# ---- can_capture_ctrl ----
can_capture_ctrl/ff_map.png
Drawn at 3 px/um. Other sequential cells in the stronger gray, the rest of the logic in the fainter gray.
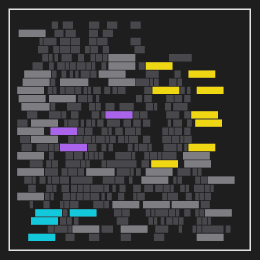

$ cat src/rtl/can_pkg.sv
// Shared types and constants for the CAN frame-capture sequencer.
package can_pkg;

  typedef enum logic [2:0] {
    IDLE_WAIT,
    IDLE,
    RECEIVE,
    TAIL,
    ERROR
  } state_t;

  localparam logic        RECESSIVE     = 1'b1;
  localparam logic        DOMINANT      = 1'b0;
  localparam int unsigned EOF_LEN       = 7;
  localparam int unsigned STUFF_LEN_DEF = 5;

  function automatic logic [7:0] sat_inc8(input logic [7:0] v);
    return (v == 8'hFF) ? v : v + 8'd1;
  endfunction

endpackage

$ cat src/rtl/can_bit_timing.sv
// Bit timing recovery: rx synchroniser, falling-edge detect, phase counter
// with resync-to-1 and the sample strobe at SAMPLE_PT.
module can_bit_timing
  import can_pkg::*;
#(
  parameter int unsigned CLK_PER_BIT = 16,
  parameter int unsigned SAMPLE_PT   = 11
) (
  input  logic i_clk,
  input  logic i_rst_n,
  input  logic i_rx,
  input  logic i_resync,
  output logic o_rx_s,
  output logic o_edge,
  output logic o_sample
);

  localparam int unsigned PW = $clog2(CLK_PER_BIT);

  logic          r_rx_meta;
  logic          r_rx_s;
  logic          r_rx_prev;
  logic [PW-1:0] r_phase;

  always_ff @(posedge i_clk or negedge i_rst_n) begin
    if (!i_rst_n) begin
      r_rx_meta <= RECESSIVE;
      r_rx_s    <= RECESSIVE;
      r_rx_prev <= RECESSIVE;
      r_phase   <= '0;
    end else begin
      r_rx_meta <= i_rx;
      r_rx_s    <= r_rx_meta;
      r_rx_prev <= r_rx_s;
      if (i_resync)
        r_phase <= PW'(1);
      else if (r_phase == PW'(CLK_PER_BIT - 1))
        r_phase <= '0;
      else
        r_phase <= r_phase + PW'(1);
    end
  end

  assign o_rx_s   = r_rx_s;
  assign o_edge   = r_rx_prev & ~r_rx_s;
  assign o_sample = (r_phase == PW'(SAMPLE_PT));

endmodule

$ cat src/rtl/can_capture_ctrl.sv
// CAN capture sequencer: idle/SOF detection, de-stuffing, capture-block
// strobes, stuff/overrun error and end-of-frame detection.
module can_capture_ctrl
  import can_pkg::*;
#(
  parameter int unsigned CLK_PER_BIT = 16,
  parameter int unsigned SAMPLE_PT   = 11,
  parameter int unsigned IDLE_BITS   = 11,
  parameter int unsigned STUFF_LEN   = STUFF_LEN_DEF,
  parameter int unsigned MAX_BITS    = 160
) (
  input  logic       i_clk,
  input  logic       i_rst_n,
  input  logic       i_rx,
  input  logic       i_enable,
  output logic       o_cap_rst,
  output logic       o_cap_en,
  output logic       o_cap_bit,
  output logic       o_busy,
  output logic       o_frame_done,
  output logic       o_stuff_err,
  output logic [7:0] o_bit_count
);

  state_t     r_state, w_state;
  logic [7:0] r_idle_cnt, w_idle_cnt;
  logic [7:0] r_run, w_run;
  logic       r_last, w_last;
  logic [3:0] r_tail_cnt, w_tail_cnt;
  logic       r_skip, w_skip;
  logic [7:0] r_bit_count, w_bit_count;
  logic       r_cap_rst, w_cap_rst;
  logic       r_cap_en, w_cap_en;
  logic       r_cap_bit, w_cap_bit;
  logic       r_busy, w_busy;
  logic       r_frame_done, w_frame_done;
  logic       r_stuff_err, w_stuff_err;
  logic       w_rx_s, w_edge, w_sample, w_resync;
  logic [7:0] w_fwd_count;

  can_bit_timing #(
    .CLK_PER_BIT(CLK_PER_BIT),
    .SAMPLE_PT  (SAMPLE_PT)
  ) u_bit_timing (
    .i_clk   (i_clk),
    .i_rst_n (i_rst_n),
    .i_rx    (i_rx),
    .i_resync(w_resync),
    .o_rx_s  (w_rx_s),
    .o_edge  (w_edge),
    .o_sample(w_sample)
  );

  always_comb begin
    w_state      = r_state;
    w_idle_cnt   = r_idle_cnt;
    w_run        = r_run;
    w_last       = r_last;
    w_tail_cnt   = r_tail_cnt;
    w_skip       = r_skip;
    w_bit_count  = r_bit_count;
    w_cap_bit    = r_cap_bit;
    w_cap_rst    = 1'b0;
    w_cap_en     = 1'b0;
    w_frame_done = 1'b0;
    w_stuff_err  = 1'b0;
    w_resync     = 1'b0;
    w_fwd_count  = sat_inc8(r_bit_count);

    if (!i_enable) begin
      w_state    = IDLE_WAIT;
      w_idle_cnt = '0;
      w_run      = '0;
      w_last     = DOMINANT;
      w_tail_cnt = '0;
      w_skip     = 1'b0;
    end else begin
      unique case (r_state)
        IDLE_WAIT, ERROR: begin
          if (w_sample) begin
            if (w_rx_s == RECESSIVE) begin
              if (r_idle_cnt == 8'(IDLE_BITS - 1)) begin
                w_state    = IDLE;
                w_idle_cnt = '0;
              end else begin
                w_idle_cnt = r_idle_cnt + 8'd1;
              end
            end else begin
              w_idle_cnt = '0;
            end
          end
        end
        IDLE: begin
          if (w_edge) begin
            w_resync    = 1'b1;
            w_cap_rst   = 1'b1;
            w_bit_count = '0;
            w_run       = 8'd1;
            w_last      = DOMINANT;
            w_skip      = 1'b1;
            w_state     = RECEIVE;
          end
        end
        RECEIVE: begin
          if (w_sample) begin
            // Hard sync lands the first sample inside SOF itself; SOF is
            // already accounted for in run/last, so that sample is dropped.
            if (r_skip) begin
              w_skip = 1'b0;
            end else if (r_run == 8'(STUFF_LEN)) begin
              if (w_rx_s != r_last) begin
                w_run  = 8'd1;
                w_last = w_rx_s;
              end else if (r_last == DOMINANT) begin
                w_stuff_err = 1'b1;
                w_state     = ERROR;
              end else begin
                w_tail_cnt = 4'(EOF_LEN - 1);
                w_state    = TAIL;
              end
            end else begin
              w_cap_en    = 1'b1;
              w_cap_bit   = w_rx_s;
              w_bit_count = w_fwd_count;
              w_run       = (w_rx_s == r_last) ? r_run + 8'd1 : 8'd1;
              w_last      = w_rx_s;
              if (w_fwd_count == 8'(MAX_BITS)) begin
                w_stuff_err = 1'b1;
                w_state     = ERROR;
              end
            end
          end else if (w_edge) begin
            w_resync = 1'b1;
          end
        end
        TAIL: begin
          if (w_sample) begin
            if (w_rx_s == RECESSIVE) begin
              if (r_tail_cnt == 4'(EOF_LEN - 1)) begin
                w_frame_done = 1'b1;
                w_state      = IDLE;
              end else begin
                w_tail_cnt = r_tail_cnt + 4'd1;
              end
            end else begin
              w_stuff_err = 1'b1;
              w_state     = ERROR;
            end
          end
        end
        default: w_state = IDLE_WAIT;
      endcase
    end

    w_busy = (w_state == RECEIVE) || (w_state == TAIL);
  end

  always_ff @(posedge i_clk or negedge i_rst_n) begin
    if (!i_rst_n) begin
      r_state      <= IDLE_WAIT;
      r_idle_cnt   <= '0;
      r_run        <= '0;
      r_last       <= DOMINANT;
      r_tail_cnt   <= '0;
      r_skip       <= 1'b0;
      r_bit_count  <= '0;
      r_cap_rst    <= 1'b0;
      r_cap_en     <= 1'b0;
      r_cap_bit    <= 1'b0;
      r_busy       <= 1'b0;
      r_frame_done <= 1'b0;
      r_stuff_err  <= 1'b0;
    end else begin
      r_state      <= w_state;
      r_idle_cnt   <= w_idle_cnt;
      r_run        <= w_run;
      r_last       <= w_last;
      r_tail_cnt   <= w_tail_cnt;
      r_skip       <= w_skip;
      r_bit_count  <= w_bit_count;
      r_cap_rst    <= w_cap_rst;
      r_cap_en     <= w_cap_en;
      r_cap_bit    <= w_cap_bit;
      r_busy       <= w_busy;
      r_frame_done <= w_frame_done;
      r_stuff_err  <= w_stuff_err;
    end
  end

  assign o_cap_rst    = r_cap_rst;
  assign o_cap_en     = r_cap_en;
  assign o_cap_bit    = r_cap_bit;
  assign o_busy       = r_busy;
  assign o_frame_done = r_frame_done;
  assign o_stuff_err  = r_stuff_err;
  assign o_bit_count  = r_bit_count;

endmodule

$ cat config.mk
export PLATFORM = sky130hd
export DESIGN_NAME = can_capture_ctrl
export DESIGN_NICKNAME = d
export VERILOG_FILES = /design/src/rtl/can_pkg.sv /design/src/rtl/can_bit_timing.sv /design/src/rtl/can_capture_ctrl.sv
export SDC_FILE = /design/constraint.sdc
export NUM_CORES = 1
export LEC_CHECK = 0
export ABC_AREA = 0
export ABC_CLOCK_PERIOD_IN_PS = 2590
export CAP_MARGIN = 40
export CORE_MARGIN = 2
export CORE_UTILIZATION = 50
export CTS_BUF_LIST = sky130_fd_sc_hd__clkbuf_8
export CTS_CLUSTER_DIAMETER = 40
export DETAILED_ROUTE_END_ITERATION = 12
export PLACE_DENSITY = 0.79
export SYNTH_ARGS = -nofsm -noshare
export SYNTH_HDL_FRONTEND = slang
export SYNTH_SLANG_ARGS = --single-unit
$ cat constraint.sdc
create_clock -name i_clk -period 2.59 [get_ports i_clk]
set_input_delay 0.3885 -clock i_clk [delete_from_list [all_inputs] [get_ports i_clk]]
set_output_delay 0.3885 -clock i_clk [all_outputs]
set_load 0.02 [all_outputs]
# ---- tl_ul_host_arbiter ----
File: config.mk
export PLATFORM = sky130hd
export DESIGN_NAME = tl_ul_host_arbiter
export DESIGN_NICKNAME = d
export VERILOG_FILES = /design/src/rtl/tl_ul_host_arbiter.sv
export SDC_FILE = /design/constraint.sdc
export NUM_CORES = 1
export LEC_CHECK = 0
export CAP_MARGIN = 10
export CORE_ASPECT_RATIO = 1.2
export CORE_UTILIZATION = 36
export DETAILED_ROUTE_END_ITERATION = 12
export PLACE_DENSITY = 0.78
export SLEW_MARGIN = 20
export SYNTH_ARGS = -nofsm -noshare
export SYNTH_HDL_FRONTEND = slang
export SYNTH_SLANG_ARGS = --single-unit
File: constraint.sdc
create_clock -name clk -period 1.2 [get_ports clk]
set_input_delay 0.12 -clock clk [delete_from_list [all_inputs] [get_ports clk]]
set_output_delay 0.12 -clock clk [all_outputs]
set_load 0.05 [all_outputs]
File: src/rtl/tl_ul_host_arbiter.sv
// tl_ul_host_arbiter
//   N-host to 1-device TileLink-UL style arbiter. Hosts are granted
//   round-robin. Only one transaction may be outstanding at a time. Each D
//   response is routed back to the host that issued the request.
//
//   Optional feature: define TL_ARB_TIMEOUT_EN to enable a response watchdog.
//   When a response does not arrive within TIMEOUT_CYCLES RESP cycles, the
//   arbiter completes the transaction towards the host with an error.
//
//   Ports
//     clk, reset                  clock, asynchronous active-low reset
//     h_a_valid/ready             per-host A handshake
//     h_a_opcode/address/data/mask  per-host A fields, packed host-major
//     h_d_valid                   per-host response strobe (one-hot or zero)
//     h_d_opcode/data/error       registered response fields, shared
//     a_*                         device A channel (a_source = granted host)
//     d_*                         device D channel
module tl_ul_host_arbiter #(
  parameter int NUM_HOSTS      = 2,
  parameter int ADDR_W         = 12,
  parameter int DATA_W         = 32,
  parameter int SRC_W          = 3,
  parameter int TIMEOUT_CYCLES = 255
) (
  input  logic                          clk,
  input  logic                          reset,
  input  logic [NUM_HOSTS-1:0]          h_a_valid,
  output logic [NUM_HOSTS-1:0]          h_a_ready,
  input  logic [3*NUM_HOSTS-1:0]        h_a_opcode,
  input  logic [ADDR_W*NUM_HOSTS-1:0]   h_a_address,
  input  logic [DATA_W*NUM_HOSTS-1:0]   h_a_data,
  input  logic [DATA_W/8*NUM_HOSTS-1:0] h_a_mask,
  output logic [NUM_HOSTS-1:0]          h_d_valid,
  output logic [2:0]                    h_d_opcode,
  output logic [DATA_W-1:0]             h_d_data,
  output logic                          h_d_error,
  output logic                          a_valid,
  input  logic                          a_ready,
  output logic [2:0]                    a_opcode,
  output logic [ADDR_W-1:0]             a_address,
  output logic [DATA_W-1:0]             a_data,
  output logic [DATA_W/8-1:0]           a_mask,
  output logic [SRC_W-1:0]              a_source,
  input  logic                          d_valid,
  output logic                          d_ready,
  input  logic [2:0]                    d_opcode,
  input  logic [DATA_W-1:0]             d_data,
  input  logic [SRC_W-1:0]              d_source,
  input  logic                          d_error
);

  localparam int MASK_W = DATA_W / 8;

  typedef enum logic [1:0] {IDLE, REQ, RESP} state_t;

  state_t              state, state_nxt;
  logic [SRC_W-1:0]    rr_ptr, g, gnt_idx, hi_idx, lo_idx, next_ptr;
  logic                hi_any, lo_any, gnt_any;
  logic [NUM_HOSTS-1:0] gnt_oh, resp_oh;
  logic [2:0]          sel_op;
  logic [ADDR_W-1:0]   sel_addr;
  logic [DATA_W-1:0]   sel_data;
  logic [MASK_W-1:0]   sel_mask;
  logic                timeout_fire;

  // Round-robin pick: the lowest requester at or above rr_ptr wins.
  // Otherwise, wrap to the lowest requester overall.
  always_comb begin
    hi_any = 1'b0;
    hi_idx = '0;
    lo_any = 1'b0;
    lo_idx = '0;
    for (int unsigned i = 0; i < NUM_HOSTS; i++) begin
      if (h_a_valid[i]) begin
        if (!lo_any) begin
          lo_any = 1'b1;
          lo_idx = SRC_W'(i);
        end
        if (!hi_any && SRC_W'(i) >= rr_ptr) begin
          hi_any = 1'b1;
          hi_idx = SRC_W'(i);
        end
      end
    end
    gnt_any = lo_any;
    gnt_idx = hi_any ? hi_idx : lo_idx;
  end

  always_comb begin
    gnt_oh   = '0;
    resp_oh  = '0;
    sel_op   = '0;
    sel_addr = '0;
    sel_data = '0;
    sel_mask = '0;
    for (int unsigned i = 0; i < NUM_HOSTS; i++) begin
      resp_oh[i] = (SRC_W'(i) == g);
      if (SRC_W'(i) == gnt_idx) begin
        gnt_oh[i] = gnt_any;
        sel_op    = h_a_opcode[i*3 +: 3];
        sel_addr  = h_a_address[i*ADDR_W +: ADDR_W];
        sel_data  = h_a_data[i*DATA_W +: DATA_W];
        sel_mask  = h_a_mask[i*MASK_W +: MASK_W];
      end
    end
  end

  assign next_ptr = (g == SRC_W'(NUM_HOSTS - 1)) ? '0 : g + SRC_W'(1);
  assign a_source = g;

`ifdef TL_ARB_TIMEOUT_EN
  localparam int TMO_W = $clog2(TIMEOUT_CYCLES + 1);
  logic [TMO_W-1:0] tmo_cnt;

  // This fires on the TIMEOUT_CYCLES-th consecutive RESP cycle without d_valid.
  assign timeout_fire = (state == RESP) && !d_valid &&
                        (tmo_cnt == TMO_W'(TIMEOUT_CYCLES - 1));

  always_ff @(posedge clk or negedge reset) begin
    if (!reset) begin
      tmo_cnt <= '0;
    end else if (state == REQ) begin
      tmo_cnt <= '0;
    end else if (state == RESP && !d_valid) begin
      tmo_cnt <= tmo_cnt + TMO_W'(1);
    end
  end
`else
  assign timeout_fire = 1'b0;
`endif

  // State register
  always_ff @(posedge clk or negedge reset) begin
    if (!reset) state <= IDLE;
    else        state <= state_nxt;
  end

  // Next-state logic
  always_comb begin
    state_nxt = state;
    unique case (state)
      IDLE:    if (gnt_any) state_nxt = REQ;
      REQ:     if (a_ready) state_nxt = RESP;
      RESP:    if (d_valid || timeout_fire) state_nxt = IDLE;
      default: state_nxt = IDLE;
    endcase
  end

  // Handshake outputs. h_a_ready is gated by reset because it is otherwise a
  // combinational function of h_a_valid while the machine sits in IDLE.
  always_comb begin
    a_valid   = 1'b0;
    d_ready   = 1'b0;
    h_a_ready = '0;
    unique case (state)
      IDLE:    if (reset) h_a_ready = gnt_oh;
      REQ:     a_valid = 1'b1;
      RESP:    d_ready = 1'b1;
      default: ;
    endcase
  end

  // Registered A fields, grant index, round-robin pointer and host responses.
  always_ff @(posedge clk or negedge reset) begin
    if (!reset) begin
      a_opcode   <= '0;
      a_address  <= '0;
      a_data     <= '0;
      a_mask     <= '0;
      g          <= '0;
      rr_ptr     <= '0;
      h_d_valid  <= '0;
      h_d_opcode <= '0;
      h_d_data   <= '0;
      h_d_error  <= 1'b0;
    end else begin
      h_d_valid <= '0;
      if (state == IDLE && gnt_any) begin
        a_opcode  <= sel_op;
        a_address <= sel_addr;
        a_data    <= sel_data;
        a_mask    <= sel_mask;
        g         <= gnt_idx;
      end
      if (state == RESP && d_valid) begin
        h_d_valid  <= resp_oh;
        h_d_opcode <= d_opcode;
        h_d_data   <= d_data;
        h_d_error  <= d_error | (d_source != g);
        rr_ptr     <= next_ptr;
      end else if (timeout_fire) begin
        h_d_valid  <= resp_oh;
        h_d_opcode <= (a_opcode == 3'b100) ? 3'b001 : 3'b000;
        h_d_data   <= '0;
        h_d_error  <= 1'b1;
        rr_ptr     <= next_ptr;
      end
    end
  end

endmodule


==> layout pictures side by side <==
Routing congestion.
Plate I
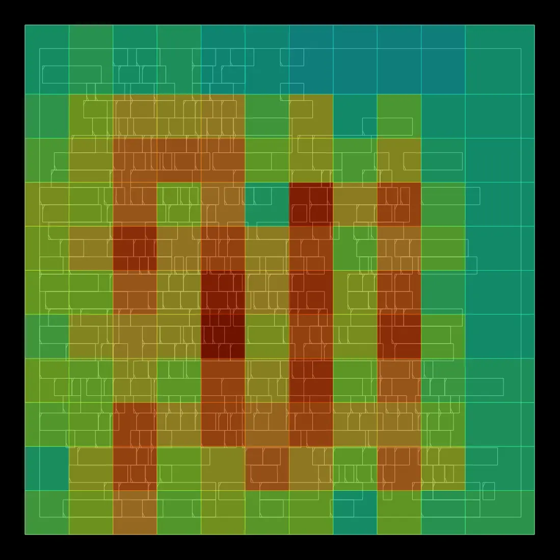
Plate II
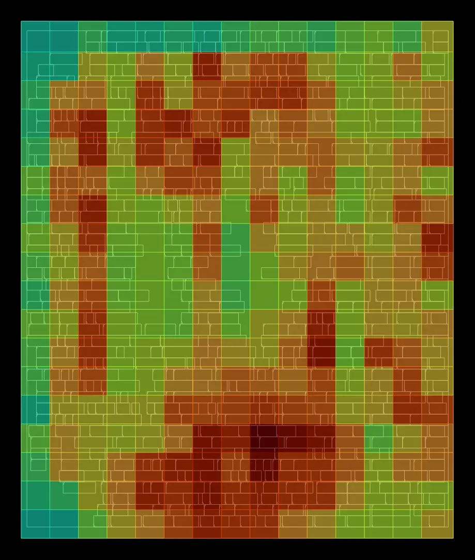
Plate I -> can_capture_ctrl
Plate II -> tl_ul_host_arbiter
Of these, most wire per cell: Plate II
Of these, highest utilization: Plate II

can_capture_ctrl/port_trees.png
Drawn at 4 px/um.
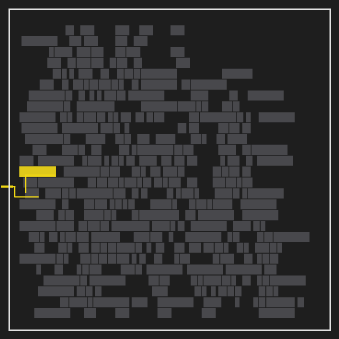
| port | color | direction | end cells | buffers | wire |
|---|---|---|---|---|---|
| o_busy | yellow | output | 1 | 1 | 21.0 um |
port bufs: 17
IO Pins: 18

can_capture_ctrl/layers.png
Drawn at 4 px/um.
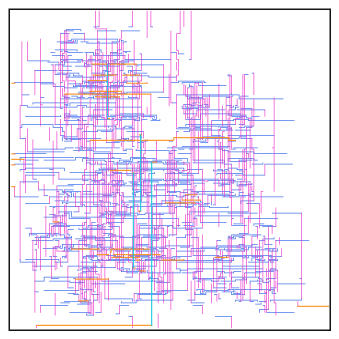
| layer | color | wire length |
|---|---|---|
| M4 | cyan | 97.2 um |
| M2 | magenta | 2990 um |
| M3 | orange | 228 um |
| M1 | blue | 3010 um |
combined global-route utilization of all metal layers: 0.215
total number of vias: 2448
Avg WL per Cell: 15.7 um
wire length reported by the detailed router: 6.33 mm

Notes on can_capture_ctrl/ff_map.png above:
| netlist name | color | placed flops |
|---|---|---|
| u_bit_timing.r_phase | cyan | 4 |
| r_run | yellow | 8 |
| r_state | purple | 3 |
not colored: 31
fraction of standard cell area that is sequential: 0.357
seq pwr: 0.000734 W
final cell utilization of the core: 0.583

==> CHANGELOG.md, can_capture_ctrl <==
### Changed

- Total power after layout: 0.00125 W
- Post-route standard cell area excluding fillers: 3230 sq um
- Post-DP Area: 3140 sq um
- Type of element capturing the critical path: register
- Antenna Violating Nets Remaining: 0
- Number of nets at floorplan: 323
- First-pass iteration count of the detailed router: 5
- Largest vdd supply drop: 0.411 mV
- Total count of max-transition violations in the final report: 0
- Post-synthesis cell type with the largest combined area: sky130_fd_sc_hd__dfrtp_1
- Yosys reg bits: 46
- Area fraction of the dominant cell type after synthesis: 0.374
- Status: completed
- Register share of total power: 0.587
- Post-Route M1 WL: 3.01 mm
- Post-place setup slack: 0.277 ns
- Combinational family with the most area after synthesis: simple AND/OR/NAND/NOR gates
tl_ul_host_arbiter/pinout.png
Drawn at 2 px/um. Pins as bars across the die edge, other pins in gray.
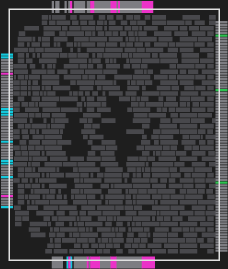
| port | color | pins | direction | edge |
|---|---|---|---|---|
| a_data | magenta | 32 | output | 17 south, 13 north, 2 west |
| a_address | cyan | 12 | output | 10 west, 2 south |
| h_d_opcode | green | 3 | output | east |
all pins by edge: 85 east, 57 west, 53 south, 48 north
port bufs: 240
floorplan die height: 125 um
overall die width: 104 um

tl_ul_host_arbiter/ff_map.png
Drawn at 2 px/um. Other sequential cells in the stronger gray, the rest of the logic in the fainter gray.
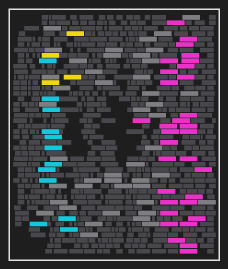
| netlist name | color | placed flops |
|---|---|---|
| h_d_data | magenta | 32 |
| a_mask | yellow | 4 |
| a_address | cyan | 12 |
not colored: 45
fraction of standard cell area that is sequential: 0.237
seq pwr: 0.00658 W
FF+latch area: 2330 sq um
final cell utilization of the core: 0.807

==> CHANGELOG.md, tl_ul_host_arbiter <==
### Changed

- Most common reg cell: sky130_fd_sc_hd__dfrtp_1
- Combinational power share: 0.683
- Tally of filler cells in the layout: 649
- Number of tap cells added at floorplan: 161
- Fraction of the yosys area taken by sequential cells: 0.515
- Largest vdd supply drop: 2.19 mV
- NonClk Buf Share: 0.441
- Clock-pin slew of the registers on the worst-case setup and hold paths: 0.06 ns
- Crit path max-delay cell type: sky130_fd_sc_hd__dfrtp_1
- Final period util: 1.28
- Final routed DRC violation total: 0
- Endpoint of the worst-slack reg-to-reg timing path: h_d_data[24]
- CP startpoint: rr_ptr[0]
- First-pass iteration count of the detailed router: 4
- Violations in the final reports: negative setup slack
- Peak per-stage delay on the critical path: 0.38 ns
- Share of synthesized cell area in and-or and or-and compound cells: 0.262
- Met2 layer usage reported by global route: 0.453
- Post-DP Area: 8200 sq um
- Status: complete, but fails checks
- Endpoints failing hold: 0
- Setup skew after layout: 0.00688 ns
- # clk buffers: 10
- Area fraction in full adders, half adders and majority gates: 0
- Total number of vias: 4686
- Synthesized instance count: 405
- Clock tree from TritonCTS: built
- Worst-case setup margin in the final layout: -0.341 ns
- Xor/xnor cell area share of the yosys netlist: 0.00194
- Number of buffers created by CTS: 9
- Post-place setup slack: -0.333 ns
- Post-route standard cell area excluding fillers: 9820 sq um
- IO Pins: 243
- Layout buffer count excluding clock buffers: 308
- Cell-by-cell listing of the critical path: and2b_2, nor2_4, and3_4, buf_8
- Total count of max-transition violations in the final report: 0
- P_sw: 0.0134 W
- Dpl hpwl: 11.4 mm
- Final setup violation count: 95
- Yosys reg bits: 93
- Final TNS setup: -23.23 ns

# ---- decode_stage ----
--- src/rtl/decode_stage.sv ---
// decode_stage: splits a 32-bit instruction into fields, builds the immediate,
// hazard-control word, memory access size and illegal flag, and holds the
// result in a single output register.
//
// Handshake: a transfer happens on a side when valid && ready are both high at
// a rising clock edge. The producer keeps valid and payload stable until the
// transfer; ready may change freely. in_ready = (!out_valid || out_ready) &&
// !flush, so a held payload drains and a new one is captured in the same cycle.

package decode_stage_pkg;
    localparam logic [6:0] OP_LOAD   = 7'b0000011;
    localparam logic [6:0] OP_IMM    = 7'b0010011;
    localparam logic [6:0] OP_AUIPC  = 7'b0010111;
    localparam logic [6:0] OP_STORE  = 7'b0100011;
    localparam logic [6:0] OP_R      = 7'b0110011;
    localparam logic [6:0] OP_BRANCH = 7'b1100011;
    localparam logic [6:0] OP_JAL    = 7'b1101111;

    typedef struct packed {
        logic [6:0] funct7;
        logic [4:0] rs2;
        logic [4:0] rs1;
        logic [2:0] funct3;
        logic [4:0] rd;
        logic [6:0] opcode;
    } instruction_t;

    // Bit 15 down to bit 0: flags first, then the two register indices.
    typedef struct packed {
        logic       is_mul;
        logic       is_instr_wb_alu;
        logic       is_instr_mem;
        logic       is_branch;
        logic       rs1_needed;
        logic       rs2_needed;
        logic [4:0] rs1;
        logic [4:0] rs2;
    } hazard_ctrl_t;

    typedef enum logic [1:0] {
        SIZE_BYTE  = 2'b00,
        SIZE_HALF  = 2'b01,
        SIZE_WORD  = 2'b10,
        SIZE_DWORD = 2'b11
    } access_size_t;
endpackage

module decode_stage #(
    parameter int INSTR_WIDTH = 32,
    parameter int ADDR_WIDTH  = 32,
    parameter int DATA_WIDTH  = 32
) (
    input  logic                   clk,
    input  logic                   rst,
    input  logic                   flush,
    input  logic                   in_valid,
    output logic                   in_ready,
    input  logic [INSTR_WIDTH-1:0] in_instr,
    input  logic [ADDR_WIDTH-1:0]  in_pc,
    output logic                   out_valid,
    input  logic                   out_ready,
    output logic [ADDR_WIDTH-1:0]  out_pc,
    output logic [INSTR_WIDTH-1:0] out_instr,
    output logic [DATA_WIDTH-1:0]  out_imm,
    output logic [15:0]            out_hazard,
    output logic [1:0]             out_access_size,
    output logic                   out_mem_unsigned,
    output logic                   out_illegal,
    output logic [31:0]            out_decode_count
);
    import decode_stage_pkg::*;

    instruction_t ins;
    logic op_load, op_imm, op_auipc, op_store, op_r, op_branch, op_jal;
    logic known, illegal, accept, drain;

    instruction_t d_instr;
    logic [31:0]  d_imm32;
    hazard_ctrl_t d_haz;
    access_size_t d_size;
    logic         d_uns;

    assign ins       = instruction_t'(in_instr[31:0]);
    assign op_load   = (ins.opcode == OP_LOAD);
    assign op_imm    = (ins.opcode == OP_IMM);
    assign op_auipc  = (ins.opcode == OP_AUIPC);
    assign op_store  = (ins.opcode == OP_STORE);
    assign op_r      = (ins.opcode == OP_R);
    assign op_branch = (ins.opcode == OP_BRANCH);
    assign op_jal    = (ins.opcode == OP_JAL);
    assign known     = op_load | op_imm | op_auipc | op_store | op_r | op_branch | op_jal;
    assign illegal   = !known
                     || ((op_load || op_store) && (ins.funct3[1:0] == 2'b11))
                     || (op_store && ins.funct3[2]);

    assign in_ready = (!out_valid || out_ready) && !flush;
    assign accept   = in_valid && in_ready;
    assign drain    = out_valid && out_ready && !flush;

    // Field decode; an illegal instruction keeps only its raw bits and the flag.
    always_comb begin
        d_instr = ins;
        d_imm32 = '0;
        d_haz   = '0;
        d_size  = SIZE_BYTE;
        d_uns   = 1'b0;
        if (op_store || op_branch) d_instr.rd = '0;
        if (!illegal) begin
            if (op_load || op_imm)
                d_imm32 = {{20{ins[31]}}, ins[31:20]};
            else if (op_store)
                d_imm32 = {{20{ins[31]}}, ins[31:25], ins[11:7]};
            else if (op_branch)
                d_imm32 = {{19{ins[31]}}, ins[31], ins[7], ins[30:25], ins[11:8], 1'b0};
            else if (op_jal)
                d_imm32 = {{11{ins[31]}}, ins[31], ins[19:12], ins[20], ins[30:21], 1'b0};
            else if (op_auipc)
                d_imm32 = {ins[31:12], 12'b0};

            d_haz.is_mul          = op_r && (ins.funct7 == 7'b0000001);
            d_haz.is_instr_wb_alu = op_r | op_imm | op_auipc | op_jal;
            d_haz.is_instr_mem    = op_load;
            d_haz.is_branch       = op_branch | op_jal;
            d_haz.rs1_needed      = op_r | op_load | op_store | op_branch | op_imm;
            d_haz.rs2_needed      = op_r | op_store | op_branch;
            d_haz.rs1             = d_haz.rs1_needed ? ins.rs1 : 5'd0;
            d_haz.rs2             = d_haz.rs2_needed ? ins.rs2 : 5'd0;

            if (op_load || op_store) d_size = access_size_t'(ins.funct3[1:0]);
            d_uns = op_load && ins.funct3[2];
        end
    end

    // Output valid flag and handshake counter; flush wins over accept and drain.
    always_ff @(posedge clk or posedge rst) begin
        if (rst) begin
            out_valid        <= 1'b0;
            out_decode_count <= 32'd0;
        end else begin
            if (flush)          out_valid <= 1'b0;
            else if (accept)    out_valid <= 1'b1;
            else if (out_ready) out_valid <= 1'b0;
            if (drain) out_decode_count <= out_decode_count + 32'd1;
        end
    end

    // Payload register, loaded only on an input transfer so it holds under backpressure.
    always_ff @(posedge clk or posedge rst) begin
        if (rst) begin
            out_pc           <= '0;
            out_instr        <= '0;
            out_imm          <= '0;
            out_hazard       <= '0;
            out_access_size  <= '0;
            out_mem_unsigned <= 1'b0;
            out_illegal      <= 1'b0;
        end else if (accept) begin
            out_pc           <= in_pc;
            out_instr        <= INSTR_WIDTH'(d_instr);
            out_imm          <= DATA_WIDTH'($signed(d_imm32));
            out_hazard       <= d_haz;
            out_access_size  <= d_size;
            out_mem_unsigned <= d_uns;
            out_illegal      <= illegal;
        end
    end
endmodule

--- config.mk ---
export PLATFORM = sky130hd
export DESIGN_NAME = decode_stage
export DESIGN_NICKNAME = d
export VERILOG_FILES = /design/src/rtl/decode_stage.sv
export SDC_FILE = /design/constraint.sdc
export NUM_CORES = 1
export LEC_CHECK = 0
export ABC_AREA = 1
export CORE_MARGIN = 4
export CORE_UTILIZATION = 35
export DETAILED_ROUTE_END_ITERATION = 6
export PLACE_DENSITY = 0.66
export REMOVE_ABC_BUFFERS = 1
export SYNTH_ARGS = -nofsm -noshare
export SYNTH_HDL_FRONTEND = slang
export SYNTH_SLANG_ARGS = --single-unit
--- constraint.sdc ---
create_clock -name clk -period 4.3 [get_ports clk]
set_input_delay 0.43 -clock clk [delete_from_list [all_inputs] [get_ports clk]]
set_output_delay 0.43 -clock clk [all_outputs]
set_load 0.05 [all_outputs]
# ---- mem_arbiter_flat ----
<file path="src/rtl/mem_arbiter_if.sv">
// Requester and memory-side signal bundle for mem_arbiter.
// The arbiter uses the slave view; requesters and the memory use master.
interface mem_arbiter_if #(
  parameter int NREQ = 4,
  parameter int AW   = 11,
  parameter int DW   = 16
);
  localparam int OW = $clog2(NREQ);

  logic [NREQ-1:0]    req;
  logic [NREQ-1:0]    lock;
  logic [NREQ-1:0]    we;
  logic [NREQ*AW-1:0] addr;
  logic [NREQ*DW-1:0] wdata;
  logic [NREQ-1:0]    ack;
  logic [DW-1:0]      rdata;
  logic [OW-1:0]      owner;
  logic               busy;
  logic [AW-1:0]      mem_address;
  logic               mem_wr_en;
  logic [DW-1:0]      mem_data_in;
  logic [DW-1:0]      mem_data_out;

  modport master (
    output req, lock, we, addr, wdata, mem_data_out,
    input  ack, rdata, owner, busy,
    input  mem_address, mem_wr_en, mem_data_in
  );

  modport slave (
    input  req, lock, we, addr, wdata, mem_data_out,
    output ack, rdata, owner, busy,
    output mem_address, mem_wr_en, mem_data_in
  );
endinterface

</file>
<file path="src/rtl/mem_arbiter.sv">
// Round-robin arbiter with a bounded RMW lock in front of the
// single-port neighbor/cost memory (1-cycle registered read).
module mem_arbiter #(
  parameter int NREQ     = 4,
  parameter int AW       = 11,
  parameter int DW       = 16,
  parameter int LOCK_MAX = 4
) (
  input  logic         clock,
  input  logic         rst,
  mem_arbiter_if.slave bus
);
  localparam int OW = $clog2(NREQ);
  localparam int CW = $clog2(LOCK_MAX + 1);

  typedef enum logic [1:0] {
    IDLE,
    ACCESS,
    RESP
  } state_t;

  state_t        state;
  state_t        state_n;
  logic [OW-1:0] own;
  logic [OW-1:0] rr;
  logic [OW-1:0] pick;
  logic [OW-1:0] win;
  logic [OW-1:0] rr_n;
  logic [CW-1:0] cnt;
  logic [CW-1:0] cnt_n;
  logic [AW-1:0] mem_address;
  logic [DW-1:0] mem_data_in;
  logic          mem_wr_en;
  logic          keep;
  logic          found;

  // first requester at or above the rr pointer, wrapping
  always_comb begin
    int idx;
    found = 1'b0;
    pick  = '0;
    idx   = 0;
    for (int i = 0; i < NREQ; i++) begin
      idx = int'(rr) + i;
      if (idx >= NREQ) idx = idx - NREQ;
      if (!found && bus.req[idx]) begin
        found = 1'b1;
        pick  = idx[OW-1:0];
      end
    end
  end

  always_comb begin
    keep  = bus.lock[own] & bus.req[own]
          & (cnt < CW'(LOCK_MAX));
    win   = keep ? own : pick;
    cnt_n = keep ? cnt + CW'(1) : CW'(1);
    rr_n  = (win == OW'(NREQ - 1)) ? '0
          : win + OW'(1);
  end

  always_comb begin
    state_n = state;
    unique case (state)
      IDLE:    if (|bus.req) state_n = ACCESS;
      ACCESS:  state_n = RESP;
      RESP:    state_n = IDLE;
      default: state_n = IDLE;
    endcase
  end

  always_ff @(posedge clock) begin
    if (rst) begin
      state       <= IDLE;
      own         <= '0;
      rr          <= '0;
      cnt         <= '0;
      mem_address <= '0;
      mem_data_in <= '0;
      mem_wr_en   <= 1'b0;
    end else begin
      state     <= state_n;
      mem_wr_en <= 1'b0;
      if (state == IDLE && |bus.req) begin
        own         <= win;
        cnt         <= cnt_n;
        rr          <= rr_n;
        mem_address <= bus.addr[int'(win)*AW +: AW];
        mem_data_in <= bus.wdata[int'(win)*DW +: DW];
        mem_wr_en   <= bus.we[win];
      end
    end
  end

  always_comb begin
    bus.ack = '0;
    if (state == RESP) bus.ack[own] = 1'b1;
  end

  assign bus.rdata       = bus.mem_data_out;
  assign bus.owner       = own;
  assign bus.busy        = (state != IDLE);
  assign bus.mem_address = mem_address;
  assign bus.mem_wr_en   = mem_wr_en;
  assign bus.mem_data_in = mem_data_in;
endmodule

</file>
<file path="src/flat_wrapper.sv">
// flat-port wrapper written by rule: the top's interface ports become plain ports
module mem_arbiter_flat 
#(
  parameter int NREQ     = 4,
  parameter int AW       = 11,
  parameter int DW       = 16,
  parameter int LOCK_MAX = 4
)
  (clock, rst, bus_req, bus_lock, bus_we, bus_addr, bus_wdata, bus_mem_data_out, bus_ack, bus_rdata, bus_owner, bus_busy, bus_mem_address, bus_mem_wr_en, bus_mem_data_in);
  mem_arbiter_if #(.NREQ(NREQ), .AW(AW), .DW(DW)) bus_i ();
  input  logic clock;
  input  logic rst;
  input wire logic [$bits(bus_i.req)-1:0] bus_req;
  input wire logic [$bits(bus_i.lock)-1:0] bus_lock;
  input wire logic [$bits(bus_i.we)-1:0] bus_we;
  input wire logic [$bits(bus_i.addr)-1:0] bus_addr;
  input wire logic [$bits(bus_i.wdata)-1:0] bus_wdata;
  input wire logic [$bits(bus_i.mem_data_out)-1:0] bus_mem_data_out;
  output wire logic [$bits(bus_i.ack)-1:0] bus_ack;
  output wire logic [$bits(bus_i.rdata)-1:0] bus_rdata;
  output wire logic [$bits(bus_i.owner)-1:0] bus_owner;
  output wire logic [$bits(bus_i.busy)-1:0] bus_busy;
  output wire logic [$bits(bus_i.mem_address)-1:0] bus_mem_address;
  output wire logic [$bits(bus_i.mem_wr_en)-1:0] bus_mem_wr_en;
  output wire logic [$bits(bus_i.mem_data_in)-1:0] bus_mem_data_in;
  assign bus_i.req = bus_req;
  assign bus_i.lock = bus_lock;
  assign bus_i.we = bus_we;
  assign bus_i.addr = bus_addr;
  assign bus_i.wdata = bus_wdata;
  assign bus_i.mem_data_out = bus_mem_data_out;
  assign bus_ack = bus_i.ack;
  assign bus_rdata = bus_i.rdata;
  assign bus_owner = bus_i.owner;
  assign bus_busy = bus_i.busy;
  assign bus_mem_address = bus_i.mem_address;
  assign bus_mem_wr_en = bus_i.mem_wr_en;
  assign bus_mem_data_in = bus_i.mem_data_in;
  mem_arbiter #(.NREQ(NREQ), .AW(AW), .DW(DW), .LOCK_MAX(LOCK_MAX)) u_core (.clock(clock), .rst(rst), .bus(bus_i));
endmodule
</file>
<file path="config.mk">
export PLATFORM = sky130hd
export DESIGN_NAME = mem_arbiter_flat
export DESIGN_NICKNAME = d
export VERILOG_FILES = /design/src/rtl/mem_arbiter_if.sv /design/src/rtl/mem_arbiter.sv /design/src/flat_wrapper.sv
export SDC_FILE = /design/constraint.sdc
export NUM_CORES = 1
export LEC_CHECK = 0
export CORE_MARGIN = 5
export CORE_UTILIZATION = 38
export DETAILED_ROUTE_END_ITERATION = 12
export PLACE_DENSITY = 0.88
export SKIP_LAST_GASP = 1
export SLEW_MARGIN = 20
export SYNTH_ARGS = -nofsm -noshare
export SYNTH_HDL_FRONTEND = slang
export SYNTH_SLANG_ARGS = --single-unit
</file>
<file path="constraint.sdc">
create_clock -name clock -period 4.8 [get_ports clock]
set_input_delay 0.96 -clock clock [delete_from_list [all_inputs] [get_ports clock]]
set_output_delay 0.96 -clock clock [all_outputs]
set_load 0.02 [all_outputs]
</file>
# ---- scaler_out_pack ----
### src/rtl/scaler_out_pack.sv
// Rounds/saturates scaler core results to 8-bit pixels, packs PIX_PER_BEAT per beat
// and buffers beats in a show-ahead FIFO feeding an AXI-Stream master.

module scaler_out_pack_lane (
  input  logic       core_clk,
  input  logic       core_rst_n,
  input  logic       wr,
  input  logic       clr,
  input  logic [7:0] pix,
  output logic [7:0] cur_byte,
  output logic       cur_keep
);
  logic [7:0] byte_q;
  logic       keep_q;

  always_ff @(posedge core_clk or negedge core_rst_n) begin
    if (!core_rst_n) begin
      byte_q <= '0;
      keep_q <= 1'b0;
    end else if (clr) begin
      byte_q <= '0;
      keep_q <= 1'b0;
    end else if (wr) begin
      byte_q <= pix;
      keep_q <= 1'b1;
    end
  end

  // Closing beat sees the pixel arriving this cycle.
  assign cur_byte = wr ? pix : byte_q;
  assign cur_keep = wr | keep_q;
endmodule

module scaler_out_pack #(
  parameter int IN_W         = 16,
  parameter int FRAC_BITS    = 7,
  parameter int PIX_PER_BEAT = 4,
  parameter int FIFO_DEPTH   = 16,
  parameter int AFULL_THRESH = 12
) (
  input  logic                      core_clk,
  input  logic                      core_rst_n,
  input  logic                      s_axis_core_valid,
  input  logic [IN_W-1:0]           s_axis_core_data,
  input  logic                      s_axis_core_done,
  output logic                      m_axis_tvalid,
  input  logic                      m_axis_tready,
  output logic [8*PIX_PER_BEAT-1:0] m_axis_tdata,
  output logic [PIX_PER_BEAT-1:0]   m_axis_tkeep,
  output logic                      m_axis_tlast,
  output logic                      core_afull,
  output logic                      err_overflow
);
  localparam int LW = (PIX_PER_BEAT > 1) ? $clog2(PIX_PER_BEAT) : 1;
  localparam int AW = $clog2(FIFO_DEPTH);
  localparam int CW = AW + 1;
  localparam logic [IN_W:0] HALF = (IN_W+1)'(1) << (FRAC_BITS - 1);

  typedef struct packed {
    logic                               last;
    logic [PIX_PER_BEAT-1:0]            keep;
    logic [PIX_PER_BEAT-1:0][7:0]       data;
  } beat_t;

  // Stage 1: round half-up at IN_W+1 bits, then saturate to [0,255]
  logic signed [IN_W:0] sum, y;
  logic [7:0]           pix_d, pix1;
  logic                 vld1, done1;

  assign sum   = $signed({s_axis_core_data[IN_W-1], s_axis_core_data}) + $signed(HALF);
  assign y     = sum >>> FRAC_BITS;
  assign pix_d = y[IN_W] ? 8'd0 : (|y[IN_W-1:8]) ? 8'hFF : y[7:0];

  always_ff @(posedge core_clk or negedge core_rst_n) begin
    if (!core_rst_n) begin
      pix1  <= '0;
      vld1  <= 1'b0;
      done1 <= 1'b0;
    end else begin
      pix1  <= pix_d;
      vld1  <= s_axis_core_valid;
      done1 <= s_axis_core_done;
    end
  end

  // Stage 2: packer
  logic [LW-1:0]                  lane;
  logic                           close;
  logic [PIX_PER_BEAT-1:0]        lane_wr;
  logic [PIX_PER_BEAT-1:0][7:0]   cur_data;
  logic [PIX_PER_BEAT-1:0]        cur_keep;

  assign close = (vld1 && lane == LW'(PIX_PER_BEAT-1)) || done1;

  for (genvar i = 0; i < PIX_PER_BEAT; i++) begin : g_lane
    assign lane_wr[i] = vld1 && lane == LW'(i);
    scaler_out_pack_lane u_lane (
      .core_clk   (core_clk),
      .core_rst_n (core_rst_n),
      .wr         (lane_wr[i]),
      .clr        (close),
      .pix        (pix1),
      .cur_byte   (cur_data[i]),
      .cur_keep   (cur_keep[i])
    );
  end

  beat_t push_beat;
  logic  push_vld;

  always_ff @(posedge core_clk or negedge core_rst_n) begin
    if (!core_rst_n) begin
      lane      <= '0;
      push_vld  <= 1'b0;
      push_beat <= '0;
    end else begin
      push_vld <= close;
      if (close) begin
        lane      <= '0;
        push_beat <= {done1, cur_keep, cur_data};
      end else if (vld1) begin
        lane <= lane + LW'(1);
      end
    end
  end

  // Beat FIFO, show-ahead
  beat_t          mem [FIFO_DEPTH];
  beat_t          head;
  logic [AW-1:0]  wr_ptr, rd_ptr;
  logic [CW-1:0]  cnt, cnt_nxt;
  logic           empty, full, pop, push_ok;

  assign empty   = cnt == '0;
  assign full    = cnt == CW'(FIFO_DEPTH);
  assign pop     = !empty && m_axis_tready;
  assign push_ok = push_vld && (!full || pop);
  assign cnt_nxt = cnt + CW'(push_ok) - CW'(pop);

  always_ff @(posedge core_clk) begin
    if (push_ok) mem[wr_ptr] <= push_beat;
  end

  always_ff @(posedge core_clk or negedge core_rst_n) begin
    if (!core_rst_n) begin
      wr_ptr       <= '0;
      rd_ptr       <= '0;
      cnt          <= '0;
      core_afull   <= 1'b0;
      err_overflow <= 1'b0;
    end else begin
      if (push_ok) wr_ptr <= wr_ptr + AW'(1);
      if (pop)     rd_ptr <= rd_ptr + AW'(1);
      cnt          <= cnt_nxt;
      core_afull   <= cnt_nxt >= CW'(AFULL_THRESH);
      err_overflow <= err_overflow | (push_vld & ~push_ok);
    end
  end

  // Gate with empty so outputs read 0 out of reset despite unreset storage.
  assign head          = empty ? '0 : mem[rd_ptr];
  assign m_axis_tvalid = !empty;
  assign m_axis_tdata  = head.data;
  assign m_axis_tkeep  = head.keep;
  assign m_axis_tlast  = head.last;
endmodule

### config.mk
export PLATFORM = sky130hd
export DESIGN_NAME = scaler_out_pack
export DESIGN_NICKNAME = d
export VERILOG_FILES = /design/src/rtl/scaler_out_pack.sv
export SDC_FILE = /design/constraint.sdc
export NUM_CORES = 1
export LEC_CHECK = 0
export CAP_MARGIN = 20
export CORE_MARGIN = 8
export CORE_UTILIZATION = 60
export DETAILED_ROUTE_END_ITERATION = 16
export GPL_TIMING_DRIVEN = 1
export PLACE_DENSITY = 0.77
export SLEW_MARGIN = 20
export SYNTH_ARGS = -nofsm -noshare
export SYNTH_HDL_FRONTEND = slang
export SYNTH_HIERARCHICAL = 1
export SYNTH_SLANG_ARGS = --single-unit
### constraint.sdc
create_clock -name core_clk -period 8.55 [get_ports core_clk]
set_input_delay 1.71 -clock core_clk [delete_from_list [all_inputs] [get_ports core_clk]]
set_output_delay 1.71 -clock core_clk [all_outputs]
set_load 0.005 [all_outputs]
# ---- dmem_arbiter ----
<file path="src/rtl/dmem_arb_pkg.sv">
// Shared types and default widths for the data-memory arbiter.
// Optional round-robin arbitration is enabled by defining DMEM_ARB_RR_EN.
package dmem_arb_pkg;

    localparam int DMEM_DATA_W = 32;
    localparam int DMEM_ADDR_W = 9;

    typedef enum logic [1:0] {
        IDLE   = 2'd0,
        ACCESS = 2'd1,
        RDATA  = 2'd2
    } arb_state_t;

    typedef enum logic {
        CORE = 1'b0,
        DBG  = 1'b1
    } owner_t;

endpackage

</file>
<file path="src/rtl/dmem_arb_pick.sv">
// Combinational owner selection between the core and debug ports.
// DMEM_ARB_RR_EN selects round-robin on contention; otherwise the core always wins.
module dmem_arb_pick
    import dmem_arb_pkg::*;
(
    input  logic   core_req,
    input  logic   dbg_req,
    input  owner_t last_owner,
    output owner_t owner
);

`ifdef DMEM_ARB_RR_EN
    always_comb begin
        owner = CORE;
        if (core_req && dbg_req) begin
            // The port that was not granted most recently takes the tie.
            owner = (last_owner == CORE) ? DBG : CORE;
        end else if (dbg_req) begin
            owner = DBG;
        end
    end
`else
    logic unused_last_owner;
    assign unused_last_owner = last_owner;

    always_comb begin
        owner = CORE;
        if (!core_req && dbg_req) begin
            owner = DBG;
        end
    end
`endif

endmodule

</file>
<file path="src/rtl/dmem_arbiter.sv">
// Two-port (core / debug) arbiter in front of a single-ported data memory.
// Define DMEM_ARB_RR_EN for round-robin contention handling instead of core priority.
module dmem_arbiter
    import dmem_arb_pkg::*;
#(
    parameter int DATA_W = DMEM_DATA_W,
    parameter int ADDR_W = DMEM_ADDR_W
) (
    input  logic              clk,
    input  logic              reset,

    input  logic              core_req,
    input  logic              core_we,
    input  logic [ADDR_W-1:0] core_addr,
    input  logic [DATA_W-1:0] core_wdata,
    output logic              core_gnt,
    output logic              core_rvalid,
    output logic [DATA_W-1:0] core_rdata,
    output logic              core_stall,

    input  logic              dbg_req,
    input  logic              dbg_we,
    input  logic [ADDR_W-1:0] dbg_addr,
    input  logic [DATA_W-1:0] dbg_wdata,
    output logic              dbg_gnt,
    output logic              dbg_rvalid,
    output logic [DATA_W-1:0] dbg_rdata,

    output logic              mem_wr,
    output logic              mem_rd,
    output logic [ADDR_W-1:0] mem_addr,
    output logic [DATA_W-1:0] mem_wdata,
    input  logic [DATA_W-1:0] mem_rdata,

    output logic [15:0]       conflict_cnt
);

    arb_state_t        state;
    arb_state_t        state_nxt;
    logic              load_txn;

    owner_t            pick_owner;
    owner_t            last_owner;
    owner_t            owner_q;
    logic              we_q;
    logic [ADDR_W-1:0] addr_q;
    logic [DATA_W-1:0] wdata_q;

    logic              sel_we;
    logic [ADDR_W-1:0] sel_addr;
    logic [DATA_W-1:0] sel_wdata;

    logic [DATA_W-1:0] core_rdata_q;
    logic [DATA_W-1:0] dbg_rdata_q;
    logic [15:0]       conflict_q;
    logic              contended;

    function automatic logic [15:0] sat_inc(input logic [15:0] v);
        return (v == 16'hFFFF) ? v : v + 16'd1;
    endfunction

    dmem_arb_pick u_pick (
        .core_req   (core_req),
        .dbg_req    (dbg_req),
        .last_owner (last_owner),
        .owner      (pick_owner)
    );

    assign sel_we    = (pick_owner == DBG) ? dbg_we    : core_we;
    assign sel_addr  = (pick_owner == DBG) ? dbg_addr  : core_addr;
    assign sel_wdata = (pick_owner == DBG) ? dbg_wdata : core_wdata;

    assign contended = (state == IDLE) && core_req && dbg_req;

    always_ff @(posedge clk or negedge reset) begin
        if (!reset) begin
            state <= IDLE;
        end else begin
            state <= state_nxt;
        end
    end

    always_comb begin
        state_nxt   = state;
        load_txn    = 1'b0;
        core_gnt    = 1'b0;
        dbg_gnt     = 1'b0;
        core_rvalid = 1'b0;
        dbg_rvalid  = 1'b0;
        mem_wr      = 1'b0;
        mem_rd      = 1'b0;
        case (state)
            IDLE: begin
                if (core_req || dbg_req) begin
                    load_txn  = 1'b1;
                    state_nxt = ACCESS;
                end
            end
            ACCESS: begin
                mem_wr    = we_q;
                mem_rd    = ~we_q;
                core_gnt  = (owner_q == CORE);
                dbg_gnt   = (owner_q == DBG);
                state_nxt = we_q ? IDLE : RDATA;
            end
            RDATA: begin
                core_rvalid = (owner_q == CORE);
                dbg_rvalid  = (owner_q == DBG);
                state_nxt   = IDLE;
            end
            default: begin
                state_nxt = IDLE;
            end
        endcase
    end

    // Payload is captured once in IDLE so later request changes cannot disturb it.
    always_ff @(posedge clk or negedge reset) begin
        if (!reset) begin
            owner_q <= CORE;
            we_q    <= 1'b0;
            addr_q  <= '0;
            wdata_q <= '0;
        end else if (load_txn) begin
            owner_q <= pick_owner;
            we_q    <= sel_we;
            addr_q  <= sel_addr;
            wdata_q <= sel_wdata;
        end
    end

`ifdef DMEM_ARB_RR_EN
    always_ff @(posedge clk or negedge reset) begin
        if (!reset) begin
            last_owner <= DBG;
        end else if (load_txn) begin
            last_owner <= pick_owner;
        end
    end
`else
    assign last_owner = DBG;
`endif

    assign mem_addr  = addr_q;
    assign mem_wdata = wdata_q;

    // Read data is forwarded in the RDATA cycle and held afterwards.
    always_ff @(posedge clk or negedge reset) begin
        if (!reset) begin
            core_rdata_q <= '0;
            dbg_rdata_q  <= '0;
        end else begin
            if (core_rvalid) begin
                core_rdata_q <= mem_rdata;
            end
            if (dbg_rvalid) begin
                dbg_rdata_q <= mem_rdata;
            end
        end
    end

    assign core_rdata = core_rvalid ? mem_rdata : core_rdata_q;
    assign dbg_rdata  = dbg_rvalid  ? mem_rdata : dbg_rdata_q;

    assign core_stall = core_req && !core_gnt;

    always_ff @(posedge clk or negedge reset) begin
        if (!reset) begin
            conflict_q <= 16'h0000;
        end else if (contended) begin
            conflict_q <= sat_inc(conflict_q);
        end
    end

    assign conflict_cnt = conflict_q;

endmodule

</file>
<file path="config.mk">
export PLATFORM = sky130hd
export DESIGN_NAME = dmem_arbiter
export DESIGN_NICKNAME = d
export VERILOG_FILES = /design/src/rtl/dmem_arb_pkg.sv /design/src/rtl/dmem_arb_pick.sv /design/src/rtl/dmem_arbiter.sv
export SDC_FILE = /design/constraint.sdc
export NUM_CORES = 1
export LEC_CHECK = 0
export ABC_AREA = 1
export ABC_CLOCK_PERIOD_IN_PS = 1300
export CAP_MARGIN = 20
export CORE_ASPECT_RATIO = 0.8
export CORE_MARGIN = 4
export CORE_UTILIZATION = 30
export CTS_CLUSTER_SIZE = 28
export DETAILED_ROUTE_END_ITERATION = 12
export PLACE_DENSITY = 0.72
export SLEW_MARGIN = 20
export SYNTH_ARGS = -nofsm -noshare
export SYNTH_HDL_FRONTEND = slang
export SYNTH_SLANG_ARGS = --single-unit
</file>
<file path="constraint.sdc">
create_clock -name clk -period 1.3 [get_ports clk]
set_input_delay 0.39 -clock clk [delete_from_list [all_inputs] [get_ports clk]]
set_output_delay 0.39 -clock clk [all_outputs]
set_load 0.02 [all_outputs]
</file>

==> notes/layouts.md <==
Pictures saved along the way, in no particular order.

Metal layers overlaid.
shot_01.png
Drawn at 4 px/um.
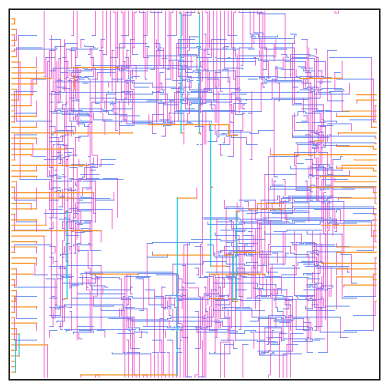
shot_02.png
Drawn at 1.5 px/um.
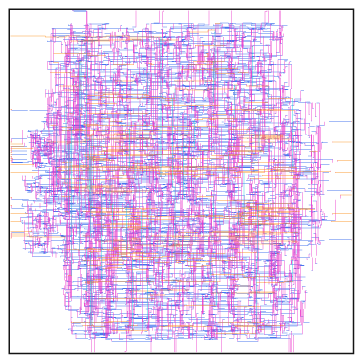
shot_03.png
Drawn at 2 px/um.
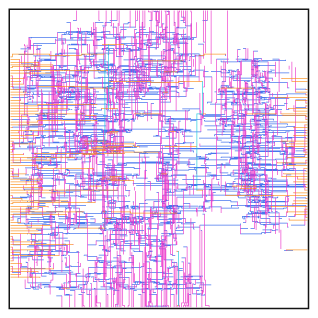
shot_04.png
Drawn at 2 px/um.
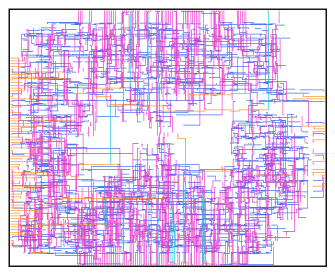
- shot_04.png = dmem_arbiter
- shot_01.png = mem_arbiter_flat
- shot_02.png = scaler_out_pack
- shot_03.png = decode_stage
Of these, least wire: shot_01.png
Of these, most wire: shot_02.png

Key to shot_02.png:
| layer | color | wire length |
|---|---|---|
| M1 | blue | 23.4 mm |
| M3 | orange | 5440 um |
| M4 | cyan | 1730 um |
| M2 | magenta | 27.2 mm |

scaler_out_pack/congestion_map.png
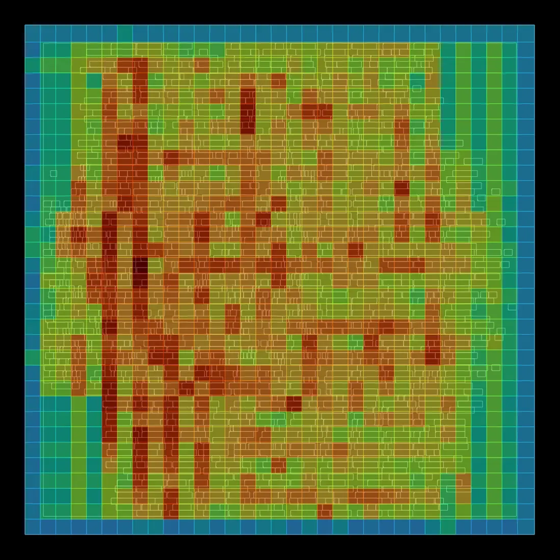
combined global-route utilization of all metal layers: 0.219
met2 layer usage reported by global route: 0.346

==> CHANGELOG.md, scaler_out_pack <==
### Changed

- Area of the synthesized netlist per yosys stat: 27100 sq um
- Largest fanout on the critical path: 32
- Minimum clock period: 5.74 ns
- Port bufs: 54
- Post-CTS Hold Buffers: 0
- EDFF count, synth: 592
- Post-Route M1 WL: 23.4 mm
- Worst Hold Slack: 0.475 ns
- Combinational share of cell area: 0.211
- Share of synthesized cell area in and-or and or-and compound cells: 0.0393
- Largest Register: mem
- Combinational family with the most area after synthesis: multiplexers
- Clk. pwr: 0.00285 W
- Clock network share of area: 0.0706
- Final cell utilization of the core: 0.678
- LEAKAGE: 11.3 nW
- Category of the most critical setup path: reg -> out
- Seq pwr: 0.00421 W
- Largest vdd supply drop: 0.435 mV
- Status: completed
- Avg Vias per Cell: 6.31
- Layer with the highest usage after global routing: met2
- Logic area: 6450 sq um
- Max transition margin: 0.257
- Maxcap violations: 0
- Non-clock inverter total of the final layout: 16
- Met2 routed wirelength: 27.2 mm
- Xor/xnor cell area share of the yosys netlist: 0.00550
- Library cell with the highest instance count after synthesis: sky130_fd_sc_hd__edfxtp_1
- Met3 usage in global routing: 0.0483
- Data arrival time at the worst-slack endpoint: 4.03 ns
- Setup skew after layout: 0.0273 ns
- Area fraction of the dominant cell type after synthesis: 0.656
- Fraction of registers with async set/reset: 0.146
- Total Die Area: 52200 sq um
- Final setup violation count: 0
- Logic power comb: 0.00285 W
- Number of tap cells added at floorplan: 600
- Number of buffers created by CTS: 61
- Dpl hpwl: 27.5 mm
- Combinational power share: 0.287
- Top Layer Used: met4
- Wire length reported by the detailed router: 57.7 mm
- Tally of filler cells in the layout: 2743
- Post-route standard cell area excluding fillers: 30500 sq um
- Largest registers: mem (592), push_beat (37), g_lane.u_lane/byte_q (32)
- Buffers plus inverters on the worst setup path: 2
- Highest-power group: registers
- Pin count of the biggest net entering global routing: 155
- Fraction of the yosys area taken by sequential cells: 0.750
- Post-place setup slack: 3.39 ns
- Cell-by-cell listing of the critical path: and2_1, buf_4, a22oi_1, and3_1, a221o_1, clkdlybuf4s50_1
- Post-DP Area: 28300 sq um
- Cell count along the critical path: 6
- P_sw: 0.00291 W
- Worst setup endpoint: m_axis_tdata[24]
- Mean area per synthesized cell: 18.6 sq um
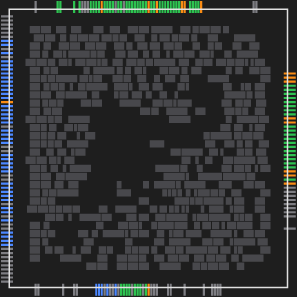
mem_arbiter_flat/pinout.png
Drawn at 3 px/um. Pins as bars across the die edge, other pins in gray.
| port | color | pins | direction | edge |
|---|---|---|---|---|
| bus_wdata | green | 64 | input | 36 north, 20 east, 8 south |
| bus_addr | blue | 44 | input | 39 west, 5 south |
| bus_mem_data_in | orange | 16 | output | 8 east, 6 north, 1 west, 1 south |
overall die width: 92.2 um
floorplan die height: 92.2 um
port bufs: 156

==> CHANGELOG.md, mem_arbiter_flat <==
### Changed

- Status: completed
- Hold wc startpoint: u_core.cnt[1]
- Class of the tightest hold or removal check: reg -> reg
- Pin slew with the least headroom to its limit: 0.956 ns
- Met2 layer usage reported by global route: 0.365
- Crit path max-delay cell type: sky130_fd_sc_hd__mux2i_4
- Peak per-stage delay on the critical path: 0.87 ns
- Logic area: 1550 sq um
- Iteration-0 DRC Markers: 96
- EDFF count, synth: 0
- Register share of total power: 0.315
- IO Pins: 189
- Met2 routed wirelength: 4.56 mm
- Max transition margin: 0.349
- Routed wl met3: 718 um
- Most frequently placed logic cells in the final layout: sky130_fd_sc_hd__clkdlybuf4s50_1 (156), sky130_fd_sc_hd__or3_1 (54), sky130_fd_sc_hd__o211ai_1 (54)
- Cell count along the critical path: 7
- Cell internal power dissipation: 0.000775 W
- Via count of the first global-routing pass: 2903
- Multi-input combinational cell count: 218
- DP Cell Count: 498
- Max Fclk: 0.296 GHz
- Final TNS setup: 0 ns
- Minimum clock period: 3.38 ns
- Combinational share of cell area: 0.379
- Worst Hold Slack: 0.474 ns
- Power density relative to cell area: 306 nW/um^2
- Post-synthesis share of cell area spent on and, or, nand and nor gates: 0.246
- Clock net sink count: 37
- Type of element capturing the critical path: register
- Total number of vias: 2884
- Combinational power share: 0.511
- Worst setup endpoint: u_core.bus.mem_data_in[3]
- Synthesized instance count: 308
- Largest Register: u_core.bus.mem_data_in
- Top Layer Used: met4
- Post-route standard cell area excluding fillers: 4090 sq um
- Logic power comb: 0.000640 W
- Inserted Diodes: 0
- Clock-pin slew of the registers on the worst-case setup and hold paths: 0.08 ns
- Root cell of the clock tree: sky130_fd_sc_hd__clkbuf_8
- # clk buffers: 6
- Dpl hpwl: 6.50 mm
- Largest fanout on the critical path: 30
- Routability congestion estimate from global placement: 0.764
- Top post-synthesis cells by count: sky130_fd_sc_hd__o211ai_1 (54), sky130_fd_sc_hd__or3_1 (54), sky130_fd_sc_hd__dfxtp_1 (37)
- Data arrival time at the worst-slack endpoint: 3.57 ns
- Avg Vias per Cell: 5.70
- Final #Nets: 564
- Post-place setup slack: 1.10 ns
- Clock network share of area: 0.0202
- Ys cells: 308
- Buffer count from post-CTS setup fixing: 0
- Clk. pwr: 0.000219 W
- Setup skew after layout: 0.0101 ns
- Post-Layout Cell Count: 506
- Total count of max-transition violations in the final report: 0
- Fraction of registers with async set/reset: 0
- H-tree levels: 2
- Wire length of the first global-routing pass: 14.1 mm
- Switching Fraction: 0.382
- Clock latency at the later pin of the worst-skew pair: 0.29 ns
- Worst Path Required: 4.99 ns
- Fraction of layout instances using a drive strength above 1: 0.0610
- Yosys reg bits: 37
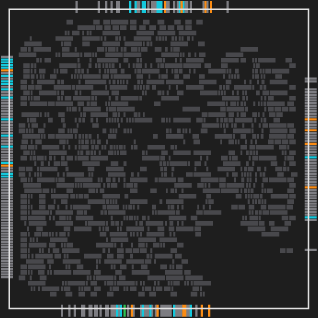
decode_stage/pinout.png
Drawn at 2 px/um. Pins as bars across the die edge, other pins in gray.
| port | color | pins | direction | edge |
|---|---|---|---|---|
| out_hazard | orange | 16 | output | 6 south, 4 east, 4 north, 2 west |
| out_mem_unsigned | green | 1 | output | south |
| in_instr | cyan | 32 | input | 15 west, 9 north, 6 south, 2 east |
all pins by edge: 82 west, 52 east, 50 south, 35 north
floorplan die height: 149 um
port bufs: 218
overall die width: 149 um

==> CHANGELOG.md, decode_stage <==
### Changed

- Status: completed
- Endpoint of the worst-slack reg-to-reg timing path: out_imm[19]
- Area of the synthesized netlist per yosys stat: 6950 sq um
- Total number of vias: 6313
- Register share of total power: 0.394
- Mean area per synthesized cell: 8.17 sq um
- Wire length of the first global-routing pass: 33.0 mm
- Combinational share of cell area: 0.278
- EDFF count, synth: 0
- Total Die Area: 22200 sq um
- Peak per-stage delay on the critical path: 0.66 ns
- NonClk Buf Share: 0.225
- Area fraction in full adders, half adders and majority gates: 0.00180
- Met2 layer usage reported by global route: 0.291
- Cells taking the most area after synthesis: sky130_fd_sc_hd__dfrtp_1 (54%), sky130_fd_sc_hd__nand2_1 (19%), sky130_fd_sc_hd__inv_1 (3.9%), sky130_fd_sc_hd__nand3_1 (3.7%), sky130_fd_sc_hd__nand4_1 (3.0%)
- Final cell utilization of the core: 0.511
- Antenna Violating Nets Remaining: 0
- Combined global-route utilization of all metal layers: 0.189
- Most frequently placed logic cells in the final layout: sky130_fd_sc_hd__nand2_1 (349), sky130_fd_sc_hd__clkdlybuf4s50_1 (218), sky130_fd_sc_hd__dfrtp_1 (149)
- Met1 usage in global routing: 0.251
- Endpoints failing hold: 0
- Max transition margin: 0.432
- Clk. pwr: 0.00151 W
- Layer with the highest usage after global routing: met2
- Switching Fraction: 0.333
- Synthesized instance count: 850
- Logic power comb: 0.000929 W
- Max Fclk: 0.380 GHz
- CP startpoint: in_instr[4]
- Xor/xnor cell area share of the yosys netlist: 0.0303
- Category of the worst setup path launch point: primary input
- Data arrival time at the worst-slack endpoint: 2.96 ns
- Combinational family with the most area after synthesis: simple AND/OR/NAND/NOR gates
- Slack of the worst reg-to-reg path: 1.99 ns
- Fraction of layout instances using a drive strength above 1: 0.0708
- Post-synthesis cell type with the largest combined area: sky130_fd_sc_hd__dfrtp_1
- Ys cells: 850
- Class of the tightest hold or removal check: reg -> reg
- Post-CTS Hold Buffers: 0
- IO Pins: 219
- Count of cells along the worst register-to-register path: 10
- Post-Route M1 WL: 9.24 mm
- Cells on Worst Hold Path: 2
- # clk buffers: 17
- Worst Path Required: 4.63 ns
- Clock tree from TritonCTS: built
- Seq cells: 149
dmem_arbiter/ff_map.png
Drawn at 2 px/um. Other sequential cells in the stronger gray, the rest of the logic in the fainter gray.
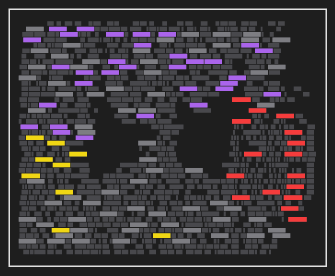
| netlist name | color | placed flops |
|---|---|---|
| conflict_cnt | red | 16 |
| mem_addr | yellow | 9 |
| core_rdata_q | purple | 32 |
not colored: 68
FF+latch area: 3130 sq um
fraction of standard cell area that is sequential: 0.261
final cell utilization of the core: 0.688
seq pwr: 0.00706 W

==> CHANGELOG.md, dmem_arbiter <==
### Changed

- Synthesized instance count: 628
- Layer with the highest usage after global routing: met2
- Final period util: 1.75
- Largest fanout on the critical path: 8
- Multi-input combinational cell count: 419
- # clk buffers: 18
- Number of core rows: 43
- Unrepaired setup endpoints after global routing: yes
- Clock latency at the later pin of the worst-skew pair: 0.41 ns
- Worst flop-to-flop path startpoint: state[0]
- Cell count along the critical path: 7
- First-pass iteration count of the detailed router: 4
- Met1 usage in global routing: 0.229
- Seq cells: 125
- Cell-by-cell listing of the critical path: buf_6, nor3_4, inv_4, buf_6, clkbuf_16, o21ai_4, buf_6
- Status: complete, but fails checks
- Kind of cell adding the most delay to the critical path: buffers and inverters
- Combined global-route utilization of all metal layers: 0.187
- Max Buffers Root-to-Sink: 2
- Final #Nets: 1132
- Routed wl met3: 1.25 mm
- Highest-power group: combinational logic
- Share of synthesized cell area in and-or and or-and compound cells: 0.157
- Non-clock inverter total of the final layout: 56
- Post-synthesis share of cell area spent on and, or, nand and nor gates: 0.183
- Data arrival time at the worst-slack endpoint: 1.88 ns
- Crit path max-delay cell type: sky130_fd_sc_hd__dfrtp_1
- Yosys reg bits: 125
- Overall die width: 158 um
- Largest vdd supply drop: 1.65 mV
- Avg Vias per Cell: 4.71
- Routability congestion estimate from global placement: 0.781
- Minimum clock period: 2.27 ns
- Worst-case setup margin in the final layout: -0.975 ns
- Category of the most critical setup path: reg -> out
- Total count of max-transition violations in the final report: 0
- Final TNS setup: -82.03 ns
- Distinct cell type count after synthesis: 22
- Clk pwr share: 0.151
- Floorplan die height: 128 um
- Port bufs: 247
- Clock network share of area: 0.0488
- IO Pins: 248
- Endpoints failing hold: 0
- Final setup violation count: 238
- Worst Hold Slack: 0.391 ns
- Most frequently placed logic cells in the final layout: sky130_fd_sc_hd__buf_6 (132), sky130_fd_sc_hd__dfrtp_1 (120), sky130_fd_sc_hd__clkdlybuf4s50_1 (116)
- Violations in the final reports: negative setup slack
- Logic area: 3590 sq um
- Dpl hpwl: 13.4 mm
- Root cell of the clock tree: sky130_fd_sc_hd__clkbuf_16
- Floorplan core density: 0.308
- Fraction of the yosys area taken by sequential cells: 0.581
- Class of the tightest hold or removal check: in -> async
- Antenna violations before repair: 2
- Worst setup endpoint: core_rdata[3]
- Post-synthesis cell type with the largest combined area: sky130_fd_sc_hd__dfrtp_1
- Type of element capturing the critical path: primary output
- Fraction of layout instances using a drive strength above 1: 0.572
- Library cell with the highest instance count after synthesis: sky130_fd_sc_hd__nand2_1


==> gallery <==
I/O nets highlighted.
picture 1
Drawn at 1.5 px/um.
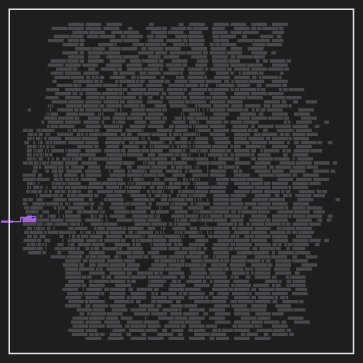
picture 2
Drawn at 2 px/um.
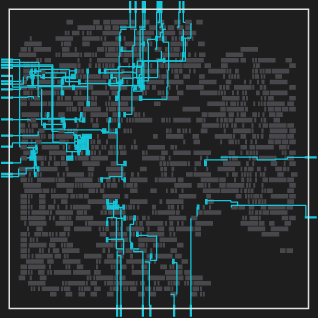
picture 3
Drawn at 4 px/um.
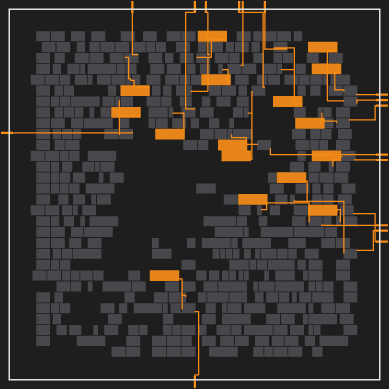
picture 4
Drawn at 2 px/um.
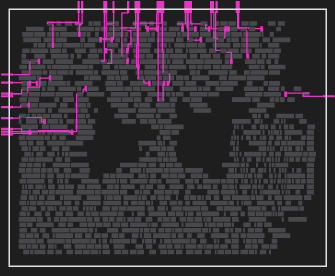
picture 5
Drawn at 3 px/um.
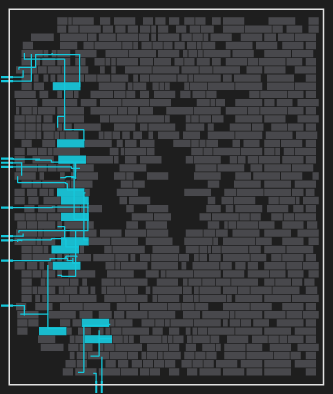
- fewest cells: picture 3
For dmem_arbiter, see picture 4.
For scaler_out_pack, see picture 1.
For mem_arbiter_flat, see picture 3.
For decode_stage, see picture 2.
For tl_ul_host_arbiter, see picture 5.

Key to picture 1:
| port | color | direction | end cells | buffers | wire |
|---|---|---|---|---|---|
| core_afull | purple | output | 1 | 1 | 24.6 um |


==> notes/layouts.md <==
Pictures saved along the way, in no particular order.

Where the registers sit.
panel A
Drawn at 2 px/um. Other sequential cells in the stronger gray, the rest of the logic in the fainter gray.
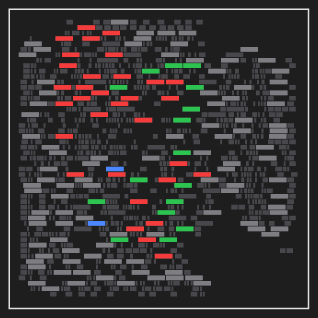
panel B
Drawn at 1 px/um. Other sequential cells in the stronger gray, the rest of the logic in the fainter gray.
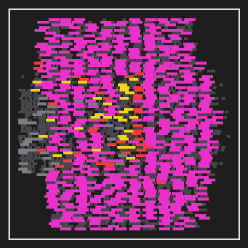
panel C
Drawn at 3 px/um. Other sequential cells in the stronger gray, the rest of the logic in the fainter gray.
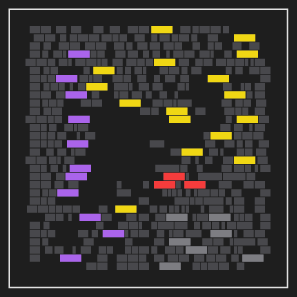
Of these, most cells: panel B
- mem_arbiter_flat = panel C
- decode_stage = panel A
- scaler_out_pack = panel B

Key to panel A:
| netlist name | color | placed flops |
|---|---|---|
| out_hazard | green | 16 |
| out_access_size | blue | 2 |
| out_imm | red | 32 |

Power and IR drop assume default switching activity.
